==================== block 1
`config.mk`:
```
export PLATFORM = sky130hd
export DESIGN_NAME = vco_gate_driver
export DESIGN_NICKNAME = d
export VERILOG_FILES = /design/src/rtl/vco_gate_driver_pkg.sv /design/src/rtl/half_clamp.sv /design/src/rtl/vco_gate_driver.sv
export SDC_FILE = /design/constraint.sdc
export NUM_CORES = 1
export LEC_CHECK = 0
export CORE_MARGIN = 2
export CORE_UTILIZATION = 51
export DETAILED_ROUTE_END_ITERATION = 7
export PLACE_DENSITY = 0.85
export SYNTH_ARGS = -nofsm -noshare
export SYNTH_HDL_FRONTEND = slang
export SYNTH_SLANG_ARGS = --single-unit
```
`constraint.sdc`:
```
create_clock -name i_CLK -period 2.6 [get_ports i_CLK]
set_input_delay 0.39 -clock i_CLK [delete_from_list [all_inputs] [get_ports i_CLK]]
set_output_delay 0.39 -clock i_CLK [all_outputs]
set_load 0.01 [all_outputs]
```
`src/rtl/vco_gate_driver_pkg.sv`:
```
// Shared definitions for the resonant half-bridge gate generator:
// FSM state encoding and the default timing constants also used by the
// PI and clamp stages.
package vco_gate_driver_pkg;

    localparam int DEF_N_BIT     = 32;
    localparam int DEF_DEAD_TIME = 10;
    localparam int DEF_MIN_HALF  = 50;
    localparam int DEF_MAX_HALF  = 2000;

    typedef enum logic [2:0] {
        IDLE = 3'd0,
        DT_A = 3'd1,
        ON_A = 3'd2,
        DT_B = 3'd3,
        ON_B = 3'd4
    } state_t;

endpackage

```
`src/rtl/half_clamp.sv`:
```
// Signed saturation of the requested half-period into [MIN_HALF, MAX_HALF].
// Negative requests land on MIN_HALF because the compare is signed.
module half_clamp
    import vco_gate_driver_pkg::*;
#(
    parameter int N_BIT    = DEF_N_BIT,
    parameter int MIN_HALF = DEF_MIN_HALF,
    parameter int MAX_HALF = DEF_MAX_HALF
) (
    input  logic signed [N_BIT-1:0] half,
    output logic signed [N_BIT-1:0] clamped
);

    localparam logic signed [N_BIT-1:0] MIN_V = N_BIT'(MIN_HALF);
    localparam logic signed [N_BIT-1:0] MAX_V = N_BIT'(MAX_HALF);

    // Saturate the request to the accepted half-period window.
    always_comb begin
        // NOTE: assigning a default first means every path drives clamped, so no latch is inferred.
        clamped = half;
        if (half < MIN_V) begin
            clamped = MIN_V;
        end else if (half > MAX_V) begin
            clamped = MAX_V;
        end
    end

endmodule

```
`src/rtl/vco_gate_driver.sv`:
```
// Variable-frequency complementary gate generator. One period is
// DT_A -> ON_A -> DT_B -> ON_B, each half lasting half_q cycles, with the
// half-period latched only at period boundaries so frequency changes always
// apply to whole periods. All outputs are registered from the next state.
module vco_gate_driver
    import vco_gate_driver_pkg::*;
#(
    parameter int N_BIT     = DEF_N_BIT,
    parameter int DEAD_TIME = DEF_DEAD_TIME,
    parameter int MIN_HALF  = DEF_MIN_HALF,
    parameter int MAX_HALF  = DEF_MAX_HALF
) (
    input  logic                    i_CLK,
    input  logic                    i_RST,
    input  logic                    i_EN,
    input  logic signed [N_BIT-1:0] i_HALF,
    output logic                    o_GATE_H,
    output logic                    o_GATE_L,
    output logic                    o_SYNC,
    output logic signed [N_BIT-1:0] o_HALF
);

    localparam int CNT_W = $clog2(MAX_HALF);
    typedef logic [CNT_W-1:0] cnt_t;

    localparam cnt_t DT_LOAD = cnt_t'(DEAD_TIME - 1);

    state_t                  state, state_n;
    cnt_t                    cnt, cnt_n, on_load;
    logic signed [N_BIT-1:0] half_q, half_n, half_clamped;
    logic                    boundary;
    logic                    sync_n;
    logic                    gate_h_q, gate_l_q, sync_q;

    half_clamp #(
        .N_BIT    (N_BIT),
        .MIN_HALF (MIN_HALF),
        .MAX_HALF (MAX_HALF)
    ) u_half_clamp (
        .half    (i_HALF),
        .clamped (half_clamped)
    );

    // On-phase count reload; MIN_HALF > DEAD_TIME keeps this non-negative.
    assign on_load = cnt_t'(half_q - N_BIT'(DEAD_TIME + 1));

    // Next-state, counter and boundary latch; disable overrides everything.
    always_comb begin
        state_n  = state;
        cnt_n    = cnt;
        half_n   = half_q;
        sync_n   = 1'b0;
        boundary = 1'b0;
        if (!i_EN) begin
            state_n = IDLE;
            cnt_n   = '0;
        end else begin
            case (state)
                IDLE: boundary = 1'b1;
                DT_A: begin
                    if (cnt == '0) begin
                        state_n = ON_A;
                        cnt_n   = on_load;
                    end else begin
                        cnt_n = cnt - cnt_t'(1);
                    end
                end
                ON_A: begin
                    if (cnt == '0) begin
                        state_n = DT_B;
                        cnt_n   = DT_LOAD;
                    end else begin
                        cnt_n = cnt - cnt_t'(1);
                    end
                end
                DT_B: begin
                    if (cnt == '0) begin
                        state_n = ON_B;
                        cnt_n   = on_load;
                    end else begin
                        cnt_n = cnt - cnt_t'(1);
                    end
                end
                ON_B: begin
                    if (cnt == '0) begin
                        boundary = 1'b1;
                    end else begin
                        cnt_n = cnt - cnt_t'(1);
                    end
                end
                default: begin
                    state_n = IDLE;
                    cnt_n   = '0;
                end
            endcase
            if (boundary) begin
                state_n = DT_A;
                cnt_n   = DT_LOAD;
                half_n  = half_clamped;
                sync_n  = 1'b1;
            end
        end
    end

    // State, counter, latched half-period and registered output decode.
    always_ff @(posedge i_CLK or negedge i_RST) begin
        if (!i_RST) begin
            state    <= IDLE;
            cnt      <= '0;
            half_q   <= N_BIT'(MIN_HALF);
            gate_h_q <= 1'b0;
            gate_l_q <= 1'b0;
            sync_q   <= 1'b0;
        end else begin
            // NOTE: non-blocking assignments so every register samples pre-edge values.
            state    <= state_n;
            cnt      <= cnt_n;
            half_q   <= half_n;
            gate_h_q <= (state_n == ON_A);
            gate_l_q <= (state_n == ON_B);
            sync_q   <= sync_n;
        end
    end

    assign o_GATE_H = gate_h_q;
    assign o_GATE_L = gate_l_q;
    assign o_SYNC   = sync_q;
    assign o_HALF   = half_q;

endmodule
```
==> flow_metrics.tcl <==
# collected from the flow reports
set metrics [dict create \
    status "finished, final reports clean" \
    viasPerCell 5.46 \
    synth-xor-area-share_pct 6.11 \
    worstSetupStartpoint "cnt[0]" \
    skew_ns 0.00561 \
    grt_pass1_wl_mm 9.05 \
    worstPathRequired_ns 2.80 \
    die_h_um 73.2 \
    setup_ws_ns 0.599 \
    hold_slack_ns 0.481 \
    utilization_pct 70.0 \
    critPathKind "flop to flop" \
    p_leak_uw 0.00141 \
    logic_family "simple AND/OR/NAND/NOR gates" \
    ir_drop_v 0.000337 \
    power_uw 2900 \
    ys_types 48 \
    die_x_um 73.2 \
    final_cells 367 \
    hold_viol_final 0 \
    taps 54 \
    cts_tree "done" \
    top_cell_area_share_pct 47.2 \
    largest_area_cell "dfrtp_1" \
]
-- metal layers --
layer / track usage (%) / vias to the layer above / share of wire [%]
li1: - / 984 / -
met1: 27.8 / 953 / 42
met2: 36.6 / 60 / 51
met3: 6.77 / 7 / 5.9
met4: 6.38 / 0 / 1.0
met5: 0 / - / 0
-- flip-flops by register name, summed over array words and instances (netlist names) --
name      count
cnt          11
state         3
o_SYNC        1
o_GATE_H      1
o_HALF       32
o_GATE_L      1
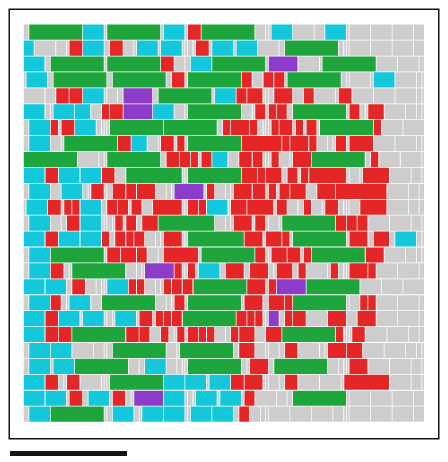
Block 1: cell classes on the final placement
The bar under the picture is 20 µm long. Fill, decap, tap and diode cells in grey.
Green stands for sequential cells, cells 49, share of their area 38%. Red stands for remaining logic cells, cells 183, share of their area 36%. Cyan stands for remaining buffers and delay cells, cells 73, share of their area 22%. Purple stands for clock drivers and dummy loads, cells 8, share of their area 3.2%.


==================== block 2
[src/rtl/mac_acc_block.sv]
// mac_acc_block: frames consecutive product beats into a wide saturating
// accumulator and returns one registered result per frame over valid/ready.
module mac_acc_block #(
    parameter int unsigned MAC_CONF_WIDTH = 3,
    parameter int unsigned MAC_MIN_WIDTH  = 8,
    parameter int unsigned MAC_INT_WIDTH  = 5 * MAC_MIN_WIDTH,
    parameter int unsigned MAC_ACC_WIDTH  = 48,    // must be >= MAC_INT_WIDTH
    parameter int unsigned MAC_CNT_WIDTH  = 16
) (
    input  logic                      clk,
    input  logic                      rst,
    input  logic                      in_valid,
    output logic                      in_ready,
    input  logic [MAC_INT_WIDTH-1:0]  in_data,
    input  logic                      in_first,
    input  logic                      in_last,
    input  logic [MAC_CONF_WIDTH-1:0] cfg,
    output logic                      out_valid,
    input  logic                      out_ready,
    output logic [MAC_ACC_WIDTH-1:0]  out_data,
    output logic [MAC_CNT_WIDTH-1:0]  out_cnt,
    output logic                      out_ovf,
    output logic [MAC_CONF_WIDTH-1:0] out_cfg
);

    localparam int unsigned SUM_W = MAC_ACC_WIDTH + 1;

    typedef enum logic [1:0] {
        S_IDLE = 2'd0,
        S_ACC  = 2'd1,
        S_HOLD = 2'd2
    } state_t;

    state_t                    state;
    logic [MAC_ACC_WIDTH-1:0]  acc;
    logic [MAC_CNT_WIDTH-1:0]  cnt;
    logic                      ovf;
    logic [MAC_CONF_WIDTH-1:0] cfg_q;

    logic                      accept;
    logic                      start;
    logic [SUM_W-1:0]          sum;
    logic [MAC_ACC_WIDTH-1:0]  acc_nxt;
    logic [MAC_CNT_WIDTH-1:0]  cnt_nxt;
    logic                      ovf_nxt;
    logic [MAC_CONF_WIDTH-1:0] cfg_nxt;

    // In HOLD a new beat can only enter while the held result drains.
    assign in_ready = (state != S_HOLD) || (out_valid && out_ready);
    assign accept   = in_valid && in_ready;

    // Next accumulator contents for an accepted beat; any beat outside ACC opens a frame.
    always_comb begin
        start   = (state != S_ACC) || in_first;
        sum     = SUM_W'(acc) + SUM_W'(in_data);
        acc_nxt = MAC_ACC_WIDTH'(in_data);
        cnt_nxt = MAC_CNT_WIDTH'(1);
        ovf_nxt = 1'b0;
        cfg_nxt = cfg;
        if (!start) begin
            acc_nxt = sum[MAC_ACC_WIDTH] ? {MAC_ACC_WIDTH{1'b1}} : sum[MAC_ACC_WIDTH-1:0];
            ovf_nxt = ovf || sum[MAC_ACC_WIDTH];
            cnt_nxt = (&cnt) ? cnt : cnt + MAC_CNT_WIDTH'(1);
            cfg_nxt = cfg_q;
        end
    end

    // Frame state machine, accumulator and output result registers.
    always_ff @(posedge clk or negedge rst) begin
        if (!rst) begin
            state     <= S_IDLE;
            acc       <= '0;
            cnt       <= '0;
            ovf       <= 1'b0;
            cfg_q     <= '0;
            out_valid <= 1'b0;
            out_data  <= '0;
            out_cnt   <= '0;
            out_ovf   <= 1'b0;
            out_cfg   <= '0;
        end else begin
            if (out_valid && out_ready) begin
                out_valid <= 1'b0;
            end
            if (accept) begin
                acc   <= acc_nxt;
                cnt   <= cnt_nxt;
                ovf   <= ovf_nxt;
                cfg_q <= cfg_nxt;
                if (in_last) begin
                    out_valid <= 1'b1;
                    out_data  <= acc_nxt;
                    out_cnt   <= cnt_nxt;
                    out_ovf   <= ovf_nxt;
                    out_cfg   <= cfg_nxt;
                    state     <= S_HOLD;
                end else begin
                    state     <= S_ACC;
                end
            end else if (state == S_HOLD && out_ready) begin
                state <= S_IDLE;
            end
        end
    end

endmodule

[config.mk]
export PLATFORM = sky130hd
export DESIGN_NAME = mac_acc_block
export DESIGN_NICKNAME = d
export VERILOG_FILES = /design/src/rtl/mac_acc_block.sv
export SDC_FILE = /design/constraint.sdc
export NUM_CORES = 1
export LEC_CHECK = 0
export CAP_MARGIN = 15
export CORE_AREA = 3 3 159 161
export CTS_CLUSTER_DIAMETER = 150
export DETAILED_ROUTE_END_ITERATION = 6
export DIE_AREA = 0 0 162 164
export GPL_ROUTABILITY_DRIVEN = 0
export PLACE_DENSITY = 0.64
export SLEW_MARGIN = 15
export SYNTH_ARGS = -nofsm -noshare
export SYNTH_HDL_FRONTEND = slang
export SYNTH_SLANG_ARGS = --single-unit
[constraint.sdc]
create_clock -name clk -period 3.9 [get_ports clk]
set_input_delay 1.17 -clock clk [delete_from_list [all_inputs] [get_ports clk]]
set_output_delay 1.17 -clock clk [all_outputs]
set_load 0.005 [all_outputs]
==> flow_metrics.tcl <==
# collected from the flow reports
set metrics [dict create \
    antenna_found_initial 0 \
    p_int_uw 3930 \
    fin_setup_tns_ns 0 \
    p_comb_share_pct 42.6 \
    worstSetupStartpoint "in_data[24]" \
    reg.largest.list "acc: 48 flops, out_data: 48 flops" \
    status "finished, final reports clean" \
    post_cts_buffers 1 \
    core_area_um2 24100 \
    area_growth_syn_to_layout_pct 41.5 \
    dp_slack_ns -0.637 \
    grt_util_met3_pct 3.25 \
    layout_top_cell "nand2_1" \
    dr_wl_met2_mm 11.3 \
    final-setup-viol-count 0 \
    arrival_ns 4.06 \
    dr.pass1.iters 5 \
    fmax_ghz 0.267 \
    m1WireLength_mm 11.3 \
]
-- cells by family (layout without fill, tap and decap cells) --
| kind of cell | count (synthesis) | count (layout) | share of synthesized area [%] |
|---|---|---|---|
| AOI/OAI and AO/OA | 335 | 335 | 25.2 |
| and+or+nand+nor | 308 | 308 | 16.5 |
| DFF | 139 | 139 | 41.8 |
| buffers and inverters | 64 | 313 | 3.46 |
| xor gates and xnor gates | 50 | 50 | 5.26 |
| adders and majority gates | 42 | 42 | 6.41 |
| muxes | 10 | 10 | 1.34 |
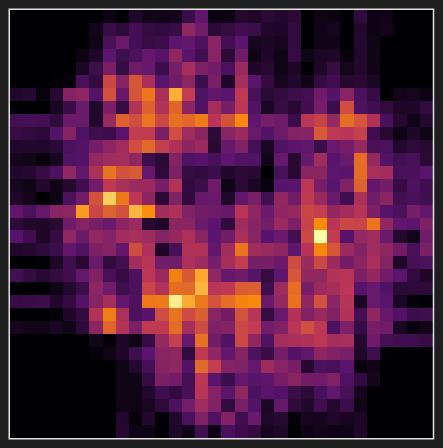
Block 2: wire density map
32 x 33 tiles, from black (low) to pale yellow (high), scaled to the fullest tile. Values are wire area over tile area, all layers added.
17% of the tiles are nearly empty. The mean over all tiles is 0.15. The fullest tile reaches 0.62. 10% of the tiles are over half the peak. The emptiest ninth of the die: bottom left.

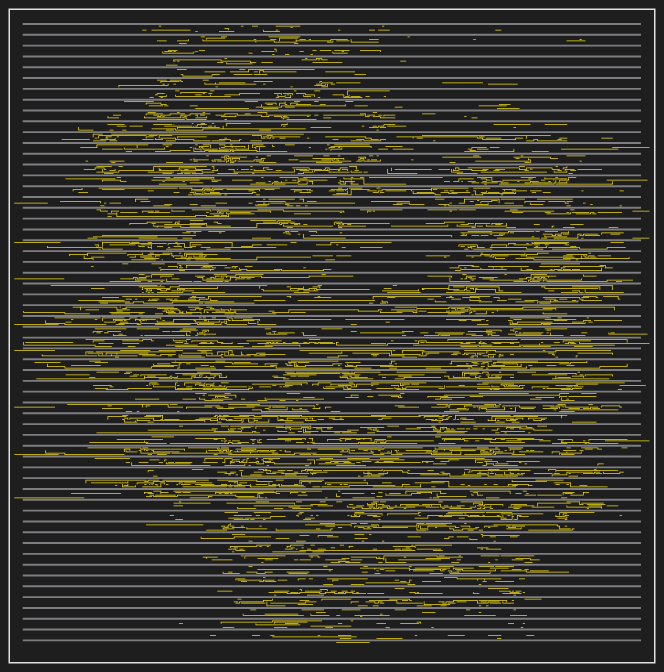
Block 2: metal 1
Supply wires on this layer in grey.
1172 nets have wire on it. The longest straight run is 48.3 µm. The layer holds 46% of the routed length. The wires run mostly horizontal. The layer carries 11300 µm of wire.


==================== block 3
Block 3, routed metal, one colour a layer:
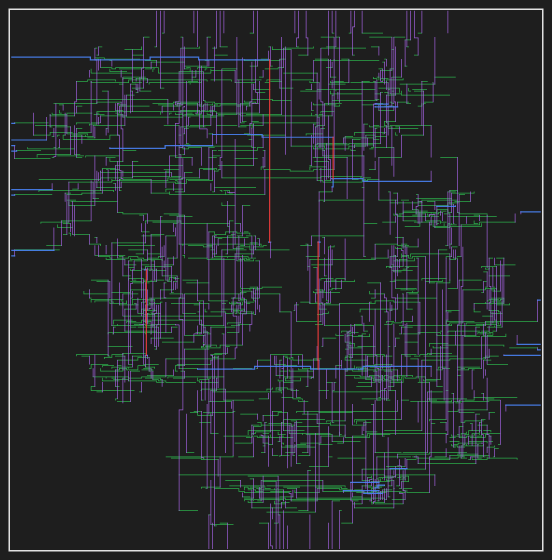
Block 3, wire density map:
26 x 27 tiles, from black (low) to pale yellow (high), scaled to the fullest tile. Values are wire area over tile area, all layers added.
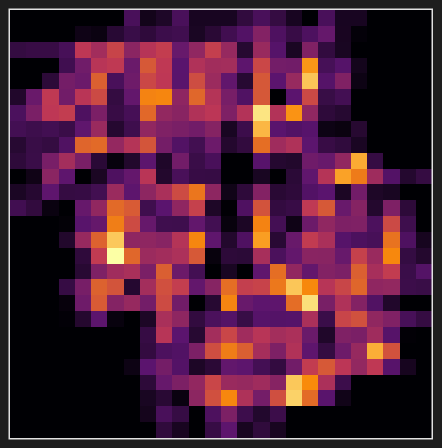
`src/rtl/clk_ctrl_pkg.sv`:
```
// Shared definitions for the CPU clock-enable controller: FSM state encoding,
// rate-select width and the rate-select clamping helper.
package clk_ctrl_pkg;

    localparam int unsigned CC_SEL_W = 3;

    typedef enum logic [1:0] {
        CC_STOP   = 2'b00,
        CC_RUN    = 2'b01,
        CC_STEP   = 2'b10,
        CC_HALTED = 2'b11
    } cc_state_e;

    // Maps a non-zero rate select onto a tick index, clamping selects beyond the chain.
    function automatic int unsigned rate_index(input logic [CC_SEL_W-1:0] sel,
                                               input int unsigned         ndec);
        int unsigned s;
        s = {{(32-CC_SEL_W){1'b0}}, sel};
        if (s > ndec) s = ndec;
        return s - 1;
    endfunction

endpackage

```
`src/rtl/clk_ctrl_btn_deb.sv`:
```
// Button conditioner: two-flop synchronizer, stability debounce and a
// registered one-cycle pulse on the debounced rising edge.
module btn_deb #(
    parameter int unsigned DEB_W = 20
) (
    input  logic clk,
    input  logic rst,
    input  logic btn,
    output logic db,
    output logic pulse
);

    logic [1:0]       sync_q,   sync_d;
    logic             stable_q, stable_d;
    logic [DEB_W-1:0] cnt_q,    cnt_d;
    logic             pulse_q,  pulse_d;

    // The count only advances while the synchronized value disagrees with the
    // debounced one; any agreement restarts it from zero.
    always_comb begin
        sync_d   = {sync_q[0], btn};
        stable_d = stable_q;
        cnt_d    = '0;
        pulse_d  = 1'b0;
        if (sync_q[1] != stable_q) begin
            if (cnt_q == '1) begin
                stable_d = sync_q[1];
                pulse_d  = sync_q[1];
            end else begin
                cnt_d = cnt_q + DEB_W'(1);
            end
        end
    end

    always_ff @(posedge clk) begin
        if (rst) begin
            sync_q   <= '0;
            stable_q <= 1'b0;
            cnt_q    <= '0;
            pulse_q  <= 1'b0;
        end else begin
            sync_q   <= sync_d;
            stable_q <= stable_d;
            cnt_q    <= cnt_d;
            pulse_q  <= pulse_d;
        end
    end

    assign db    = stable_q;
    assign pulse = pulse_q;

endmodule

```
`src/rtl/clk_ctrl.sv`:
```
// CPU clock-enable controller: decade prescaler, rate select and a
// run/stop/step/halt FSM producing a registered one-cycle ce pulse.
module clk_ctrl
    import clk_ctrl_pkg::*;
#(
    parameter int unsigned NDEC  = 8,
    parameter int unsigned DEB_W = 20,
    parameter int unsigned CW    = 32
) (
    input  logic                CLK,
    input  logic                RESET,
    input  logic [CC_SEL_W-1:0] sel,
    input  logic                run_req,
    input  logic                step_btn,
    input  logic                halt,
    output logic                ce,
    output logic [1:0]          state,
    output logic                running,
    output logic [NDEC-1:0]     tick,
    output logic [CW-1:0]       ce_cnt
);

    logic [NDEC-1:0] all9;
    logic            r;
    logic            step_p;
    logic            step_db;

    cc_state_e       state_q,  state_d;
    logic            ce_q,     ce_d;
    logic [CW-1:0]   ce_cnt_q, ce_cnt_d;

    for (genvar i = 0; i < NDEC; i++) begin : g_dec
        logic [3:0] digit_q, digit_d;
        logic       carry_in;

        if (i == 0) begin : g_first
            assign carry_in = 1'b1;
        end else begin : g_rest
            assign carry_in = all9[i-1];
        end

        assign all9[i] = carry_in && (digit_q == 4'd9);

        always_comb begin
            digit_d = digit_q;
            if (carry_in) digit_d = (digit_q == 4'd9) ? 4'd0 : digit_q + 4'd1;
        end

        always_ff @(posedge CLK) begin
            if (RESET) digit_q <= '0;
            else       digit_q <= digit_d;
        end
    end

    assign tick = all9;

    always_comb begin
        int unsigned idx;
        idx = rate_index(sel, NDEC);
        r   = 1'b0;
        if (sel == '0) begin
            r = 1'b1;
        end else begin
            for (int unsigned k = 0; k < NDEC; k++)
                if (k == idx) r = all9[k];
        end
    end

    btn_deb #(.DEB_W(DEB_W)) u_step_deb (
        .clk   (CLK),
        .rst   (RESET),
        .btn   (step_btn),
        .db    (step_db),
        .pulse (step_p)
    );

    always_comb begin
        state_d = state_q;
        unique case (state_q)
            CC_STOP:   if (run_req && !halt) state_d = CC_RUN;
                       else if (step_p)      state_d = CC_STEP;
            CC_RUN:    if (!run_req)         state_d = CC_STOP;
                       else if (halt)        state_d = CC_HALTED;
            CC_STEP:                         state_d = CC_STOP;
            CC_HALTED: if (!run_req)         state_d = CC_STOP;
                       else if (step_p)      state_d = CC_STEP;
            default:                         state_d = CC_STOP;
        endcase
        ce_d     = ((state_q == CC_RUN) && run_req && !halt && r) || (state_q == CC_STEP);
        ce_cnt_d = ce_q ? ce_cnt_q + CW'(1) : ce_cnt_q;
    end

    always_ff @(posedge CLK) begin
        if (RESET) begin
            state_q  <= CC_STOP;
            ce_q     <= 1'b0;
            ce_cnt_q <= '0;
        end else begin
            state_q  <= state_d;
            ce_q     <= ce_d;
            ce_cnt_q <= ce_cnt_d;
        end
    end

    assign ce      = ce_q;
    assign state   = state_q;
    assign running = (state_q == CC_RUN);
    assign ce_cnt  = ce_cnt_q;

endmodule

```
`config.mk`:
```
export PLATFORM = sky130hd
export DESIGN_NAME = clk_ctrl
export DESIGN_NICKNAME = d
export VERILOG_FILES = /design/src/rtl/clk_ctrl_pkg.sv /design/src/rtl/clk_ctrl_btn_deb.sv /design/src/rtl/clk_ctrl.sv
export SDC_FILE = /design/constraint.sdc
export NUM_CORES = 1
export LEC_CHECK = 0
export CAP_MARGIN = 0
export CORE_AREA = 4 4 127 129
export CTS_CLUSTER_SIZE = 20
export DETAILED_ROUTE_END_ITERATION = 16
export DIE_AREA = 0 0 131 133
export PLACE_DENSITY_LB_ADDON = 0.15
export SLEW_MARGIN = 10
export SYNTH_ARGS = -nofsm -noshare
export SYNTH_HDL_FRONTEND = slang
export SYNTH_HIERARCHICAL = 1
export SYNTH_SLANG_ARGS = --single-unit
```
`constraint.sdc`:
```
create_clock -name CLK -period 2.85 [get_ports CLK]
set_input_delay 0.855 -clock CLK [delete_from_list [all_inputs] [get_ports CLK]]
set_output_delay 0.855 -clock CLK [all_outputs]
set_load 0.03 [all_outputs]
```
==> flow_metrics.tcl <==
# collected from the flow reports
set metrics [dict create \
    antenna_found_initial 0 \
    arrival_ns 1.93 \
    antenna_left 0 \
    drtIter0Drc 157 \
    final-setup-viol-count 0 \
    status "finished, final reports clean" \
    num_io_pins 52 \
    n_all_buffers 70 \
    top_cell_area_share_pct 40.9 \
    async_flop_share_pct 0 \
    setup_ws_ns 0.0643 \
    grt_pass1_wl_mm 17.3 \
    r2r-end "ce_cnt[31]" \
    grtUsageTotal_pct 12.1 \
    core_area_um2 15000 \
    post_drt_wl_per_cell_um 13.4 \
    hold_viol_final 0 \
    dp_slack_ns 0.202 \
    ir_drop_v 0.000288 \
]
## Picture notes: 'routed metal, one colour a layer' of block 3
Red stands for M4, wire length 107 µm. Purple stands for M2, wire length 4960 µm. Green stands for M1, wire length 4900 µm. Blue stands for M3, wire length 312 µm.

## Picture notes: 'wire density map' of block 3
28% of the tiles are nearly empty. The emptiest ninth of the die: bottom left. The mean over all tiles is 0.091. 14% of the tiles are over half the peak. The densest ninth of the die: top middle. The fullest tile reaches 0.40.

==> power groups by stage <==
stage | registers [µW] | logic (µW) | clock network [µW]
final | 1290 | 81.6 | 1340
after global routing | 1290 | 91.6 | 1430
after CTS | 1290 | 76.1 | 1390
after detailed placement | 1320 | 75.8 | 0
after global placement | 1320 | 74.7 | 0
after floorplan | 1320 | 40.5 | 0
==> metal layers <==
metal / global-route usage (%) / vias to the layer above / part of all wire (%)
li1: - / 1936 / -
met1: 15.3 / 1775 / 48
met2: 19.5 / 43 / 48
met3: 4.00 / 8 / 3.0
met4: 3.43 / 0 / 1.0
met5: 0 / - / 0

==================== block 4
Block 4, placed standard cells:
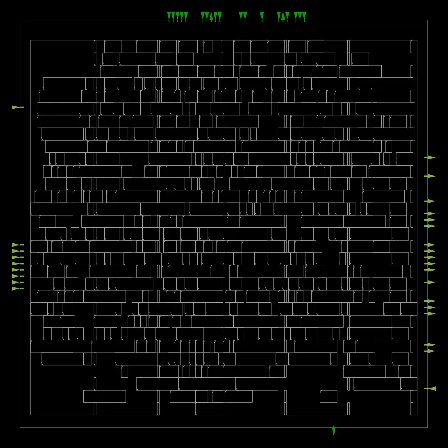
Block 4, wire density map:
18 x 18 tiles, from black (low) to pale yellow (high), scaled to the fullest tile. Values are wire area over tile area, all layers added.
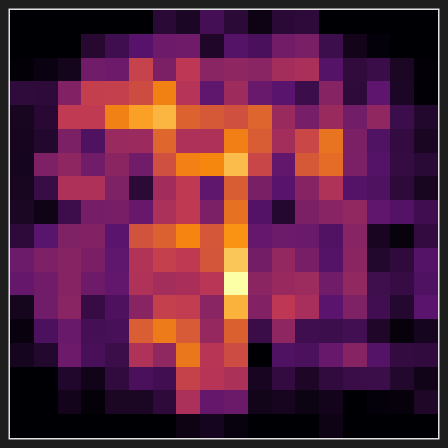
$ cat config.mk
export PLATFORM = sky130hd
export DESIGN_NAME = divisor_restaurador
export DESIGN_NICKNAME = d
export VERILOG_FILES = /design/src/rtl/divisor_restaurador.sv
export SDC_FILE = /design/constraint.sdc
export NUM_CORES = 1
export LEC_CHECK = 0
export CAP_MARGIN = 40
export CORE_MARGIN = 2
export CORE_UTILIZATION = 50
export DETAILED_ROUTE_END_ITERATION = 8
export GPL_ROUTABILITY_DRIVEN = 0
export GPL_TIMING_DRIVEN = 0
export PLACE_DENSITY = 0.76
export SLEW_MARGIN = 20
export SYNTH_ARGS = -nofsm -noshare
export SYNTH_HDL_FRONTEND = slang
export SYNTH_SLANG_ARGS = --single-unit
$ cat constraint.sdc
create_clock -name clk_i -period 1.8 [get_ports clk_i]
set_input_delay 0.36 -clock clk_i [delete_from_list [all_inputs] [get_ports clk_i]]
set_output_delay 0.36 -clock clk_i [all_outputs]
set_load 0.02 [all_outputs]
$ cat src/rtl/divisor_restaurador.sv
// Sequential signed restoring divider: 16-bit dividend / 8-bit divisor -> 8-bit quotient and remainder.
// Optional `DIV_SATURATION_EN clamps an overflowing quotient instead of wrapping it.
module divisor_restaurador (
    input  logic        clk_i,
    input  logic        rst_ni,
    input  logic        valid_i,
    input  logic [15:0] dividendo_i,
    input  logic [7:0]  divisor_i,
    output logic [7:0]  cociente_o,
    output logic [7:0]  residuo_o,
    output logic        done_o,
    output logic        ocupado_o,
    output logic        div_cero_o,
    output logic        desborde_o
);

    typedef enum logic [1:0] {StIdle, StCalc, StFix} state_e;

    state_e      state_q, state_d;
    logic [15:0] dvd_q, dvd_d;        // dividend magnitude, becomes the quotient magnitude
    logic [7:0]  dvs_q, dvs_d;
    logic [7:0]  rem_q, rem_d;
    logic [3:0]  cnt_q, cnt_d;
    logic        sgn_dvd_q, sgn_dvd_d;
    logic        sgn_dvs_q, sgn_dvs_d;
    logic        zero_q, zero_d;

    logic [7:0]  coc_q, coc_d;
    logic [7:0]  res_q, res_d;
    logic        done_q, done_d;
    logic        dz_q, dz_d;
    logic        ovf_q, ovf_d;

    logic [15:0] abs_dvd;
    logic [7:0]  abs_dvs;
    logic [8:0]  rem_sh;
    logic        trial_ge;
    logic [7:0]  trial;
    logic        q_neg;
    logic        q_ovf;
    logic [7:0]  q_wrap;
    logic [7:0]  q_out;
    logic [7:0]  r_out;

    assign abs_dvd = dividendo_i[15] ? (~dividendo_i + 16'd1) : dividendo_i;
    assign abs_dvs = divisor_i[7] ? (~divisor_i + 8'd1) : divisor_i;

    // Remainder stays below |divisor| <= 128, so 8 bits of state suffice; the shifted value needs 9.
    assign rem_sh   = {rem_q, dvd_q[15]};
    assign trial_ge = rem_sh >= {1'b0, dvs_q};
    assign trial    = rem_sh[7:0] - dvs_q;

    assign q_neg  = sgn_dvd_q ^ sgn_dvs_q;
    assign q_ovf  = q_neg ? (dvd_q > 16'd128) : (dvd_q > 16'd127);
    assign q_wrap = q_neg ? (~dvd_q[7:0] + 8'd1) : dvd_q[7:0];
    assign r_out  = sgn_dvd_q ? (~rem_q + 8'd1) : rem_q;

`ifdef DIV_SATURATION_EN
    assign q_out = q_ovf ? (q_neg ? 8'h80 : 8'h7F) : q_wrap;
`else
    assign q_out = q_wrap;
`endif

    always_comb begin
        state_d   = state_q;
        dvd_d     = dvd_q;
        dvs_d     = dvs_q;
        rem_d     = rem_q;
        cnt_d     = cnt_q;
        sgn_dvd_d = sgn_dvd_q;
        sgn_dvs_d = sgn_dvs_q;
        zero_d    = zero_q;
        coc_d     = coc_q;
        res_d     = res_q;
        dz_d      = dz_q;
        ovf_d     = ovf_q;
        done_d    = 1'b0;

        unique case (state_q)
            StIdle: begin
                if (valid_i) begin
                    dvd_d     = abs_dvd;
                    dvs_d     = abs_dvs;
                    sgn_dvd_d = dividendo_i[15];
                    sgn_dvs_d = divisor_i[7];
                    zero_d    = (divisor_i == 8'd0);
                    rem_d     = 8'd0;
                    cnt_d     = 4'd15;
                    state_d   = StCalc;
                end
            end
            StCalc: begin
                rem_d = trial_ge ? trial : rem_sh[7:0];
                dvd_d = {dvd_q[14:0], trial_ge};
                cnt_d = cnt_q - 4'd1;
                if (cnt_q == 4'd0) begin
                    state_d = StFix;
                end
            end
            StFix: begin
                if (zero_q) begin
                    coc_d = 8'd0;
                    res_d = 8'd0;
                    dz_d  = 1'b1;
                    ovf_d = 1'b0;
                end else begin
                    coc_d = q_out;
                    res_d = r_out;
                    dz_d  = 1'b0;
                    ovf_d = q_ovf;
                end
                done_d  = 1'b1;
                state_d = StIdle;
            end
            default: state_d = StIdle;
        endcase
    end

    always_ff @(posedge clk_i or negedge rst_ni) begin
        if (!rst_ni) begin
            state_q   <= StIdle;
            dvd_q     <= 16'd0;
            dvs_q     <= 8'd0;
            rem_q     <= 8'd0;
            cnt_q     <= 4'd0;
            sgn_dvd_q <= 1'b0;
            sgn_dvs_q <= 1'b0;
            zero_q    <= 1'b0;
            coc_q     <= 8'd0;
            res_q     <= 8'd0;
            done_q    <= 1'b0;
            dz_q      <= 1'b0;
            ovf_q     <= 1'b0;
        end else begin
            state_q   <= state_d;
            dvd_q     <= dvd_d;
            dvs_q     <= dvs_d;
            rem_q     <= rem_d;
            cnt_q     <= cnt_d;
            sgn_dvd_q <= sgn_dvd_d;
            sgn_dvs_q <= sgn_dvs_d;
            zero_q    <= zero_d;
            coc_q     <= coc_d;
            res_q     <= res_d;
            done_q    <= done_d;
            dz_q      <= dz_d;
            ovf_q     <= ovf_d;
        end
    end

    assign cociente_o = coc_q;
    assign residuo_o  = res_q;
    assign done_o     = done_q;
    assign ocupado_o  = (state_q != StIdle);
    assign div_cero_o = dz_q;
    assign desborde_o = ovf_q;

endmodule
==> flow_metrics.tcl <==
# collected from the flow reports
set metrics [dict create \
    dr_wl_met2_mm 4.35 \
    placed_area_um2 4200 \
    hold_path.class "input pin to flop" \
    m1WireLength_mm 4.01 \
    clk_pin_slew_ns 0.07 \
    cp-end-kind "flop" \
    tightest_slew_ns 0.593 \
    relSlewSlack_pct 60.1 \
    critPathMaxFanout 4 \
    violations "negative setup slack" \
    final-comb-area_um2 2100 \
    final-setup-viol-count 5 \
    status "complete, but fails checks" \
    startpoint_type "flop" \
    holdPathStages 3 \
    edf_count 0 \
    crit_family "AND-OR/OR-AND gates" \
    setup_ws_ns -0.204 \
    cts_tree "done" \
    p_seq_share_pct 28.8 \
]
Notes on 'placed standard cells' of block 4 above:
FFs & Latches: 60
# rows: 30
TAP cells: 96

Notes on 'wire density map' of block 4 above:
The fullest tile reaches 0.69. 16% of the tiles are over half the peak. The densest ninth of the die: middle. The mean over all tiles is 0.19. 14% of the tiles are nearly empty.

sequential cells by signal, summed over array words and instances (netlist names):
signal      cells
residuo_o       8
desborde_o      1
dvs_q           8
done_o          1
state_q         2
sgn_dvs_q       1
div_cero_o      1
sgn_dvd_q       1
zero_q          1
rem_q           8
dvd_q          16
cnt_q           4
cociente_o      8
logic make-up after synthesis:
group | Yosys count | synth area share [%]
fa+ha+maj | 14 | 5.09
flops | 60 | 41.8
xor+xnor | 32 | 7.81
buf+inv | 42 | 4.81
compound gates | 108 | 19.3
simple gates | 128 | 17.5
mux | 13 | 3.66

==================== block 5
Block 5, cell classes on the final placement:
The bar under the picture is 50 µm long. Fill, decap, tap and diode cells in grey.
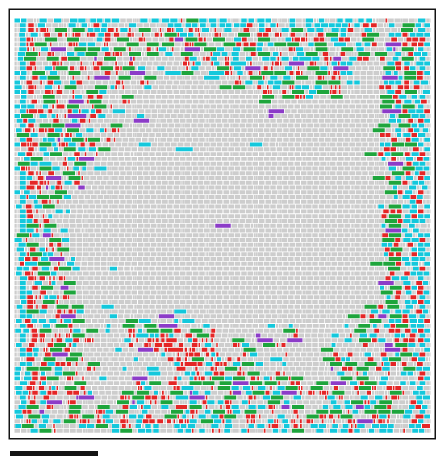
Block 5, wire density map:
24 x 24 tiles, from black (low) to pale yellow (high), scaled to the fullest tile. Values are wire area over tile area, all layers added.
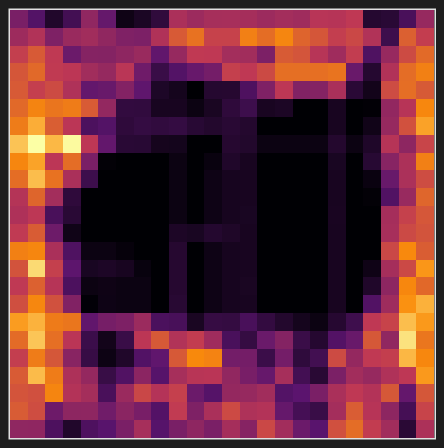
`src/rtl/mem_miss_servicer_pkg.sv`:
```
// Shared types for the two-port cache miss servicer: controller states,
// store size codes, the latched request record and line alignment.
package mem_miss_servicer_pkg;

  typedef enum logic [2:0] {
    IDLE,
    RD_REQ,
    RD_DATA,
    WR_REQ,
    WR_RSP,
    DONE
  } state_t;

  typedef enum logic [2:0] {
    SIZE_B = 3'b000,
    SIZE_H = 3'b001,
    SIZE_W = 3'b010,
    SIZE_D = 3'b011
  } size_t;

  localparam logic PORT1 = 1'b0;
  localparam logic PORT2 = 1'b1;

  typedef struct packed {
    logic [63:0] addr;
    logic        write;
    size_t       size;
    logic [63:0] data;
    logic        port;
  } req_t;

  function automatic logic [63:0] line_align(input logic [63:0] addr, input int unsigned off);
    return addr & ~((64'd1 << off) - 64'd1);
  endfunction

endpackage

```
`src/rtl/mem_miss_servicer_if.sv`:
```
// Downstream memory bus: one request channel with valid/ready and one
// response channel that the memory pushes without back-pressure.
interface mem_miss_servicer_if;
  logic        bus_req_valid;
  logic        bus_req_ready;
  logic [63:0] bus_req_addr;
  logic        bus_req_write;
  logic [2:0]  bus_req_size;
  logic [63:0] bus_req_data;
  logic [7:0]  bus_req_len;
  logic        bus_rsp_valid;
  logic [63:0] bus_rsp_data;
  logic        bus_rsp_last;

  modport master (
    output bus_req_valid, bus_req_addr, bus_req_write, bus_req_size, bus_req_data, bus_req_len,
    input  bus_req_ready, bus_rsp_valid, bus_rsp_data, bus_rsp_last
  );

  modport slave (
    input  bus_req_valid, bus_req_addr, bus_req_write, bus_req_size, bus_req_data, bus_req_len,
    output bus_req_ready, bus_rsp_valid, bus_rsp_data, bus_rsp_last
  );
endinterface

```
`src/rtl/miss_arb.sv`:
```
// Two-way round-robin arbiter; the last-served pointer advances only when
// the controller actually accepts the grant.
module miss_arb
  import mem_miss_servicer_pkg::*;
(
  input  logic       clk,
  input  logic       reset_n,
  input  logic [1:0] req,
  input  logic       accept,
  output logic       grant_valid,
  output logic       grant_port
);

  logic last_port;

  always_comb begin
    // NOTE: defaults first so every path assigns both outputs; no latch is inferred.
    grant_valid = |req;
    grant_port  = PORT1;
    if (req == 2'b11) grant_port = ~last_port;
    else if (req[1])  grant_port = PORT2;
  end

  // Pointing at port 2 after reset hands port 1 the first contested grant.
  always_ff @(posedge clk) begin
    if (!reset_n)                     last_port <= PORT2;
    else if (accept && grant_valid)   last_port <= grant_port;
  end

endmodule

```
`src/rtl/mem_miss_servicer.sv`:
```
// Services one cache miss at a time from two requesters: line fills become
// B-beat bus reads streamed back as fill beats, stores become single-beat writes.
module mem_miss_servicer
  import mem_miss_servicer_pkg::*;
#(
  parameter int B   = 8,
  parameter int OFF = 6
) (
  input  logic                 clk,
  input  logic                 reset_n,
  input  logic                 MEM_miss1,
  input  logic [63:0]          MEM_addr1,
  input  logic                 MEM_Write1,
  input  logic [2:0]           MEM_Size1,
  input  logic [63:0]          MEM_Data1,
  input  logic                 MEM_miss2,
  input  logic [63:0]          MEM_addr2,
  input  logic                 MEM_Write2,
  input  logic [2:0]           MEM_Size2,
  input  logic [63:0]          MEM_Data2,
  output logic                 done1,
  output logic                 done2,
  output logic                 fill_valid,
  output logic                 fill_port,
  output logic [63:0]          fill_addr,
  output logic [$clog2(B)-1:0] fill_beat,
  output logic [63:0]          fill_data,
  output logic                 fill_last,
  mem_miss_servicer_if.master  bus
);

  localparam int              BW        = $clog2(B);
  localparam logic [BW-1:0]   LAST_BEAT = BW'(B - 1);
  localparam logic [7:0]      READ_LEN  = 8'(B - 1);

  state_t        state;
  logic [BW-1:0] beat_cnt;
  logic          txn_port;
  logic          txn_write;
  logic [63:0]   txn_line;

  logic   grant_valid;
  logic   grant_port;
  logic   accept;
  req_t   granted;

  assign accept = (state == IDLE);

  miss_arb u_arb (
    .clk         (clk),
    .reset_n     (reset_n),
    .req         ({MEM_miss2, MEM_miss1}),
    .accept      (accept),
    .grant_valid (grant_valid),
    .grant_port  (grant_port)
  );

  always_comb begin
    granted      = '0;
    granted.port = grant_port;
    if (grant_port == PORT2) begin
      granted.addr  = MEM_addr2;
      granted.write = MEM_Write2;
      granted.size  = size_t'(MEM_Size2);
      granted.data  = MEM_Data2;
    end else begin
      granted.addr  = MEM_addr1;
      granted.write = MEM_Write1;
      granted.size  = size_t'(MEM_Size1);
      granted.data  = MEM_Data1;
    end
  end

  // NOTE: all state and registered outputs use <= so every read sees the pre-edge value.
  always_ff @(posedge clk) begin
    if (!reset_n) begin
      state             <= IDLE;
      beat_cnt          <= '0;
      txn_port          <= PORT1;
      txn_write         <= 1'b0;
      txn_line          <= '0;
      done1             <= 1'b0;
      done2             <= 1'b0;
      fill_valid        <= 1'b0;
      fill_port         <= 1'b0;
      fill_addr         <= '0;
      fill_beat         <= '0;
      fill_data         <= '0;
      fill_last         <= 1'b0;
      bus.bus_req_valid <= 1'b0;
      bus.bus_req_addr  <= '0;
      bus.bus_req_write <= 1'b0;
      bus.bus_req_size  <= '0;
      bus.bus_req_data  <= '0;
      bus.bus_req_len   <= '0;
    end else begin
      done1      <= 1'b0;
      done2      <= 1'b0;
      fill_valid <= 1'b0;
      fill_last  <= 1'b0;

      case (state)
        IDLE: begin
          if (grant_valid) begin
            txn_port          <= granted.port;
            txn_write         <= granted.write;
            txn_line          <= line_align(granted.addr, OFF);
            beat_cnt          <= '0;
            bus.bus_req_valid <= 1'b1;
            bus.bus_req_write <= granted.write;
            if (granted.write) begin
              bus.bus_req_addr <= granted.addr;
              bus.bus_req_size <= granted.size;
              bus.bus_req_data <= granted.data;
              bus.bus_req_len  <= '0;
              state            <= WR_REQ;
            end else begin
              bus.bus_req_addr <= line_align(granted.addr, OFF);
              bus.bus_req_size <= SIZE_D;
              bus.bus_req_data <= '0;
              bus.bus_req_len  <= READ_LEN;
              state            <= RD_REQ;
            end
          end
        end

        RD_REQ, WR_REQ: begin
          if (bus.bus_req_ready) begin
            bus.bus_req_valid <= 1'b0;
            state             <= (state == RD_REQ) ? RD_DATA : WR_RSP;
          end
        end

        RD_DATA: begin
          if (bus.bus_rsp_valid) begin
            fill_valid <= 1'b1;
            fill_port  <= txn_port;
            fill_addr  <= txn_line;
            fill_beat  <= beat_cnt;
            fill_data  <= bus.bus_rsp_data;
            // An early last from the bus ends the line without wrapping the counter.
            if (beat_cnt == LAST_BEAT || bus.bus_rsp_last) begin
              fill_last <= 1'b1;
              state     <= DONE;
            end else begin
              beat_cnt <= beat_cnt + 1'b1;
            end
          end
        end

        WR_RSP: begin
          if (bus.bus_rsp_valid) begin
            done1 <= (txn_port == PORT1);
            done2 <= (txn_port == PORT2);
            state <= DONE;
          end
        end

        DONE: begin
          // Fills report completion the cycle after fill_last; stores already did on the ack.
          if (!txn_write) begin
            done1 <= (txn_port == PORT1);
            done2 <= (txn_port == PORT2);
          end
          state <= IDLE;
        end

        default: state <= IDLE;
      endcase
    end
  end

endmodule
```
`src/flat_wrapper.sv`:
```
// flat-port wrapper written by rule: the top's interface ports become plain ports
module mem_miss_servicer_flat import mem_miss_servicer_pkg::*;
#(
  parameter int B   = 8,
  parameter int OFF = 6
)
  (clk, reset_n, MEM_miss1, MEM_addr1, MEM_Write1, MEM_Size1, MEM_Data1, MEM_miss2, MEM_addr2, MEM_Write2, MEM_Size2, MEM_Data2, done1, done2, fill_valid, fill_port, fill_addr, fill_beat, fill_data, fill_last, bus_bus_req_valid, bus_bus_req_addr, bus_bus_req_write, bus_bus_req_size, bus_bus_req_data, bus_bus_req_len, bus_bus_req_ready, bus_bus_rsp_valid, bus_bus_rsp_data, bus_bus_rsp_last);
  mem_miss_servicer_if bus_i ();
  input  logic clk;
  input  logic reset_n;
  input  logic MEM_miss1;
  input  logic [63:0] MEM_addr1;
  input  logic MEM_Write1;
  input  logic [2:0] MEM_Size1;
  input  logic [63:0] MEM_Data1;
  input  logic MEM_miss2;
  input  logic [63:0] MEM_addr2;
  input  logic MEM_Write2;
  input  logic [2:0] MEM_Size2;
  input  logic [63:0] MEM_Data2;
  output logic done1;
  output logic done2;
  output logic fill_valid;
  output logic fill_port;
  output logic [63:0] fill_addr;
  output logic [$clog2(B)-1:0] fill_beat;
  output logic [63:0] fill_data;
  output logic fill_last;
  output wire logic [$bits(bus_i.bus_req_valid)-1:0] bus_bus_req_valid;
  output wire logic [$bits(bus_i.bus_req_addr)-1:0] bus_bus_req_addr;
  output wire logic [$bits(bus_i.bus_req_write)-1:0] bus_bus_req_write;
  output wire logic [$bits(bus_i.bus_req_size)-1:0] bus_bus_req_size;
  output wire logic [$bits(bus_i.bus_req_data)-1:0] bus_bus_req_data;
  output wire logic [$bits(bus_i.bus_req_len)-1:0] bus_bus_req_len;
  input wire logic [$bits(bus_i.bus_req_ready)-1:0] bus_bus_req_ready;
  input wire logic [$bits(bus_i.bus_rsp_valid)-1:0] bus_bus_rsp_valid;
  input wire logic [$bits(bus_i.bus_rsp_data)-1:0] bus_bus_rsp_data;
  input wire logic [$bits(bus_i.bus_rsp_last)-1:0] bus_bus_rsp_last;
  assign bus_bus_req_valid = bus_i.bus_req_valid;
  assign bus_bus_req_addr = bus_i.bus_req_addr;
  assign bus_bus_req_write = bus_i.bus_req_write;
  assign bus_bus_req_size = bus_i.bus_req_size;
  assign bus_bus_req_data = bus_i.bus_req_data;
  assign bus_bus_req_len = bus_i.bus_req_len;
  assign bus_i.bus_req_ready = bus_bus_req_ready;
  assign bus_i.bus_rsp_valid = bus_bus_rsp_valid;
  assign bus_i.bus_rsp_data = bus_bus_rsp_data;
  assign bus_i.bus_rsp_last = bus_bus_rsp_last;
  mem_miss_servicer #(.B(B), .OFF(OFF)) u_core (.clk(clk), .reset_n(reset_n), .MEM_miss1(MEM_miss1), .MEM_addr1(MEM_addr1), .MEM_Write1(MEM_Write1), .MEM_Size1(MEM_Size1), .MEM_Data1(MEM_Data1), .MEM_miss2(MEM_miss2), .MEM_addr2(MEM_addr2), .MEM_Write2(MEM_Write2), .MEM_Size2(MEM_Size2), .MEM_Data2(MEM_Data2), .done1(done1), .done2(done2), .fill_valid(fill_valid), .fill_port(fill_port), .fill_addr(fill_addr), .fill_beat(fill_beat), .fill_data(fill_data), .fill_last(fill_last), .bus(bus_i));
endmodule
```
`config.mk`:
```
export PLATFORM = sky130hd
export DESIGN_NAME = mem_miss_servicer_flat
export DESIGN_NICKNAME = d
export VERILOG_FILES = /design/src/rtl/mem_miss_servicer_pkg.sv /design/src/rtl/mem_miss_servicer_if.sv /design/src/rtl/miss_arb.sv /design/src/rtl/mem_miss_servicer.sv /design/src/flat_wrapper.sv
export SDC_FILE = /design/constraint.sdc
export NUM_CORES = 1
export LEC_CHECK = 0
export CELL_PAD_IN_SITES_DETAIL_PLACEMENT = 0
export CELL_PAD_IN_SITES_GLOBAL_PLACEMENT = 1
export CORE_AREA = 2 2 240 242
export CTS_CLUSTER_DIAMETER = 60
export DETAILED_ROUTE_END_ITERATION = 12
export DIE_AREA = 0 0 242 244
export GPL_ROUTABILITY_DRIVEN = 0
export PLACE_DENSITY = 0.74
export SKIP_CTS_REPAIR_TIMING = 1
export SYNTH_ARGS = -nofsm -noshare
export SYNTH_HDL_FRONTEND = slang
export SYNTH_SLANG_ARGS = --single-unit
export TNS_END_PERCENT = 5
```
`constraint.sdc`:
```
create_clock -name clk -period 1.6 [get_ports clk]
set_input_delay 0.24 -clock clk [delete_from_list [all_inputs] [get_ports clk]]
set_output_delay 0.24 -clock clk [all_outputs]
set_load 0.01 [all_outputs]
```
==> flow_metrics.tcl <==
# collected from the flow reports
set metrics [dict create \
    status "complete, but fails checks" \
    violations "negative setup slack" \
    hpwl_mm 34.2 \
    final-setup-viol-count 31 \
    dr_wl_met2_mm 22.1 \
    pg_clk_uw 7970 \
    relSlewSlack_pct 59.7 \
    p_per_area_nw_per_um2 1100 \
    setup_ws_ns -0.0332 \
    crit_family "flip-flops" \
    clock_power_share_pct 35.3 \
    die_x_um 242 \
    antenna_cells 1 \
    final-comb-area_um2 5230 \
    busiest_layer "met2" \
    cp-end-kind "flop" \
    final-nonclk-buf-share_pct 37.5 \
    syn_avg_cell_area_um2 9.60 \
    drv_cap 0 \
    antenna_left 0 \
    ys_seq_share_pct 49.2 \
]
About 'cell classes on the final placement' of block 5:
Cyan stands for remaining buffers and delay cells, cells 693, share of their area 39%. Red stands for remaining logic cells, cells 780, share of their area 27%. Green stands for sequential cells, cells 272, share of their area 28%. Purple stands for clock drivers and dummy loads, cells 60, share of their area 6.0%.

About 'wire density map' of block 5:
17% of the tiles are nearly empty. 25% of the tiles are over half the peak. The fullest tile reaches 0.42. The emptiest ninth of the die: middle.

## path summary, 6_finish.rpt
| check | startpoint | to | depth (start not counted) |
|---|---|---|---|
| max | u_core.u_arb.last_port | u_core.bus.bus_req_data[16] | 5 |
| max reg2reg | u_core.u_arb.last_port | u_core.bus.bus_req_data[16] | 5 |
| min | reset_n | u_core.bus.bus_req_write | 3 |
| min reg2reg | u_core.fill_data[14] | u_core.fill_data[14] | 2 |
## cells by family after synthesis
kind of cell | after synthesis
AOI/OAI and AO/OA | 287
adders and majority gates | 2
buffers and inverters | 114
DFF | 272
other | 1
muxes | 130
and+or+nand+nor | 347

==================== block 6
Block 6, metal 1:
Supply wires on this layer in grey.
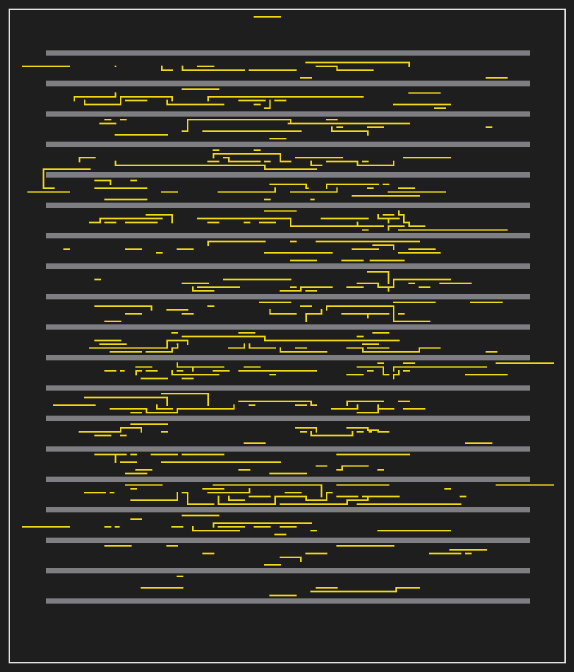
Block 6, wire density map:
10 x 12 tiles, from black (low) to pale yellow (high), scaled to the fullest tile. Values are wire area over tile area, all layers added.
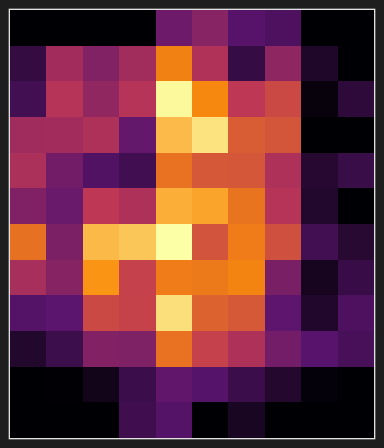
$ cat config.mk
export PLATFORM = sky130hd
export DESIGN_NAME = slot_bank_arbiter
export DESIGN_NICKNAME = d
export VERILOG_FILES = /design/src/rtl/slot_bank_arbiter_pkg.sv /design/src/rtl/slot_bank_arbiter_rr_pick.sv /design/src/rtl/slot_bank_arbiter.sv
export SDC_FILE = /design/constraint.sdc
export NUM_CORES = 1
export LEC_CHECK = 0
export CAP_MARGIN = 0
export CORE_ASPECT_RATIO = 1.2
export CORE_MARGIN = 3
export CORE_UTILIZATION = 39
export CTS_CLUSTER_DIAMETER = 200
export DETAILED_ROUTE_END_ITERATION = 8
export PLACE_DENSITY_LB_ADDON = 0.2
export SYNTH_ARGS = -nofsm -noshare
export SYNTH_HDL_FRONTEND = slang
export SYNTH_SLANG_ARGS = --single-unit
$ cat constraint.sdc
create_clock -name clk -period 1.5 [get_ports clk]
set_clock_uncertainty 0.1 [all_clocks]
set_input_delay 0.3 -clock clk [delete_from_list [all_inputs] [get_ports clk]]
set_output_delay 0.3 -clock clk [all_outputs]
set_load 0.03 [all_outputs]
$ cat src/rtl/slot_bank_arbiter_pkg.sv
// Shared types and defaults for the slot bank write-port arbiter.
// Package name is slot_arb_pkg; imported by slot_bank_arbiter and rr_pick.
package slot_arb_pkg;

    localparam int NREQ_DEF   = 3;
    localparam int WIDTH_DEF  = 4;
    localparam int SLOTS_DEF  = 3;
    localparam int SLOT_IDX_W = 2;

    typedef enum logic [1:0] {
        ST_FILL    = 2'd0,
        ST_COMBINE = 2'd1,
        ST_CLEAR   = 2'd2
    } state_t;

    // Index of the lowest zero bit; callers pad unused upper bits with ones.
    function automatic logic [SLOT_IDX_W-1:0] lowest_zero(input logic [3:0] v);
        lowest_zero = '0;
        for (int i = 3; i >= 0; i--) begin
            if (!v[i]) lowest_zero = SLOT_IDX_W'(i);
        end
    endfunction

endpackage

$ cat src/rtl/slot_bank_arbiter_rr_pick.sv
// One-hot picker: first asserted request at or after i_start, wrapping.
// With i_start tied to zero this degenerates to fixed priority (bit 0 highest).
module rr_pick
    import slot_arb_pkg::*;
#(
    parameter int N = NREQ_DEF
) (
    input  logic [N-1:0]          i_req,
    input  logic [SLOT_IDX_W-1:0] i_start,
    output logic [N-1:0]          o_gnt,
    output logic [SLOT_IDX_W-1:0] o_idx
);

    logic w_found;

    always_comb begin
        o_gnt   = '0;
        o_idx   = '0;
        w_found = 1'b0;
        for (int k = 0; k < N; k++) begin
            if (!w_found && i_req[(int'(i_start) + k) % N]) begin
                w_found = 1'b1;
                o_idx   = SLOT_IDX_W'((int'(i_start) + k) % N);
                o_gnt[(int'(i_start) + k) % N] = 1'b1;
            end
        end
    end

endmodule

$ cat src/rtl/slot_bank_arbiter.sv
// Write-port arbiter and FILL/COMBINE/CLEAR sequencer for the slot value bank.
// Define SLOT_ARB_RR_EN for round-robin arbitration; otherwise fixed priority.
//
// state      | meaning
// ST_FILL    | granting writes into the lowest free slot
// ST_COMBINE | bank full, requests held off until a clear
// ST_CLEAR   | one-cycle bank clear strobe, then back to FILL
module slot_bank_arbiter
    import slot_arb_pkg::*;
#(
    parameter int NREQ  = NREQ_DEF,
    parameter int WIDTH = WIDTH_DEF,
    parameter int SLOTS = SLOTS_DEF
) (
    input  logic                    clk,
    input  logic                    rst_n,
    input  logic [NREQ-1:0]         i_req,
    input  logic [NREQ*WIDTH-1:0]   i_wdata,
    input  logic                    i_clr,
    output logic [NREQ-1:0]         o_gnt,
    output logic                    o_wr_en,
    output logic [SLOT_IDX_W-1:0]   o_wr_slot,
    output logic [WIDTH-1:0]        o_wr_data,
    output logic                    o_bank_clr,
    output logic                    o_mode,
    output logic [2:0]              o_fill_cnt
);

    state_t                  r_state;
    state_t                  w_next_state;
    logic [SLOTS-1:0]        r_valid;
    logic [2:0]              r_fill_cnt;
    logic                    r_wr_en;
    logic [SLOT_IDX_W-1:0]   r_wr_slot;
    logic [WIDTH-1:0]        r_wr_data;
    logic                    r_bank_clr;
    logic                    r_mode;

    logic [NREQ-1:0]         w_pick_gnt;
    logic [SLOT_IDX_W-1:0]   w_pick_idx;
    logic [SLOT_IDX_W-1:0]   w_start;
    logic [NREQ-1:0]         w_gnt;
    logic                    w_accept;
    logic                    w_last_slot;
    logic                    w_clr_take;
    logic [3:0]              w_valid_pad;
    logic [SLOT_IDX_W-1:0]   w_free_slot;
    logic [WIDTH-1:0]        w_data;

`ifdef SLOT_ARB_RR_EN
    logic [SLOT_IDX_W-1:0]   r_ptr;

    assign w_start = (r_ptr == SLOT_IDX_W'(NREQ - 1)) ? '0 : r_ptr + 1'b1;

    always_ff @(posedge clk or negedge rst_n) begin
        if (!rst_n) begin
            r_ptr <= SLOT_IDX_W'(NREQ - 1);
        end else if (w_clr_take) begin
            r_ptr <= SLOT_IDX_W'(NREQ - 1);
        end else if (w_accept) begin
            r_ptr <= w_pick_idx;
        end
    end
`else
    assign w_start = '0;
`endif

    rr_pick #(
        .N (NREQ)
    ) u_pick (
        .i_req   (i_req),
        .i_start (w_start),
        .o_gnt   (w_pick_gnt),
        .o_idx   (w_pick_idx)
    );

    always_comb begin
        w_valid_pad              = '1;
        w_valid_pad[SLOTS-1:0]   = r_valid;
    end

    assign w_free_slot = lowest_zero(w_valid_pad);
    assign w_last_slot = (r_fill_cnt == 3'(SLOTS - 1));
    assign w_data      = i_wdata[int'(w_pick_idx)*WIDTH +: WIDTH];
    assign w_accept    = |w_gnt;
    // A clear is only honoured outside CLEAR; a repeat pulse there is dropped.
    assign w_clr_take  = i_clr && (r_state != ST_CLEAR);

    always_ff @(posedge clk or negedge rst_n) begin
        if (!rst_n) begin
            r_state <= ST_FILL;
        end else begin
            r_state <= w_next_state;
        end
    end

    always_comb begin
        w_next_state = r_state;
        w_gnt        = '0;
        case (r_state)
            ST_FILL: begin
                if (i_clr) begin
                    w_next_state = ST_CLEAR;
                end else begin
                    w_gnt = w_pick_gnt;
                    if ((|w_pick_gnt) && w_last_slot) w_next_state = ST_COMBINE;
                end
            end
            ST_COMBINE: begin
                if (i_clr) w_next_state = ST_CLEAR;
            end
            ST_CLEAR: begin
                w_next_state = ST_FILL;
            end
            default: begin
                w_next_state = ST_FILL;
            end
        endcase
    end

    always_ff @(posedge clk or negedge rst_n) begin
        if (!rst_n) begin
            r_valid    <= '0;
            r_fill_cnt <= '0;
            r_wr_en    <= 1'b0;
            r_wr_slot  <= '0;
            r_wr_data  <= '0;
            r_bank_clr <= 1'b0;
            r_mode     <= 1'b0;
        end else begin
            r_wr_en    <= w_accept;
            r_bank_clr <= w_clr_take;
            r_mode     <= (w_next_state == ST_COMBINE);
            // Occupancy drops on the clr edge so fill_cnt reads 0 alongside bank_clr.
            if (w_clr_take) begin
                r_valid    <= '0;
                r_fill_cnt <= '0;
            end else if (w_accept) begin
                r_valid[w_free_slot] <= 1'b1;
                r_fill_cnt           <= r_fill_cnt + 3'd1;
                r_wr_slot            <= w_free_slot;
                r_wr_data            <= w_data;
            end
        end
    end

    assign o_gnt      = w_gnt;
    assign o_wr_en    = r_wr_en;
    assign o_wr_slot  = r_wr_slot;
    assign o_wr_data  = r_wr_data;
    assign o_bank_clr = r_bank_clr;
    assign o_mode     = r_mode;
    assign o_fill_cnt = r_fill_cnt;

endmodule

==> flow_metrics.tcl <==
# collected from the flow reports
set metrics [dict create \
    status "complete, but fails checks" \
    violations "negative setup slack" \
    gp_congestion 0.763 \
    logic_gate_count 59 \
    crit_cells 3 \
    slew_viol_final 0 \
    final-setup-viol-count 13 \
    grt_max_degree 18 \
    final-nonclk-buf-share_pct 33.1 \
    synth_stat.cells 84 \
    relSlewSlack_pct 79.4 \
    m1WireLength_um 820 \
    endpoint "o_gnt[2]" \
    placed_area_um2 1370 \
    chipArea_um2 2890 \
    final-comb-area_um2 522 \
    p_seq_share_pct 38.7 \
    grt_pass1_wl_mm 3.57 \
    pg_seq_uw 615 \
    synthTopCellsByArea "dfrtp_1, o21ai_0, or3b_2, nand2b_1, o31ai_1" \
    hpwl_mm 1.65 \
    io_buffers 32 \
    dominant_cells "combinational gates" \
    tightest_slew_ns 0.310 \
    dr.pass1.iters 4 \
    fin_setup_tns_ns -2.03 \
    grt_util_met1_pct 18.4 \
    p_comb_share_pct 44.5 \
    setup_ws_ns -0.435 \
    slowest_stage "or3_4" \
]
## Picture notes: 'metal 1' of block 6
The layer holds 35% of the routed length. 138 nets have wire on it. The longest straight run is 13.8 µm.

## Picture notes: 'wire density map' of block 6
28% of the tiles are over half the peak. The mean over all tiles is 0.13. The emptiest ninth of the die: bottom right. The fullest tile reaches 0.38. 18% of the tiles are nearly empty. The densest ninth of the die: middle.

==> flip-flops by register name, indices dropped and copies added (netlist names) <==
signal and cells:
o_bank_clr 1, o_fill_cnt 3, o_mode 1, o_wr_data 4, o_wr_en 1, o_wr_slot 2
r_state 2, r_valid 3
==> Yosys cell counts (3+ instances only) <==
| library cell | count |
|---|---|
| nor2b_1 | 3 |
| o31ai_1 | 4 |
| a21o_1 | 3 |
| nand2b_1 | 5 |
| dfrtp_1 | 17 |
| or3b_2 | 4 |
| a21oi_1 | 4 |
| nor3_1 | 3 |
| o21ai_0 | 8 |
| nor2_1 | 6 |
| inv_1 | 4 |

==================== block 7
**src/rtl/lotr_pkg.sv**
```systemverilog
// Shared types and widths for the core-to-fabric (C2F) request and response path.
package lotr_pkg;

    localparam int C2F_ADRS_W = 32;
    localparam int C2F_DATA_W = 32;
    localparam int TID_W      = 2;

    typedef enum logic [1:0] {
        C2F_RD     = 2'b00,
        C2F_WR     = 2'b01,
        C2F_RD_RSP = 2'b10,
        C2F_WR_RSP = 2'b11
    } t_c2f_opcode;

    typedef struct packed {
        t_c2f_opcode             opcode;
        logic [TID_W-1:0]        thread_id;
        logic [C2F_ADRS_W-1:0]   address;
        logic [C2F_DATA_W-1:0]   data;
    } t_c2f_req;

    // Only RD and WR travel to the fabric; response opcodes from the core are ignored.
    function automatic logic is_mem_op(input t_c2f_opcode op);
        return (op == C2F_RD) || (op == C2F_WR);
    endfunction

endpackage

```
**src/rtl/lotr_sync_fifo.sv**
```systemverilog
// In-order synchronous FIFO of C2F requests with registered storage.
// The caller guarantees no push when full without a pop, and no pop when empty.
module lotr_sync_fifo
    import lotr_pkg::*;
#(
    parameter  int DEPTH = 4,
    localparam int PTR_W = $clog2(DEPTH),
    localparam int CNT_W = PTR_W + 1
) (
    input  logic             clk_i,
    input  logic             rst_i,
    input  logic             push_i,
    input  t_c2f_req         push_data_i,
    input  logic             pop_i,
    output t_c2f_req         head_o,
    output logic [CNT_W-1:0] count_o,
    output logic             full_o,
    output logic             empty_o
);

    logic [PTR_W-1:0] wr_ptr_q, wr_ptr_d;
    logic [PTR_W-1:0] rd_ptr_q, rd_ptr_d;
    logic [CNT_W-1:0] count_q, count_d;
    t_c2f_req         mem_q [DEPTH];

    // NOTE: every variable gets a default at the top of always_comb so no path can infer a latch.
    always_comb begin
        wr_ptr_d = wr_ptr_q;
        rd_ptr_d = rd_ptr_q;
        if (push_i) wr_ptr_d = wr_ptr_q + PTR_W'(1);
        if (pop_i)  rd_ptr_d = rd_ptr_q + PTR_W'(1);
        count_d = count_q + CNT_W'(push_i) - CNT_W'(pop_i);
    end

    // NOTE: sequential state uses non-blocking assignments so all registers update from pre-edge values.
    always_ff @(posedge clk_i) begin
        if (rst_i) begin
            wr_ptr_q <= '0;
            rd_ptr_q <= '0;
            count_q  <= '0;
        end else begin
            wr_ptr_q <= wr_ptr_d;
            rd_ptr_q <= rd_ptr_d;
            count_q  <= count_d;
        end
    end

    // NOTE: storage has no reset; occupancy alone decides which entries are meaningful.
    always_ff @(posedge clk_i) begin
        if (push_i) mem_q[wr_ptr_q] <= push_data_i;
    end

    assign head_o  = mem_q[rd_ptr_q];
    assign count_o = count_q;
    assign full_o  = (count_q == CNT_W'(DEPTH));
    assign empty_o = (count_q == '0);

endmodule

```
**src/rtl/c2f_fabric_if.sv**
```systemverilog
// Core-to-fabric egress: buffers core requests, issues them in order to the ring,
// throttles the core and returns read responses tagged by thread.
module c2f_fabric_if
    import lotr_pkg::*;
#(
    parameter int DEPTH        = 4,
    parameter int STALL_MARGIN = 2,
    parameter int NUM_THREADS  = 4
) (
    input  logic                  QClk,
    input  logic                  RstQnnnH,
    input  logic                  C2F_ReqValidQ500H,
    input  logic [1:0]            C2F_ReqOpcodeQ500H,
    input  logic [TID_W-1:0]      C2F_ReqThreadIDQ500H,
    input  logic [C2F_ADRS_W-1:0] C2F_ReqAddressQ500H,
    input  logic [C2F_DATA_W-1:0] C2F_ReqDataQ500H,
    output logic                  C2F_RspStall,
    output logic                  C2F_RspValidQ502H,
    output logic [1:0]            C2F_RspOpcodeQ502H,
    output logic [TID_W-1:0]      C2F_RspThreadIDQ502H,
    output logic [C2F_DATA_W-1:0] C2F_RspDataQ502H,
    output logic                  RingReqValid,
    input  logic                  RingReqReady,
    output logic [1:0]            RingReqOpcode,
    output logic [TID_W-1:0]      RingReqThreadID,
    output logic [C2F_ADRS_W-1:0] RingReqAddress,
    output logic [C2F_DATA_W-1:0] RingReqData,
    input  logic                  RingRspValid,
    input  logic [TID_W-1:0]      RingRspThreadID,
    input  logic [C2F_DATA_W-1:0] RingRspData,
    output logic                  OverflowErr,
    output logic                  SpurRspErr
);

    localparam int               CNT_W    = $clog2(DEPTH) + 1;
    localparam logic [CNT_W-1:0] DEPTH_C  = CNT_W'(DEPTH);
    localparam logic [CNT_W-1:0] MARGIN_C = CNT_W'(STALL_MARGIN);

    t_c2f_req         req_in;
    t_c2f_req         fifo_head;
    logic [CNT_W-1:0] fifo_count;
    logic [CNT_W-1:0] count_next;
    logic             fifo_full;
    logic             fifo_empty;
    logic             req_is_mem;
    logic             head_present;
    logic             head_blocked;
    logic             push;
    logic             pop;
    logic             rsp_hit;

    logic [NUM_THREADS-1:0] pending_q, pending_d;
    logic                   stall_q, stall_d;
    logic                   rsp_valid_q, rsp_valid_d;
    logic [1:0]             rsp_opcode_q, rsp_opcode_d;
    logic [TID_W-1:0]       rsp_tid_q, rsp_tid_d;
    logic [C2F_DATA_W-1:0]  rsp_data_q, rsp_data_d;
    logic                   ovf_q, ovf_d;
    logic                   spur_q, spur_d;

    assign req_in = '{opcode:    t_c2f_opcode'(C2F_ReqOpcodeQ500H),
                      thread_id: C2F_ReqThreadIDQ500H,
                      address:   C2F_ReqAddressQ500H,
                      data:      C2F_ReqDataQ500H};

    // A head read waits while its thread still has a read in flight; younger entries wait behind it.
    assign head_present = !RstQnnnH && !fifo_empty;
    assign head_blocked = (fifo_head.opcode == C2F_RD) && pending_q[fifo_head.thread_id];
    assign RingReqValid = head_present && !head_blocked;
    assign pop          = RingReqValid && RingReqReady;

    assign req_is_mem = C2F_ReqValidQ500H && is_mem_op(req_in.opcode);
    assign push       = req_is_mem && (!fifo_full || pop);
    assign count_next = fifo_count + CNT_W'(push) - CNT_W'(pop);
    assign rsp_hit    = RingRspValid && pending_q[RingRspThreadID];

    lotr_sync_fifo #(.DEPTH(DEPTH)) u_fifo (
        .clk_i       (QClk),
        .rst_i       (RstQnnnH),
        .push_i      (push),
        .push_data_i (req_in),
        .pop_i       (pop),
        .head_o      (fifo_head),
        .count_o     (fifo_count),
        .full_o      (fifo_full),
        .empty_o     (fifo_empty)
    );

    always_comb begin
        // The response clears first so a same-cycle read issue for that thread keeps it pending.
        pending_d = pending_q;
        if (rsp_hit)                                pending_d[RingRspThreadID]    = 1'b0;
        if (pop && (fifo_head.opcode == C2F_RD))    pending_d[fifo_head.thread_id] = 1'b1;

        stall_d      = (DEPTH_C - count_next) < MARGIN_C;
        rsp_valid_d  = rsp_hit;
        rsp_opcode_d = rsp_hit ? C2F_RD_RSP : 2'b00;
        rsp_tid_d    = rsp_hit ? RingRspThreadID : '0;
        rsp_data_d   = rsp_hit ? RingRspData : '0;
        ovf_d        = ovf_q  | (req_is_mem && fifo_full && !pop);
        spur_d       = spur_q | (RingRspValid && !pending_q[RingRspThreadID]);
    end

    always_ff @(posedge QClk) begin
        if (RstQnnnH) begin
            pending_q    <= '0;
            stall_q      <= 1'b0;
            rsp_valid_q  <= 1'b0;
            rsp_opcode_q <= 2'b00;
            rsp_tid_q    <= '0;
            rsp_data_q   <= '0;
            ovf_q        <= 1'b0;
            spur_q       <= 1'b0;
        end else begin
            pending_q    <= pending_d;
            stall_q      <= stall_d;
            rsp_valid_q  <= rsp_valid_d;
            rsp_opcode_q <= rsp_opcode_d;
            rsp_tid_q    <= rsp_tid_d;
            rsp_data_q   <= rsp_data_d;
            ovf_q        <= ovf_d;
            spur_q       <= spur_d;
        end
    end

    assign RingReqOpcode   = head_present ? fifo_head.opcode    : 2'b00;
    assign RingReqThreadID = head_present ? fifo_head.thread_id : '0;
    assign RingReqAddress  = head_present ? fifo_head.address   : '0;
    assign RingReqData     = head_present ? fifo_head.data      : '0;

    assign C2F_RspStall         = stall_q;
    assign C2F_RspValidQ502H    = rsp_valid_q;
    assign C2F_RspOpcodeQ502H   = rsp_opcode_q;
    assign C2F_RspThreadIDQ502H = rsp_tid_q;
    assign C2F_RspDataQ502H     = rsp_data_q;
    assign OverflowErr          = ovf_q;
    assign SpurRspErr           = spur_q;

endmodule

```
**config.mk**
```make
export PLATFORM = sky130hd
export DESIGN_NAME = c2f_fabric_if
export DESIGN_NICKNAME = d
export VERILOG_FILES = /design/src/rtl/lotr_pkg.sv /design/src/rtl/lotr_sync_fifo.sv /design/src/rtl/c2f_fabric_if.sv
export SDC_FILE = /design/constraint.sdc
export NUM_CORES = 1
export LEC_CHECK = 0
export CORE_MARGIN = 2
export CORE_UTILIZATION = 45
export CTS_CLUSTER_SIZE = 20
export DETAILED_ROUTE_END_ITERATION = 10
export PLACE_DENSITY = 0.73
export SYNTH_ARGS = -nofsm -noshare
export SYNTH_HDL_FRONTEND = slang
export SYNTH_SLANG_ARGS = --single-unit
```
**constraint.sdc**
```tcl
create_clock -name QClk -period 3.5 [get_ports QClk]
set_input_delay 0.7 -clock QClk [delete_from_list [all_inputs] [get_ports QClk]]
set_output_delay 0.7 -clock QClk [all_outputs]
set_load 0.01 [all_outputs]
```
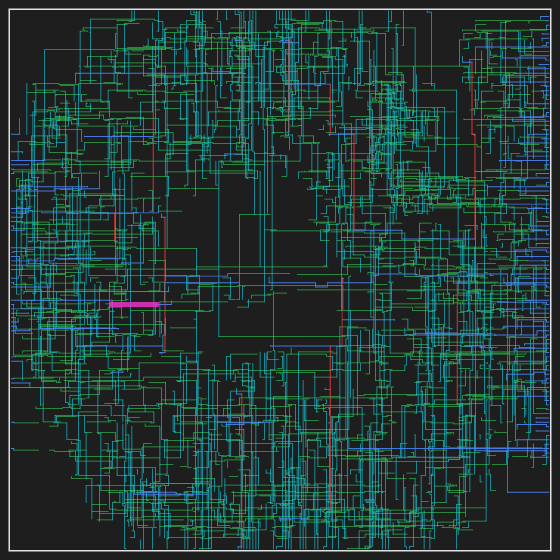
Block 7: routed metal, one colour a layer
Red stands for M4, wire length 526 µm. Green stands for M1, wire length 10200 µm. Magenta stands for M5, wire length 13.8 µm. Cyan stands for M2, wire length 12100 µm. Blue stands for M3, wire length 1800 µm.

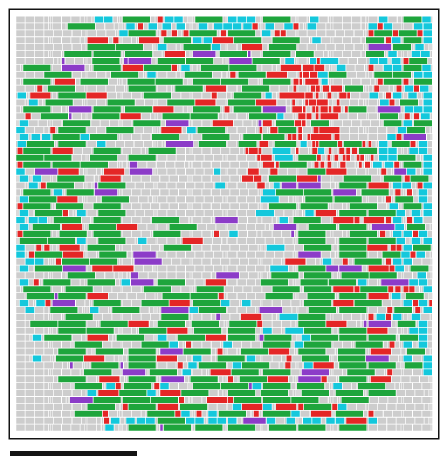
Block 7: cell classes on the final placement
The bar under the picture is 50 µm long. Fill, decap, tap and diode cells in grey.
Cyan stands for remaining buffers and delay cells, cells 234, share of their area 16%. Green stands for sequential cells, cells 323, share of their area 59%. Red stands for remaining logic cells, cells 260, share of their area 18%. Purple stands for clock drivers and dummy loads, cells 60, share of their area 7.2%.

==> flow_metrics.tcl <==
# collected from the flow reports
set metrics [dict create \
    status "finished, final reports clean" \
    holdPathStages 1 \
    clock_power_share_pct 34.0 \
    syn-num-nets 734 \
    p_seq_share_pct 42.4 \
    fp_util_pct 45.4 \
    fin_crit_sh_pct 95.4 \
    sh_seq_area_pct 57.5 \
    hold_path.class "flop to flop" \
    tightest_slew_ns 0.852 \
    cp-end-kind "output pin" \
    core_area_um2 26700 \
    clock_area_share_pct 7.04 \
    synthTopCellsByArea "edfxtp_1, mux4_2, dfxtp_1, and3_1, and2_1" \
    n_all_buffers 234 \
    r2r-end "C2F_RspStall" \
]
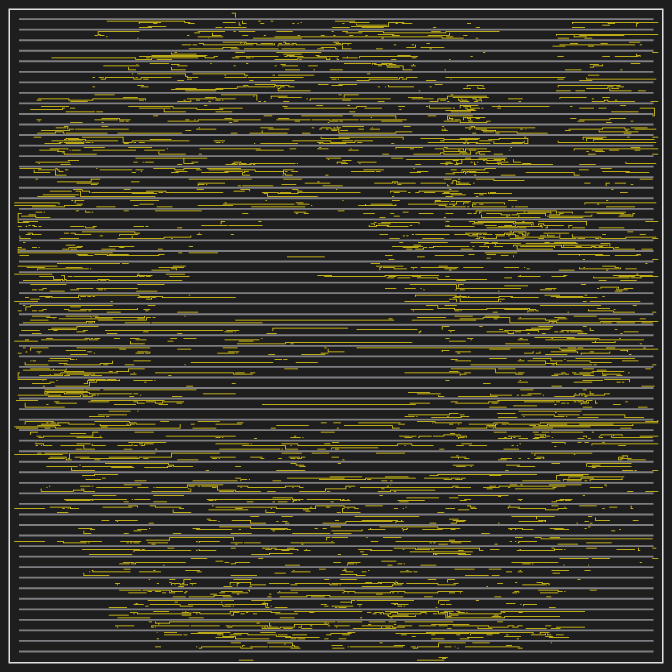
Block 7: metal 1
Supply wires on this layer in grey.
The wires run mostly horizontal. The longest straight run is 52.4 µm. The layer carries 10200 µm of wire. 871 nets have wire on it.

[through the flow]
| stage | utilization (%) | setup slack (ns) | instances | area (µm²) | total power (µW) |
|---|---|---|---|---|---|
| 4_1_cts | 59.7 | 0.00389 | 1215 | 16000 | 10700 |
| 5_1_grt | 59.8 | 0.0498 | 1218 | 16000 | 11000 |
| 6_report | 59.8 | 0.160 | 1219 | 16000 | 10600 |
| 3_5_place_dp | 55.4 | 0.109 | 1155 | 14800 | 7050 |
| 2_1_floorplan | - | 0.401 | 620 | 12100 | 5980 |
| 3_3_place_gp | 55.4 | 0.216 | 1155 | 14800 | 7020 |

==================== block 8
Block 8, routed metal, one colour a layer:
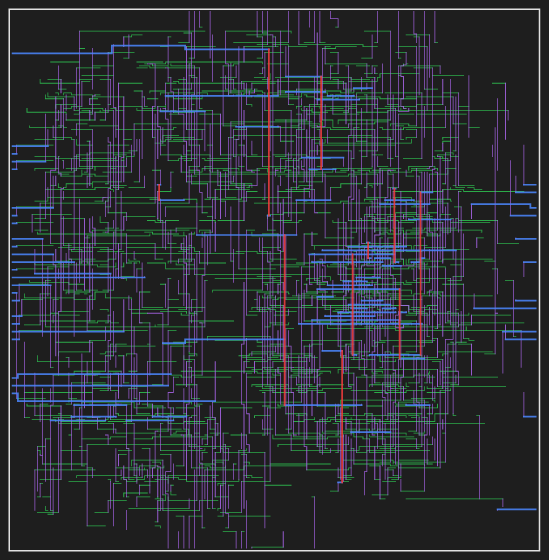
Block 8, placed standard cells:
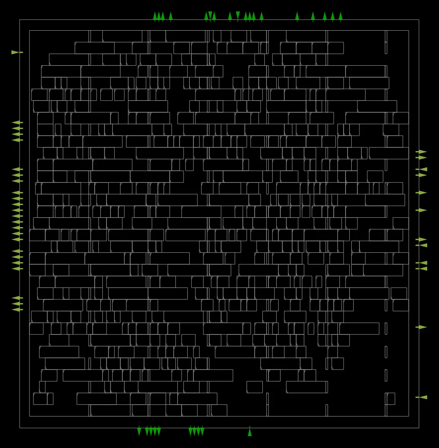
Block 8, wire density map:
19 x 19 tiles, from black (low) to pale yellow (high), scaled to the fullest tile. Values are wire area over tile area, all layers added.
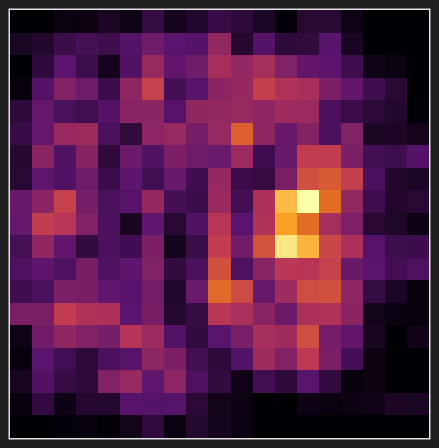
[src/rtl/video_sync_sequencer_if.sv]
// Control, stream-monitor and status bundle between the video_clk-domain
// sequencer and its environment (VTC, AXIS bridge, PS register slice).
interface video_sync_sequencer_if #(
  parameter int unsigned CNT_WIDTH = 16
);
  logic                 enable;
  logic                 clear_counters;
  logic                 mmcm_locked;
  logic                 vtc_fsync;
  logic                 vtc_active_video;
  logic                 s_axis_tvalid;
  logic                 s_axis_tuser;
  logic                 vtc_en;
  logic                 bridge_resetn;
  logic                 sync_locked;
  logic [2:0]           state_o;
  logic                 irq;
  logic [CNT_WIDTH-1:0] frame_count;
  logic [CNT_WIDTH-1:0] underflow_frames;
  logic [CNT_WIDTH-1:0] restart_count;

  // Environment side: drives control and stream observation, reads status
  modport master (
    output enable, clear_counters, mmcm_locked, vtc_fsync, vtc_active_video,
           s_axis_tvalid, s_axis_tuser,
    input  vtc_en, bridge_resetn, sync_locked, state_o, irq,
           frame_count, underflow_frames, restart_count
  );

  // Sequencer side
  modport slave (
    input  enable, clear_counters, mmcm_locked, vtc_fsync, vtc_active_video,
           s_axis_tvalid, s_axis_tuser,
    output vtc_en, bridge_resetn, sync_locked, state_o, irq,
           frame_count, underflow_frames, restart_count
  );
endinterface

[src/rtl/video_sync_sequencer.sv]
// HDMI output-path bring-up and supervision: waits for pixel-clock lock,
// starts the VTC, releases the AXIS-to-video bridge on a stream SOF, then
// watches for underflow / lock loss and forces a bridge re-sync.
module video_sync_sequencer #(
  parameter int unsigned LOCK_SETTLE    = 1024,
  parameter int unsigned VTC_WARMUP     = 2,
  parameter int unsigned SOF_TIMEOUT    = 4,
  parameter int unsigned MAX_BAD_FRAMES = 3,
  parameter int unsigned RECOVER_CYCLES = 64,
  parameter int unsigned CNT_WIDTH      = 16
) (
  input  logic                 video_clk,
  input  logic                 resetn,
  video_sync_sequencer_if.slave bus
);

  typedef enum logic [2:0] {
    S_IDLE      = 3'd0,
    S_WAIT_CLK  = 3'd1,
    S_START_VTC = 3'd2,
    S_WAIT_SOF  = 3'd3,
    S_RUN       = 3'd4,
    S_RECOVER   = 3'd5
  } state_t;

  // One per-state counter serves settle, warm-up, timeout, bad-frame and recover counts
  localparam int unsigned MAX_A = (LOCK_SETTLE > RECOVER_CYCLES) ? LOCK_SETTLE : RECOVER_CYCLES;
  localparam int unsigned MAX_B = (VTC_WARMUP > SOF_TIMEOUT) ? VTC_WARMUP : SOF_TIMEOUT;
  localparam int unsigned MAX_C = (MAX_A > MAX_B) ? MAX_A : MAX_B;
  localparam int unsigned MAX_N = (MAX_C > MAX_BAD_FRAMES) ? MAX_C : MAX_BAD_FRAMES;
  localparam int unsigned PW    = $clog2(MAX_N + 1);

  state_t               r_state, w_next;
  logic [PW-1:0]        r_cnt, w_cnt_nxt;
  logic                 r_sof_seen, w_sof_nxt;
  logic                 r_uf_flag, w_uf_nxt;
  logic                 r_fsync_d1;
  logic                 r_vtc_en, r_bridge_resetn, r_sync_locked, r_irq;
  logic                 w_vtc_en_nxt, w_bridge_resetn_nxt, w_sync_locked_nxt, w_irq_nxt;
  logic                 w_fs_rise, w_uf, w_entry, w_lock_lost;
  logic                 w_frame_inc, w_uf_inc, w_restart_inc;
  logic [CNT_WIDTH-1:0] r_frame_count, r_underflow_frames, r_restart_count;

  assign w_fs_rise = bus.vtc_fsync & ~r_fsync_d1;
  assign w_uf      = bus.vtc_active_video & ~bus.s_axis_tvalid;

  function automatic logic [CNT_WIDTH-1:0] sat_inc(input logic [CNT_WIDTH-1:0] v, input logic inc);
    return (inc && (v != '1)) ? v + CNT_WIDTH'(1) : v;
  endfunction

  // State, per-state bookkeeping and registered outputs
  always_ff @(posedge video_clk or negedge resetn) begin
    if (!resetn) begin
      r_state         <= S_IDLE;
      r_cnt           <= '0;
      r_sof_seen      <= 1'b0;
      r_uf_flag       <= 1'b0;
      r_fsync_d1      <= 1'b0;
      r_vtc_en        <= 1'b0;
      r_bridge_resetn <= 1'b0;
      r_sync_locked   <= 1'b0;
      r_irq           <= 1'b0;
    end else begin
      r_state         <= w_next;
      r_cnt           <= w_cnt_nxt;
      r_sof_seen      <= w_sof_nxt;
      r_uf_flag       <= w_uf_nxt;
      r_fsync_d1      <= bus.vtc_fsync;
      r_vtc_en        <= w_vtc_en_nxt;
      r_bridge_resetn <= w_bridge_resetn_nxt;
      r_sync_locked   <= w_sync_locked_nxt;
      r_irq           <= w_irq_nxt;
    end
  end

  // Next state, per-state updates and next-cycle output values
  always_comb begin
    w_next              = r_state;
    w_cnt_nxt           = r_cnt;
    w_sof_nxt           = r_sof_seen;
    w_uf_nxt            = r_uf_flag;
    w_frame_inc         = 1'b0;
    w_uf_inc            = 1'b0;
    w_vtc_en_nxt        = 1'b0;
    w_bridge_resetn_nxt = 1'b0;
    w_sync_locked_nxt   = 1'b0;
    w_lock_lost         = !bus.mmcm_locked &&
                          ((r_state == S_START_VTC) || (r_state == S_WAIT_SOF) || (r_state == S_RUN));

    if (!bus.enable) begin
      w_next = S_IDLE;
    end else if (w_lock_lost) begin
      w_next = S_RECOVER;
    end else begin
      case (r_state)
        S_IDLE: w_next = S_WAIT_CLK;
        S_WAIT_CLK: begin
          if (!bus.mmcm_locked)                    w_cnt_nxt = '0;
          else if (r_cnt == PW'(LOCK_SETTLE - 1))  w_next    = S_START_VTC;
          else                                     w_cnt_nxt = r_cnt + PW'(1);
        end
        S_START_VTC: begin
          if (w_fs_rise) begin
            if (r_cnt == PW'(VTC_WARMUP - 1)) w_next    = S_WAIT_SOF;
            else                              w_cnt_nxt = r_cnt + PW'(1);
          end
        end
        S_WAIT_SOF: begin
          if (bus.s_axis_tvalid && bus.s_axis_tuser) w_sof_nxt = 1'b1;
          if (w_fs_rise) begin
            if (r_sof_seen)                         w_next    = S_RUN;
            else if (r_cnt == PW'(SOF_TIMEOUT - 1)) w_next    = S_RECOVER;
            else                                    w_cnt_nxt = r_cnt + PW'(1);
          end
        end
        S_RUN: begin
          // An underflow on the fsync cycle belongs to the frame that starts there
          if (w_uf) w_uf_nxt = 1'b1;
          if (w_fs_rise) begin
            w_frame_inc = 1'b1;
            w_uf_nxt    = w_uf;
            if (r_uf_flag) begin
              w_uf_inc = 1'b1;
              if (r_cnt == PW'(MAX_BAD_FRAMES - 1)) w_next    = S_RECOVER;
              else                                  w_cnt_nxt = r_cnt + PW'(1);
            end else begin
              w_cnt_nxt = '0;
            end
          end
        end
        S_RECOVER: begin
          if (r_cnt == PW'(RECOVER_CYCLES - 1)) w_next    = S_WAIT_CLK;
          else                                  w_cnt_nxt = r_cnt + PW'(1);
        end
        default: w_next = S_IDLE;
      endcase
    end

    w_entry = (w_next != r_state);
    if (w_entry) begin
      w_cnt_nxt = '0;
      w_sof_nxt = 1'b0;
      w_uf_nxt  = 1'b0;
    end

    case (w_next)
      S_START_VTC: w_vtc_en_nxt = 1'b1;
      S_WAIT_SOF: begin
        w_vtc_en_nxt        = 1'b1;
        w_bridge_resetn_nxt = 1'b1;
      end
      S_RUN: begin
        w_vtc_en_nxt        = 1'b1;
        w_bridge_resetn_nxt = 1'b1;
        w_sync_locked_nxt   = 1'b1;
      end
      S_RECOVER: w_vtc_en_nxt = 1'b1;
      default: ;
    endcase

    w_irq_nxt     = w_entry && ((w_next == S_RUN) || (w_next == S_RECOVER));
    w_restart_inc = w_entry && (w_next == S_RECOVER);
  end

  // Saturating status counters; clear has priority over increment
  always_ff @(posedge video_clk or negedge resetn) begin
    if (!resetn) begin
      r_frame_count      <= '0;
      r_underflow_frames <= '0;
      r_restart_count    <= '0;
    end else if (bus.clear_counters) begin
      r_frame_count      <= '0;
      r_underflow_frames <= '0;
      r_restart_count    <= '0;
    end else begin
      r_frame_count      <= sat_inc(r_frame_count, w_frame_inc);
      r_underflow_frames <= sat_inc(r_underflow_frames, w_uf_inc);
      r_restart_count    <= sat_inc(r_restart_count, w_restart_inc);
    end
  end

  assign bus.vtc_en           = r_vtc_en;
  assign bus.bridge_resetn    = r_bridge_resetn;
  assign bus.sync_locked      = r_sync_locked;
  assign bus.state_o          = r_state;
  assign bus.irq              = r_irq;
  assign bus.frame_count      = r_frame_count;
  assign bus.underflow_frames = r_underflow_frames;
  assign bus.restart_count    = r_restart_count;

endmodule

[src/flat_wrapper.sv]
// flat-port wrapper written by rule: the top's interface ports become plain ports
module video_sync_sequencer_flat 
#(
  parameter int unsigned LOCK_SETTLE    = 1024,
  parameter int unsigned VTC_WARMUP     = 2,
  parameter int unsigned SOF_TIMEOUT    = 4,
  parameter int unsigned MAX_BAD_FRAMES = 3,
  parameter int unsigned RECOVER_CYCLES = 64,
  parameter int unsigned CNT_WIDTH      = 16
)
  (video_clk, resetn, bus_enable, bus_clear_counters, bus_mmcm_locked, bus_vtc_fsync, bus_vtc_active_video, bus_s_axis_tvalid, bus_s_axis_tuser, bus_vtc_en, bus_bridge_resetn, bus_sync_locked, bus_state_o, bus_irq, bus_frame_count, bus_underflow_frames, bus_restart_count);
  video_sync_sequencer_if #(.CNT_WIDTH(CNT_WIDTH)) bus_i ();
  input  logic video_clk;
  input  logic resetn;
  input wire logic [$bits(bus_i.enable)-1:0] bus_enable;
  input wire logic [$bits(bus_i.clear_counters)-1:0] bus_clear_counters;
  input wire logic [$bits(bus_i.mmcm_locked)-1:0] bus_mmcm_locked;
  input wire logic [$bits(bus_i.vtc_fsync)-1:0] bus_vtc_fsync;
  input wire logic [$bits(bus_i.vtc_active_video)-1:0] bus_vtc_active_video;
  input wire logic [$bits(bus_i.s_axis_tvalid)-1:0] bus_s_axis_tvalid;
  input wire logic [$bits(bus_i.s_axis_tuser)-1:0] bus_s_axis_tuser;
  output wire logic [$bits(bus_i.vtc_en)-1:0] bus_vtc_en;
  output wire logic [$bits(bus_i.bridge_resetn)-1:0] bus_bridge_resetn;
  output wire logic [$bits(bus_i.sync_locked)-1:0] bus_sync_locked;
  output wire logic [$bits(bus_i.state_o)-1:0] bus_state_o;
  output wire logic [$bits(bus_i.irq)-1:0] bus_irq;
  output wire logic [$bits(bus_i.frame_count)-1:0] bus_frame_count;
  output wire logic [$bits(bus_i.underflow_frames)-1:0] bus_underflow_frames;
  output wire logic [$bits(bus_i.restart_count)-1:0] bus_restart_count;
  assign bus_i.enable = bus_enable;
  assign bus_i.clear_counters = bus_clear_counters;
  assign bus_i.mmcm_locked = bus_mmcm_locked;
  assign bus_i.vtc_fsync = bus_vtc_fsync;
  assign bus_i.vtc_active_video = bus_vtc_active_video;
  assign bus_i.s_axis_tvalid = bus_s_axis_tvalid;
  assign bus_i.s_axis_tuser = bus_s_axis_tuser;
  assign bus_vtc_en = bus_i.vtc_en;
  assign bus_bridge_resetn = bus_i.bridge_resetn;
  assign bus_sync_locked = bus_i.sync_locked;
  assign bus_state_o = bus_i.state_o;
  assign bus_irq = bus_i.irq;
  assign bus_frame_count = bus_i.frame_count;
  assign bus_underflow_frames = bus_i.underflow_frames;
  assign bus_restart_count = bus_i.restart_count;
  video_sync_sequencer #(.LOCK_SETTLE(LOCK_SETTLE), .VTC_WARMUP(VTC_WARMUP), .SOF_TIMEOUT(SOF_TIMEOUT), .MAX_BAD_FRAMES(MAX_BAD_FRAMES), .RECOVER_CYCLES(RECOVER_CYCLES), .CNT_WIDTH(CNT_WIDTH)) u_core (.video_clk(video_clk), .resetn(resetn), .bus(bus_i));
endmodule
[config.mk]
export PLATFORM = sky130hd
export DESIGN_NAME = video_sync_sequencer_flat
export DESIGN_NICKNAME = d
export VERILOG_FILES = /design/src/rtl/video_sync_sequencer_if.sv /design/src/rtl/video_sync_sequencer.sv /design/src/flat_wrapper.sv
export SDC_FILE = /design/constraint.sdc
export NUM_CORES = 1
export LEC_CHECK = 0
export CAP_MARGIN = 20
export CORE_AREA = 2 2 91 93
export DETAILED_ROUTE_END_ITERATION = 10
export DIE_AREA = 0 0 93 95
export PLACE_DENSITY = 0.76
export SLEW_MARGIN = 20
export SYNTH_ARGS = -nofsm -noshare
export SYNTH_HDL_FRONTEND = slang
export SYNTH_SLANG_ARGS = --single-unit
[constraint.sdc]
create_clock -name video_clk -period 3.3 [get_ports video_clk]
set_input_delay 0.66 -clock video_clk [delete_from_list [all_inputs] [get_ports video_clk]]
set_output_delay 0.66 -clock video_clk [all_outputs]
set_load 0.05 [all_outputs]
==> flow_metrics.tcl <==
# collected from the flow reports
set metrics [dict create \
    fp_util_pct 52.4 \
    fin_crit_sh_pct 85.0 \
    critPathMaxFanout 7 \
    rsz0062_at_grt "no" \
    cts_root_buf "clkbuf_8" \
    slew_viol_final 0 \
    utilization_pct 64.7 \
    critPathKind "input pin to flop" \
    antenna_left 0 \
    cp-end-kind "flop" \
    m1WireLength_mm 4.44 \
    pg_comb_uw 102 \
    status "finished, final reports clean" \
    dp.cells 619 \
    pg_clk_uw 683 \
    r2r-end "u_core.bus.restart_count[12]" \
    finalCriticalPeriod_ns 2.81 \
    r2r_cells 9 \
]
## Picture notes: 'routed metal, one colour a layer' of block 8
Blue stands for M3, wire length 728 µm. Red stands for M4, wire length 175 µm. Purple stands for M2, wire length 5170 µm. Green stands for M1, wire length 4440 µm.

## Picture notes: 'placed standard cells' of block 8
final cell count without fillers: 635
Core Footprint: 7930 µm²
TAP cells: 105
FFs & Latches: 69

## Picture notes: 'wire density map' of block 8
8.0% of the tiles are over half the peak. The fullest tile reaches 0.80. The mean over all tiles is 0.19. 9.1% of the tiles are nearly empty.

[worst register-to-register path, stage by stage, from the launching register on]
cell      delay, ns
dfrtp_1        0.42
ha_1           0.30
nand3_1        0.24
nor4_4         0.08
buf_4          0.17
a211oi_2       0.35
a31oi_2        0.14
buf_4          0.20
nor4_1         0.30
mux2_2         0.38
[layout make-up]
cell class	instances	area share, %
Sequential cell	69	33.7
Multi-Input combinational cell	352	44.5
Clock buffer	10	2.49
Clock inverter	6	1.24
Inverter	13	0.951
Timing Repair Buffer	80	14.6
Tap cell	105	2.56

==================== block 9
Block 9, wire density map:
14 x 24 tiles, from black (low) to pale yellow (high), scaled to the fullest tile. Values are wire area over tile area, all layers added.
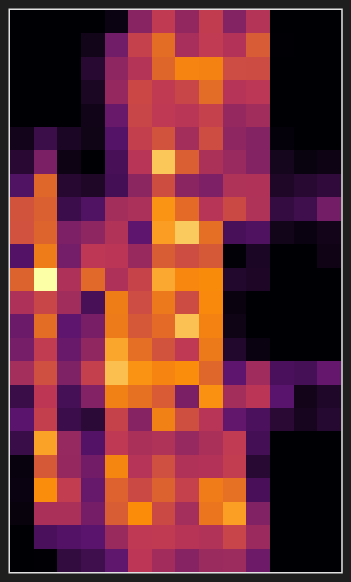
Block 9, metal 1:
Supply wires on this layer in grey.
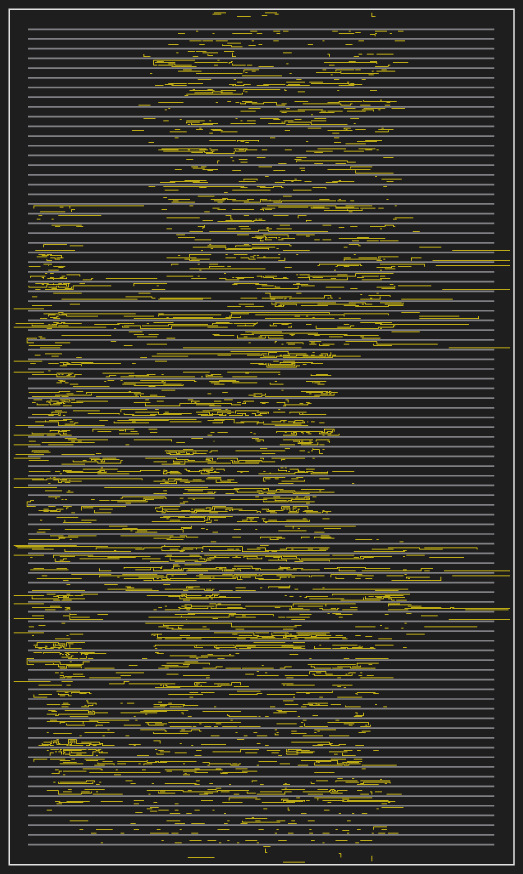
[config.mk]
export PLATFORM = sky130hd
export DESIGN_NAME = packet_assembler_flat
export DESIGN_NICKNAME = d
export VERILOG_FILES = /design/src/rtl/packet_assembler_if.sv /design/src/rtl/packet_assembler.sv /design/src/flat_wrapper.sv
export SDC_FILE = /design/constraint.sdc
export NUM_CORES = 1
export LEC_CHECK = 0
export CORE_ASPECT_RATIO = 1.75
export CORE_MARGIN = 5
export CORE_UTILIZATION = 30
export DETAILED_ROUTE_END_ITERATION = 7
export GPL_TIMING_DRIVEN = 1
export SYNTH_ARGS = -nofsm -noshare
export SYNTH_HDL_FRONTEND = slang
export SYNTH_SLANG_ARGS = --single-unit
[constraint.sdc]
create_clock -name clk -period 2.5 [get_ports clk]
set_input_delay 0.625 -clock clk [delete_from_list [all_inputs] [get_ports clk]]
set_output_delay 0.625 -clock clk [all_outputs]
set_load 0.01 [all_outputs]
[src/rtl/packet_assembler_if.sv]
// packet_assembler_if: byte-stream input and 152-bit packet output handshakes for packet_assembler.
interface packet_assembler_if;
    logic [7:0]   in_data;
    logic         in_valid;
    logic         in_ready;
    logic [151:0] packet;
    logic         pkt_valid;
    logic         pkt_ready;
    modport master (output in_data, in_valid, pkt_ready, input in_ready, packet, pkt_valid);
    modport slave  (input in_data, in_valid, pkt_ready, output in_ready, packet, pkt_valid);
endinterface

[src/rtl/packet_assembler.sv]
// packet_assembler: sync hunt, 19-byte frame collection, XOR checksum check, packet handoff.
// Optional inter-byte gap timeout enabled by defining PACKET_ASSEMBLER_TIMEOUT_EN.
module packet_assembler #(
    parameter logic [7:0] SYNC_BYTE      = 8'hA5,
    parameter int         FRAME_BYTES    = 19,
    parameter int         TIMEOUT_CYCLES = 255,
    parameter int         CNT_W          = 16
) (
    input  logic                 clk,
    input  logic                 rst_n,
    packet_assembler_if.slave    bus,
    output logic                 err_pulse,
    output logic                 err_timeout,
    output logic [CNT_W-1:0]     frame_cnt,
    output logic [CNT_W-1:0]     err_cnt
);
    localparam int LAST = FRAME_BYTES - 1;

    typedef enum logic [1:0] {IDLE, COLLECT, HOLD} state_t;

    state_t             state_q, state_d;
    logic [151:0]       packet_q, packet_d;
    logic [4:0]         byte_cnt_q, byte_cnt_d;
    logic [7:0]         chk_q, chk_d;
    logic               pkt_valid_q, pkt_valid_d;
    logic               err_pulse_q, err_pulse_d;
    logic [CNT_W-1:0]   frame_cnt_q, frame_cnt_d;
    logic [CNT_W-1:0]   err_cnt_q, err_cnt_d;
    logic               accept;
    logic [7:0]         lsb;

    assign bus.in_ready  = (state_q != HOLD);
    assign accept        = bus.in_valid && bus.in_ready;
    assign bus.packet    = packet_q;
    assign bus.pkt_valid = pkt_valid_q;
    assign err_pulse     = err_pulse_q;
    assign frame_cnt     = frame_cnt_q;
    assign err_cnt       = err_cnt_q;

`ifdef PACKET_ASSEMBLER_TIMEOUT_EN
    localparam int GAP_W = $clog2(TIMEOUT_CYCLES + 1);
    logic [GAP_W-1:0] gap_q, gap_d;
    logic             err_timeout_q, err_timeout_d;
    assign err_timeout = err_timeout_q;
`else
    localparam int unused_timeout = TIMEOUT_CYCLES;
    assign err_timeout = 1'b0;
`endif

    always_comb begin
        state_d     = state_q;
        packet_d    = packet_q;
        byte_cnt_d  = byte_cnt_q;
        chk_d       = chk_q;
        pkt_valid_d = pkt_valid_q;
        err_pulse_d = 1'b0;
        frame_cnt_d = frame_cnt_q;
        err_cnt_d   = err_cnt_q;
        lsb         = 8'(8 * (LAST - int'(byte_cnt_q)));
`ifdef PACKET_ASSEMBLER_TIMEOUT_EN
        gap_d         = '0;
        err_timeout_d = 1'b0;
`endif
        case (state_q)
            IDLE: begin
                if (accept && bus.in_data == SYNC_BYTE) begin
                    packet_d[151:144] = bus.in_data;
                    chk_d             = SYNC_BYTE;
                    byte_cnt_d        = 5'd1;
                    state_d           = COLLECT;
                end
            end
            COLLECT: begin
                if (accept) begin
                    packet_d[lsb +: 8] = bus.in_data;
                    if (byte_cnt_q == 5'(LAST)) begin
                        byte_cnt_d = '0;
                        if (bus.in_data == chk_q) begin
                            state_d     = HOLD;
                            pkt_valid_d = 1'b1;
                            frame_cnt_d = &frame_cnt_q ? frame_cnt_q : frame_cnt_q + 1'b1;
                        end else begin
                            state_d     = IDLE;
                            err_pulse_d = 1'b1;
                            err_cnt_d   = &err_cnt_q ? err_cnt_q : err_cnt_q + 1'b1;
                        end
                    end else begin
                        chk_d      = chk_q ^ bus.in_data;
                        byte_cnt_d = byte_cnt_q + 5'd1;
                    end
                end
`ifdef PACKET_ASSEMBLER_TIMEOUT_EN
                // an accepted byte on the limit cycle takes priority over the timeout
                else if (gap_q == GAP_W'(TIMEOUT_CYCLES - 1)) begin
                    state_d       = IDLE;
                    byte_cnt_d    = '0;
                    err_pulse_d   = 1'b1;
                    err_timeout_d = 1'b1;
                    err_cnt_d     = &err_cnt_q ? err_cnt_q : err_cnt_q + 1'b1;
                end else begin
                    gap_d = gap_q + 1'b1;
                end
`endif
            end
            HOLD: begin
                if (bus.pkt_ready) begin
                    pkt_valid_d = 1'b0;
                    state_d     = IDLE;
                end
            end
            default: state_d = IDLE;
        endcase
    end

    always_ff @(posedge clk or negedge rst_n) begin
        if (!rst_n) begin
            state_q     <= IDLE;
            packet_q    <= '0;
            byte_cnt_q  <= '0;
            chk_q       <= '0;
            pkt_valid_q <= 1'b0;
            err_pulse_q <= 1'b0;
            frame_cnt_q <= '0;
            err_cnt_q   <= '0;
        end else begin
            state_q     <= state_d;
            packet_q    <= packet_d;
            byte_cnt_q  <= byte_cnt_d;
            chk_q       <= chk_d;
            pkt_valid_q <= pkt_valid_d;
            err_pulse_q <= err_pulse_d;
            frame_cnt_q <= frame_cnt_d;
            err_cnt_q   <= err_cnt_d;
        end
    end

`ifdef PACKET_ASSEMBLER_TIMEOUT_EN
    always_ff @(posedge clk or negedge rst_n) begin
        if (!rst_n) begin
            gap_q         <= '0;
            err_timeout_q <= 1'b0;
        end else begin
            gap_q         <= gap_d;
            err_timeout_q <= err_timeout_d;
        end
    end
`endif

endmodule

[src/flat_wrapper.sv]
// flat-port wrapper written by rule: the top's interface ports become plain ports
module packet_assembler_flat 
#(
    parameter logic [7:0] SYNC_BYTE      = 8'hA5,
    parameter int         FRAME_BYTES    = 19,
    parameter int         TIMEOUT_CYCLES = 255,
    parameter int         CNT_W          = 16
)
  (clk, rst_n, err_pulse, err_timeout, frame_cnt, err_cnt, bus_in_data, bus_in_valid, bus_pkt_ready, bus_in_ready, bus_packet, bus_pkt_valid);
  packet_assembler_if bus_i ();
  input  logic clk;
  input  logic rst_n;
  output logic err_pulse;
  output logic err_timeout;
  output logic [CNT_W-1:0] frame_cnt;
  output logic [CNT_W-1:0] err_cnt;
  input wire logic [$bits(bus_i.in_data)-1:0] bus_in_data;
  input wire logic [$bits(bus_i.in_valid)-1:0] bus_in_valid;
  input wire logic [$bits(bus_i.pkt_ready)-1:0] bus_pkt_ready;
  output wire logic [$bits(bus_i.in_ready)-1:0] bus_in_ready;
  output wire logic [$bits(bus_i.packet)-1:0] bus_packet;
  output wire logic [$bits(bus_i.pkt_valid)-1:0] bus_pkt_valid;
  assign bus_i.in_data = bus_in_data;
  assign bus_i.in_valid = bus_in_valid;
  assign bus_i.pkt_ready = bus_pkt_ready;
  assign bus_in_ready = bus_i.in_ready;
  assign bus_packet = bus_i.packet;
  assign bus_pkt_valid = bus_i.pkt_valid;
  packet_assembler #(.SYNC_BYTE(SYNC_BYTE), .FRAME_BYTES(FRAME_BYTES), .TIMEOUT_CYCLES(TIMEOUT_CYCLES), .CNT_W(CNT_W)) u_core (.clk(clk), .rst_n(rst_n), .bus(bus_i), .err_pulse(err_pulse), .err_timeout(err_timeout), .frame_cnt(frame_cnt), .err_cnt(err_cnt));
endmodule
==> flow_metrics.tcl <==
# collected from the flow reports
set metrics [dict create \
    status "complete, but fails checks" \
    violations "negative setup slack" \
    ys.flop_type "dfrtp_1" \
    htreeDepth 1 \
    final-comb-area_um2 3960 \
    warnings 33 \
    yosys-stat-area_um2 9010 \
    grt_util_met3_pct 2.76 \
    clk_path_buf_depth 3 \
    setup_ws_ns -0.0140 \
    rsz0062_at_grt "yes" \
    fp_util_pct 30.2 \
    startpoint_type "flop" \
    final-setup-viol-count 8 \
    clock_area_share_pct 4.61 \
    p_per_area_nw_per_um2 941 \
]
About 'wire density map' of block 9:
The densest ninth of the die: middle. 22% of the tiles are nearly empty. The mean over all tiles is 0.13. The fullest tile reaches 0.39. 30% of the tiles are over half the peak.

About 'metal 1' of block 9:
The layer carries 9610 µm of wire. The longest straight run is 35.0 µm.

## synth_stat cells, types with 3 or more instances
cell type,n
dfrtp_1,201
mux2_2,124
xnor2_1,34
nand2_1,33
nor2_1,31
nand3_1,21
and3_1,19
clkbuf_1,17
mux2_4,16
nand4_1,16
and2_1,15
o21ai_0,14
and4_1,11
mux2_1,10
nand2b_1,9
buf_4,8
mux2i_1,8
buf_2,7
ha_1,7
inv_1,6
nor3_2,6
a21oi_1,5
o31ai_1,5
or3b_1,5
a31oi_1,3
nand4b_1,3
nor2b_1,3
nor3_1,3
nor3_4,3

==================== block 10
Block 10, wire density map:
10 x 15 tiles, from black (low) to pale yellow (high), scaled to the fullest tile. Values are wire area over tile area, all layers added.
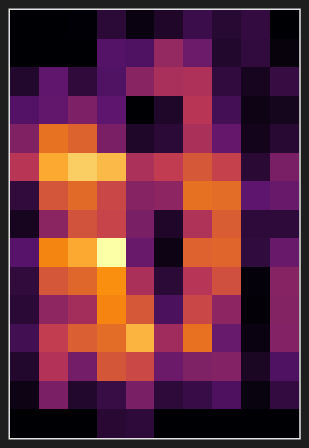
Block 10, cell classes on the final placement:
The bar under the picture is 20 µm long. Fill, decap, tap and diode cells in grey.
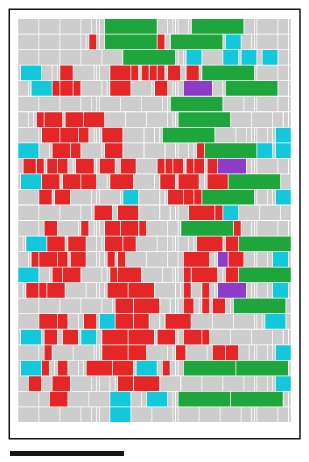
Block 10, metal 1:
Supply wires on this layer in grey.
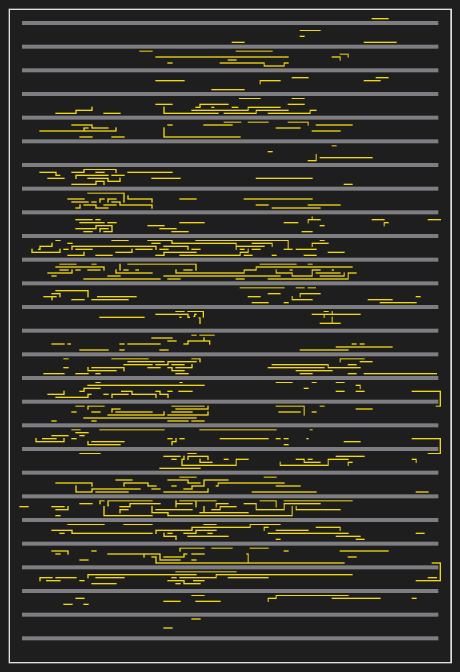
==> src/rtl/wbus_transfer_scheduler.sv <==
// -----------------------------------------------------------------------------
// wbus_transfer_scheduler
//
// Sequences register-to-register transfers over the shared 8-bit W-bus.
// Sources are granted round-robin. The grant drives exactly one source output
// enable and then exactly one destination load enable. The load is asserted
// only after the bus has had one full cycle to settle.
//
// Ports
//   inCLK         system clock; all state updates on posedge
//   inCLR_n       asynchronous active-low reset
//   inReq         per-source request (level, held until ack)
//   inDest        per-source destination index; field i = inDest[i*DST_W +: DST_W]
//   outEnableOut  one-hot-or-zero source output enable (to the bufif1 enables)
//   outLoad       one-hot-or-zero destination load enable
//   outAck        one-cycle completion pulse to the granted source
//   outErr        one-cycle pulse: granted request named a destination >= N_DST
//   outBusy       high in any state other than IDLE
//
// Build option
//   WBUS_DEADCYCLE_EN  defined   : LOAD -> RELEASE -> IDLE. The bus is left
//                                  undriven for one cycle between transfers,
//                                  so each transfer takes 4 cycles.
//                      undefined : LOAD -> IDLE. Ack and the pointer update
//                                  appear in that IDLE cycle, and the next
//                                  grant is taken in the same cycle, so each
//                                  transfer takes 3 cycles.
// -----------------------------------------------------------------------------
module wbus_transfer_scheduler #(
    parameter int N_SRC = 4,
    parameter int N_DST = 4,
    parameter int DST_W = 2
) (
    input  logic                   inCLK,
    input  logic                   inCLR_n,
    input  logic [N_SRC-1:0]       inReq,
    input  logic [N_SRC*DST_W-1:0] inDest,
    output logic [N_SRC-1:0]       outEnableOut,
    output logic [N_DST-1:0]       outLoad,
    output logic [N_SRC-1:0]       outAck,
    output logic                   outErr,
    output logic                   outBusy
);

    localparam int IDX_W = (N_SRC > 1) ? $clog2(N_SRC) : 1;

    typedef enum logic [1:0] {
        S_IDLE    = 2'd0,
        S_DRIVE   = 2'd1,
        S_LOAD    = 2'd2,
        S_RELEASE = 2'd3
    } state_t;

    // State that follows a finished (or rejected) transfer.
`ifdef WBUS_DEADCYCLE_EN
    localparam state_t S_END = S_RELEASE;
`else
    localparam state_t S_END = S_IDLE;
`endif

    state_t             r_state;
    logic [IDX_W-1:0]   r_ptr;
    logic [IDX_W-1:0]   r_grant;
    logic [DST_W-1:0]   r_dest;
    logic [N_SRC-1:0]   r_enable;
    logic [N_DST-1:0]   r_load;
    logic [N_SRC-1:0]   r_ack;
    logic               r_err;
    logic               r_busy;

    state_t             w_state_nxt;
    logic               w_found;
    logic [IDX_W-1:0]   w_grant_idx;
    logic [DST_W-1:0]   w_req_dest;
    logic               w_dest_ok;
    logic               w_req_held;
    logic [IDX_W-1:0]   w_ptr_nxt;
    logic [N_SRC-1:0]   w_enable_nxt;
    logic [N_DST-1:0]   w_load_nxt;
    logic [N_SRC-1:0]   w_ack_nxt;
    logic               w_err_nxt;
    logic               w_busy_nxt;

    // One-hot selects are built by comparison so that an index wider than the
    // vector can never produce an out-of-range select.
    function automatic logic [N_SRC-1:0] f_src_sel(input logic [IDX_W-1:0] idx);
        f_src_sel = '0;
        for (int i = 0; i < N_SRC; i++)
            if (int'(idx) == i) f_src_sel[i] = 1'b1;
    endfunction

    function automatic logic [N_DST-1:0] f_dst_sel(input logic [DST_W-1:0] idx);
        f_dst_sel = '0;
        for (int d = 0; d < N_DST; d++)
            if (int'(idx) == d) f_dst_sel[d] = 1'b1;
    endfunction

    function automatic logic [IDX_W-1:0] f_ptr_inc(input logic [IDX_W-1:0] idx);
        f_ptr_inc = (int'(idx) == N_SRC - 1) ? '0 : idx + IDX_W'(1);
    endfunction

    // Round-robin search: first requesting source at or after r_ptr, wrapping.
    always_comb begin
        // NOTE: every combinational output gets a default before any branch so
        // no path leaves it unassigned, which would otherwise infer a latch.
        w_found     = 1'b0;
        w_grant_idx = r_ptr;
        for (int k = 0; k < N_SRC; k++) begin
            if (!w_found && |(inReq & f_src_sel(IDX_W'((int'(r_ptr) + k) % N_SRC)))) begin
                w_found     = 1'b1;
                w_grant_idx = IDX_W'((int'(r_ptr) + k) % N_SRC);
            end
        end
        w_req_dest = '0;
        for (int i = 0; i < N_SRC; i++)
            if (int'(w_grant_idx) == i) w_req_dest = inDest[i*DST_W +: DST_W];
    end

    assign w_dest_ok  = (int'(w_req_dest) < N_DST);
    assign w_req_held = |(inReq & f_src_sel(r_grant));

    // State register. The outputs are registered here as well, so every output
    // is a flop and the enables for one cycle come from a single state decision.
    always_ff @(posedge inCLK or negedge inCLR_n) begin
        if (!inCLR_n) begin
            r_state  <= S_IDLE;
            r_ptr    <= '0;
            r_grant  <= '0;
            r_dest   <= '0;
            r_enable <= '0;
            r_load   <= '0;
            r_ack    <= '0;
            r_err    <= 1'b0;
            r_busy   <= 1'b0;
        end else begin
            // NOTE: non-blocking assignments so every flop samples the values
            // from before this edge, whatever order the statements appear in.
            r_state  <= w_state_nxt;
            r_ptr    <= w_ptr_nxt;
            r_enable <= w_enable_nxt;
            r_load   <= w_load_nxt;
            r_ack    <= w_ack_nxt;
            r_err    <= w_err_nxt;
            r_busy   <= w_busy_nxt;
            // Request and destination are captured only at the grant.
            if (r_state == S_IDLE && w_found) begin
                r_grant <= w_grant_idx;
                r_dest  <= w_req_dest;
            end
        end
    end

    // Next-state logic.
    always_comb begin
        w_state_nxt = r_state;
        case (r_state)
            S_IDLE: begin
                if (w_found)
                    w_state_nxt = w_dest_ok ? S_DRIVE : S_END;
            end
            // A request dropped during the settle cycle aborts the transfer.
            S_DRIVE:   w_state_nxt = w_req_held ? S_LOAD : S_IDLE;
            // The transfer is committed once LOAD is entered.
            S_LOAD:    w_state_nxt = S_END;
            S_RELEASE: w_state_nxt = S_IDLE;
            default:   w_state_nxt = S_IDLE;
        endcase
    end

    // Output logic: values the outputs take for the cycle after this edge.
    always_comb begin
        w_enable_nxt = '0;
        w_load_nxt   = '0;
        w_ack_nxt    = '0;
        w_err_nxt    = 1'b0;
        w_ptr_nxt    = r_ptr;
        w_busy_nxt   = (w_state_nxt != S_IDLE);
        case (r_state)
            S_IDLE: begin
                if (w_found) begin
                    if (w_dest_ok) begin
                        w_enable_nxt = f_src_sel(w_grant_idx);
                    end else begin
                        // Rejected grant: complete immediately and never drive.
                        w_ack_nxt = f_src_sel(w_grant_idx);
                        w_err_nxt = 1'b1;
                        w_ptr_nxt = f_ptr_inc(w_grant_idx);
                    end
                end
            end
            S_DRIVE: begin
                // On abort, enable drops and the pointer stays on this source.
                if (w_req_held) begin
                    w_enable_nxt = f_src_sel(r_grant);
                    w_load_nxt   = f_dst_sel(r_dest);
                end
            end
            S_LOAD: begin
                w_ack_nxt = f_src_sel(r_grant);
                w_ptr_nxt = f_ptr_inc(r_grant);
            end
            default: begin
            end
        endcase
    end

    assign outEnableOut = r_enable;
    assign outLoad      = r_load;
    assign outAck       = r_ack;
    assign outErr       = r_err;
    assign outBusy      = r_busy;

endmodule
==> config.mk <==
export PLATFORM = sky130hd
export DESIGN_NAME = wbus_transfer_scheduler
export DESIGN_NICKNAME = d
export VERILOG_FILES = /design/src/rtl/wbus_transfer_scheduler.sv
export SDC_FILE = /design/constraint.sdc
export NUM_CORES = 1
export LEC_CHECK = 0
export CAP_MARGIN = 20
export CORE_ASPECT_RATIO = 1.5
export CORE_UTILIZATION = 40
export DETAILED_ROUTE_END_ITERATION = 10
export PLACE_DENSITY = 0.61
export SETUP_SLACK_MARGIN = 0.3
export SYNTH_ARGS = -nofsm -noshare
export SYNTH_HDL_FRONTEND = slang
export SYNTH_SLANG_ARGS = --single-unit
==> constraint.sdc <==
create_clock -name inCLK -period 3.83 [get_ports inCLK]
set_clock_uncertainty 0.1 [all_clocks]
set_input_delay 1.149 -clock inCLK [delete_from_list [all_inputs] [get_ports inCLK]]
set_output_delay 1.149 -clock inCLK [all_outputs]
set_load 0.1 [all_outputs]
==> flow_metrics.tcl <==
# collected from the flow reports
set metrics [dict create \
    hold_viol_final 0 \
    status "finished, final reports clean" \
    synthTopCellsByArea "dfrtp_1, ha_1, nand2_1, a2111oi_0, a211o_1" \
    die_h_um 74.9 \
    min-delay-start "r_dest[1]" \
    ys.flops 21 \
    clk_path_buf_depth 2 \
    dr.pass1.iters 4 \
    tightest_slew_ns 0.878 \
    grt_max_degree 24 \
    syn-num-nets 171 \
    slowest_stage "o41a_1" \
    hpwl_mm 2.76 \
    netlist_instances 149 \
    grt_pass1_wl_mm 5.62 \
    core_area_um2 3380 \
]
About 'wire density map' of block 10:
23% of the tiles are over half the peak. The densest ninth of the die: left middle. The fullest tile reaches 0.47. 13% of the tiles are nearly empty.

About 'cell classes on the final placement' of block 10:
Red stands for remaining logic cells, cells 124, share of their area 51%. Purple stands for clock drivers and dummy loads, cells 4, share of their area 2.7%. Cyan stands for remaining buffers and delay cells, cells 30, share of their area 15%. Green stands for sequential cells, cells 21, share of their area 31%.

About 'metal 1' of block 10:
The longest straight run is 21.6 µm. 170 nets have wire on it. The layer holds 36% of the routed length.

[cells in the final DEF, fill, tap and decap left out, drive strengths merged, types with 2 or more instances in the layout]
| master | instances |
|---|---|
| and2 | 5 |
| clkbuf | 3 |
| a211o | 9 |
| clkdlybuf4s50 | 13 |
| nand2 | 20 |
| buf | 17 |
| nor3 | 4 |
| inv | 8 |
| o21ai | 6 |
| nor2 | 4 |
| or2 | 2 |
| a21o | 2 |
| nand2b | 8 |
| nand3 | 4 |
| ha | 8 |
| a22o | 5 |
| dfrtp | 21 |
| a2111oi | 8 |
| mux2i | 4 |
| a32o | 2 |
| and3 | 2 |
| a22oi | 10 |

==================== block 11
Block 11, metal 1:
Supply wires on this layer in grey.
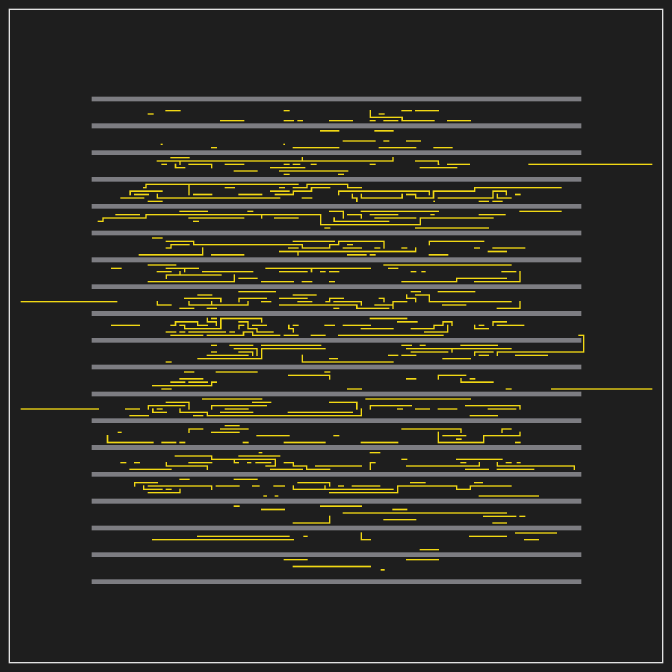
==> src/rtl/product_accumulator.sv <==
// product_accumulator: sums FRAME unsigned 6-bit products from an upstream
// 3x3 multiplier into one frame sum, then holds that sum behind a
// valid/ready handshake until the downstream stage takes it. A synchronous
// clear abandons the current frame; frames counts completed frames mod 16.
module product_accumulator #(
  parameter int FRAME = 4,
  parameter int SUM_W = 8
) (
  input  logic             clk,
  input  logic             rst_n,
  input  logic [5:0]       p,
  input  logic             in_valid,
  output logic             in_ready,
  input  logic             clear,
  output logic [SUM_W-1:0] sum,
  output logic             sum_valid,
  input  logic             sum_ready,
  output logic [2:0]       cnt,
  output logic [3:0]       frames
);

  typedef enum logic {
    ACC  = 1'b0,
    HOLD = 1'b1
  } state_t;

  localparam logic [2:0] LAST_IDX = 3'(FRAME - 1);

  state_t           state;
  state_t           state_nxt;
  logic             accept;
  logic             last_accept;
  logic [SUM_W-1:0] acc_q;
  logic [SUM_W-1:0] acc_plus_p;
  logic [SUM_W-1:0] sum_q;
  logic [2:0]       cnt_q;
  logic [3:0]       frames_q;

  // Products are unsigned; zero-extend into the sum width before adding.
  function automatic logic [SUM_W-1:0] widen_product(input logic [5:0] v);
    return SUM_W'(v);
  endfunction

  // SUM_W is sized so FRAME maximal products cannot overflow, so a plain
  // modular add is exact.
  function automatic logic [SUM_W-1:0] add_product(input logic [SUM_W-1:0] a,
                                                   input logic [5:0]       v);
    return a + widen_product(v);
  endfunction

  // Handshake decode: clear blocks acceptance in the same cycle it is seen.
  always_comb begin
    in_ready    = (state == ACC) && !clear;
    accept      = in_valid && in_ready;
    last_accept = accept && (cnt_q == LAST_IDX);
    acc_plus_p  = add_product(acc_q, p);
  end

  // Next-state: clear forces ACC from anywhere; the final product of a frame
  // moves to HOLD; the downstream handshake releases HOLD.
  always_comb begin
    state_nxt = state;
    if (clear) begin
      state_nxt = ACC;
    end else begin
      case (state)
        ACC:     if (last_accept) state_nxt = HOLD;
        HOLD:    if (sum_ready)   state_nxt = ACC;
        default: state_nxt = ACC;
      endcase
    end
  end

  // State register.
  always_ff @(posedge clk) begin
    if (!rst_n) begin
      state <= ACC;
    end else begin
      state <= state_nxt;
    end
  end

  // Accumulator, product count, published sum and frame counter.
  always_ff @(posedge clk) begin
    if (!rst_n) begin
      acc_q    <= '0;
      cnt_q    <= '0;
      sum_q    <= '0;
      frames_q <= '0;
    end else if (clear) begin
      acc_q <= '0;
      cnt_q <= '0;
    end else if (last_accept) begin
      sum_q    <= acc_plus_p;
      acc_q    <= '0;
      cnt_q    <= '0;
      frames_q <= frames_q + 4'd1;
    end else if (accept) begin
      acc_q <= acc_plus_p;
      cnt_q <= cnt_q + 3'd1;
    end
  end

  // Outputs are taken straight from registered state.
  always_comb begin
    sum       = sum_q;
    sum_valid = (state == HOLD);
    cnt       = cnt_q;
    frames    = frames_q;
  end

endmodule

==> config.mk <==
export PLATFORM = sky130hd
export DESIGN_NAME = product_accumulator
export DESIGN_NICKNAME = d
export VERILOG_FILES = /design/src/rtl/product_accumulator.sv
export SDC_FILE = /design/constraint.sdc
export NUM_CORES = 1
export LEC_CHECK = 0
export CAP_MARGIN = 30
export CORE_MARGIN = 8
export CORE_UTILIZATION = 49
export CTS_CLUSTER_DIAMETER = 80
export CTS_CLUSTER_SIZE = 12
export DETAILED_ROUTE_END_ITERATION = 8
export GPL_TIMING_DRIVEN = 0
export PLACE_DENSITY_LB_ADDON = 0.3
export SKIP_CTS_REPAIR_TIMING = 1
export SYNTH_ARGS = -nofsm -noshare
export SYNTH_HDL_FRONTEND = slang
export SYNTH_SLANG_ARGS = --single-unit
==> constraint.sdc <==
create_clock -name clk -period 2.1 [get_ports clk]
set_input_delay 0.21 -clock clk [delete_from_list [all_inputs] [get_ports clk]]
set_output_delay 0.21 -clock clk [all_outputs]
set_load 0.005 [all_outputs]
==> flow_metrics.tcl <==
# collected from the flow reports
set metrics [dict create \
    switching_share_pct 23.5 \
    sh_comb_area_pct 44.7 \
    ys.flops 24 \
    hold_slack_ns 0.464 \
    clock_area_share_pct 2.30 \
    chipArea_um2 4380 \
    grtUsageTotal_pct 12.9 \
    synth_warnings 0 \
    arrival_ns 2.09 \
    cts_tree "done" \
    r2r_cells 8 \
    dp_slack_ns -0.0737 \
    power.group.top "sequential cells" \
    viasPerCell 5.23 \
    p_comb_share_pct 12.7 \
    fillers 219 \
    status "finished, final reports clean" \
    regArea_um2 480 \
    largest_area_cell "dfxtp_1" \
    critPathMaxFanout 3 \
    wl_mm 2.67 \
    nClkBuffers 4 \
]
About 'metal 1' of block 11:
173 nets have wire on it. The layer carries 1150 µm of wire. The longest straight run is 23.9 µm. The layer holds 43% of the routed length. The wires run mostly horizontal.

==> cell families (layout without fill, tap and decap cells) <==
group	count (synthesis)	in the layout	share of synthesized area [%]
AND-OR/OR-AND	33	33	17.1
XOR/XNOR	10	10	7.11
adder cells (fa/ha/maj)	10	10	10.8
buffers and inverters	10	41	3.86
flip-flops	24	24	39.0
multiplexers	1	1	0.812
AND/OR/NAND/NOR	54	54	21.4
==> critical path, stage by stage <==
cell             delay, ns
clkdlybuf4s50_1       0.46
ha_1                  0.21
inv_1                 0.07
fa_1                  0.40
nor2b_1               0.20
o31a_1                0.19
o21ai_0               0.13
nand4_1               0.12
o211ai_1              0.09


## Gallery

Wire density map.
shot_01.png
15 x 15 tiles, from black (low) to pale yellow (high), scaled to the fullest tile. Values are wire area over tile area, all layers added.
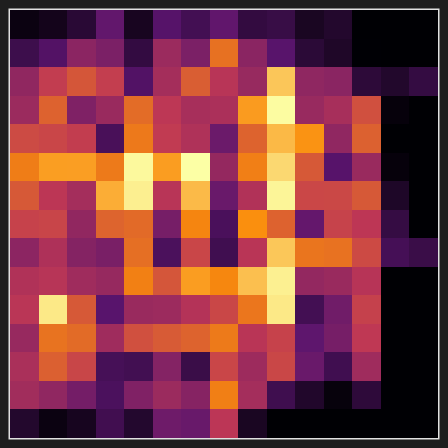
shot_02.png
34 x 34 tiles, from black (low) to pale yellow (high), scaled to the fullest tile. Values are wire area over tile area, all layers added.
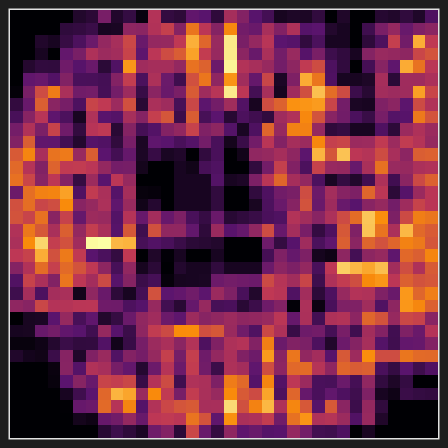
shot_03.png
13 x 13 tiles, from black (low) to pale yellow (high), scaled to the fullest tile. Values are wire area over tile area, all layers added.
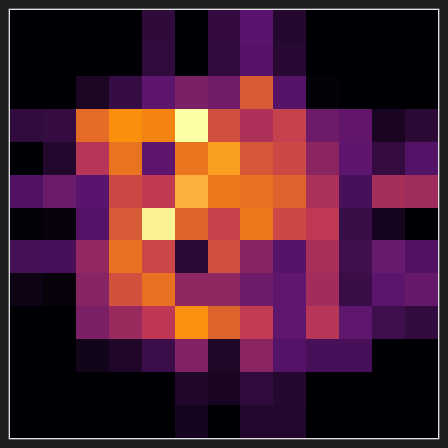
shot_02.png comes from block 7.
shot_03.png comes from block 11.
shot_01.png comes from block 1.


==> screenshots <==
Routed metal, one colour a layer.
Plate I
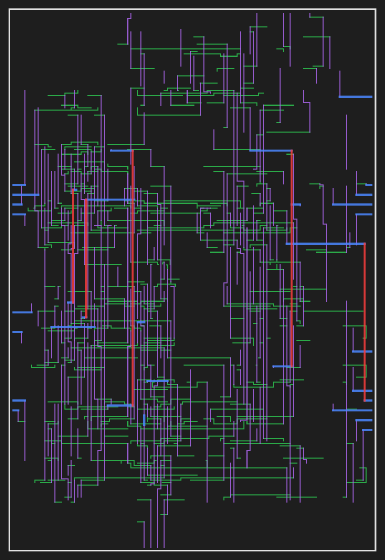
Plate II
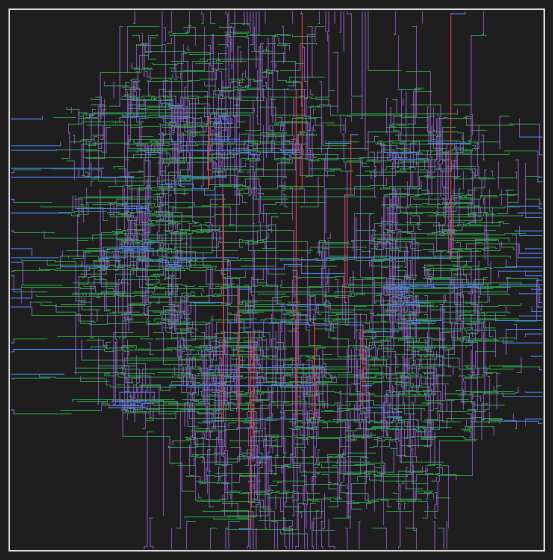
Plate III
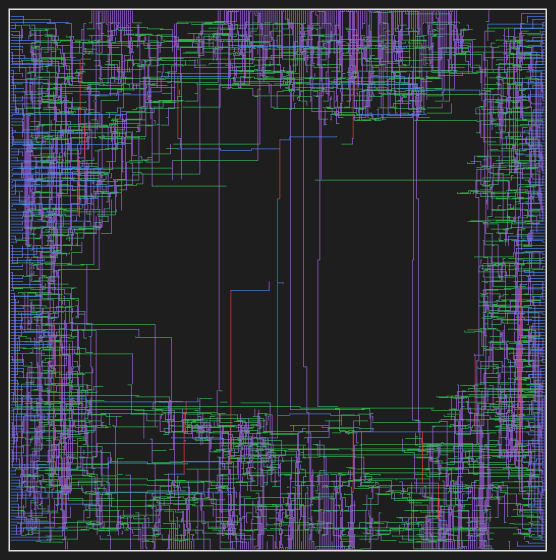
Plate IV
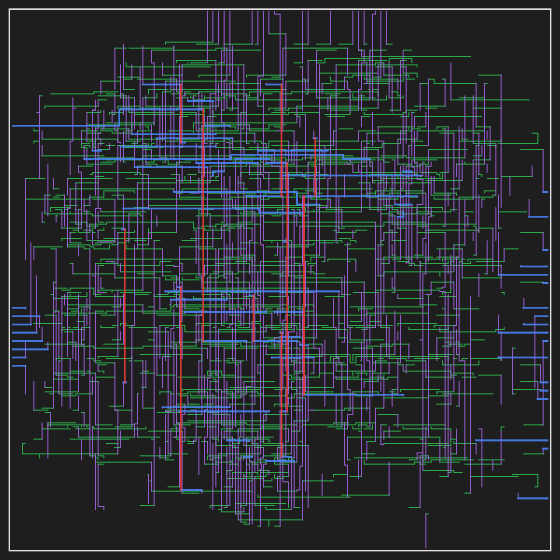
Plate V
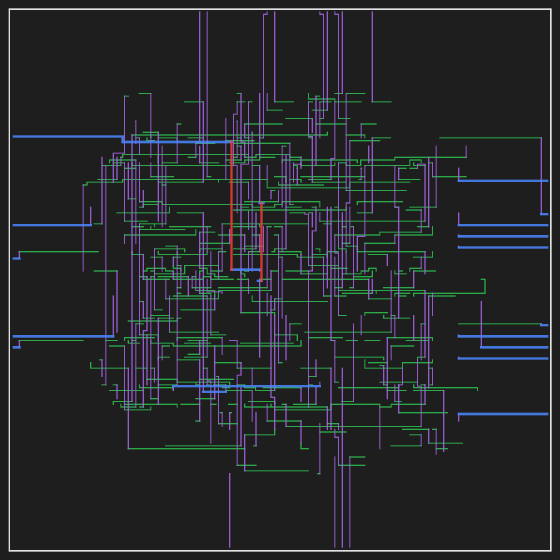
Plate VI
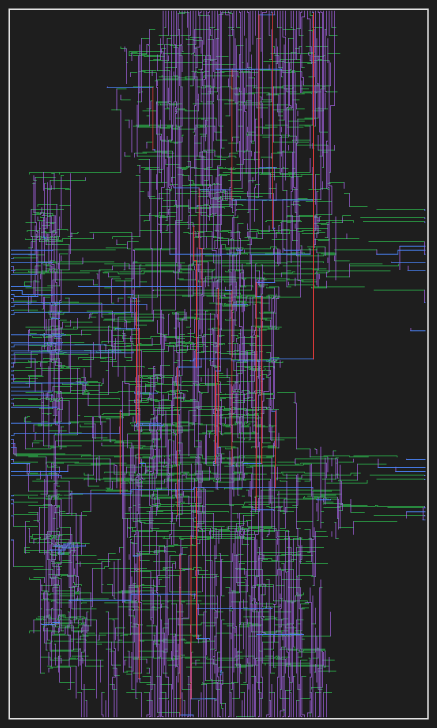
| from | picture |
|---|---|
| block 11 | Plate V |
| block 9 | Plate VI |
| block 4 | Plate IV |
| block 2 | Plate II |
| block 5 | Plate III |
| block 10 | Plate I |
- least wire: Plate V

No activity file was given, so power comes from the tool's default toggle rates.
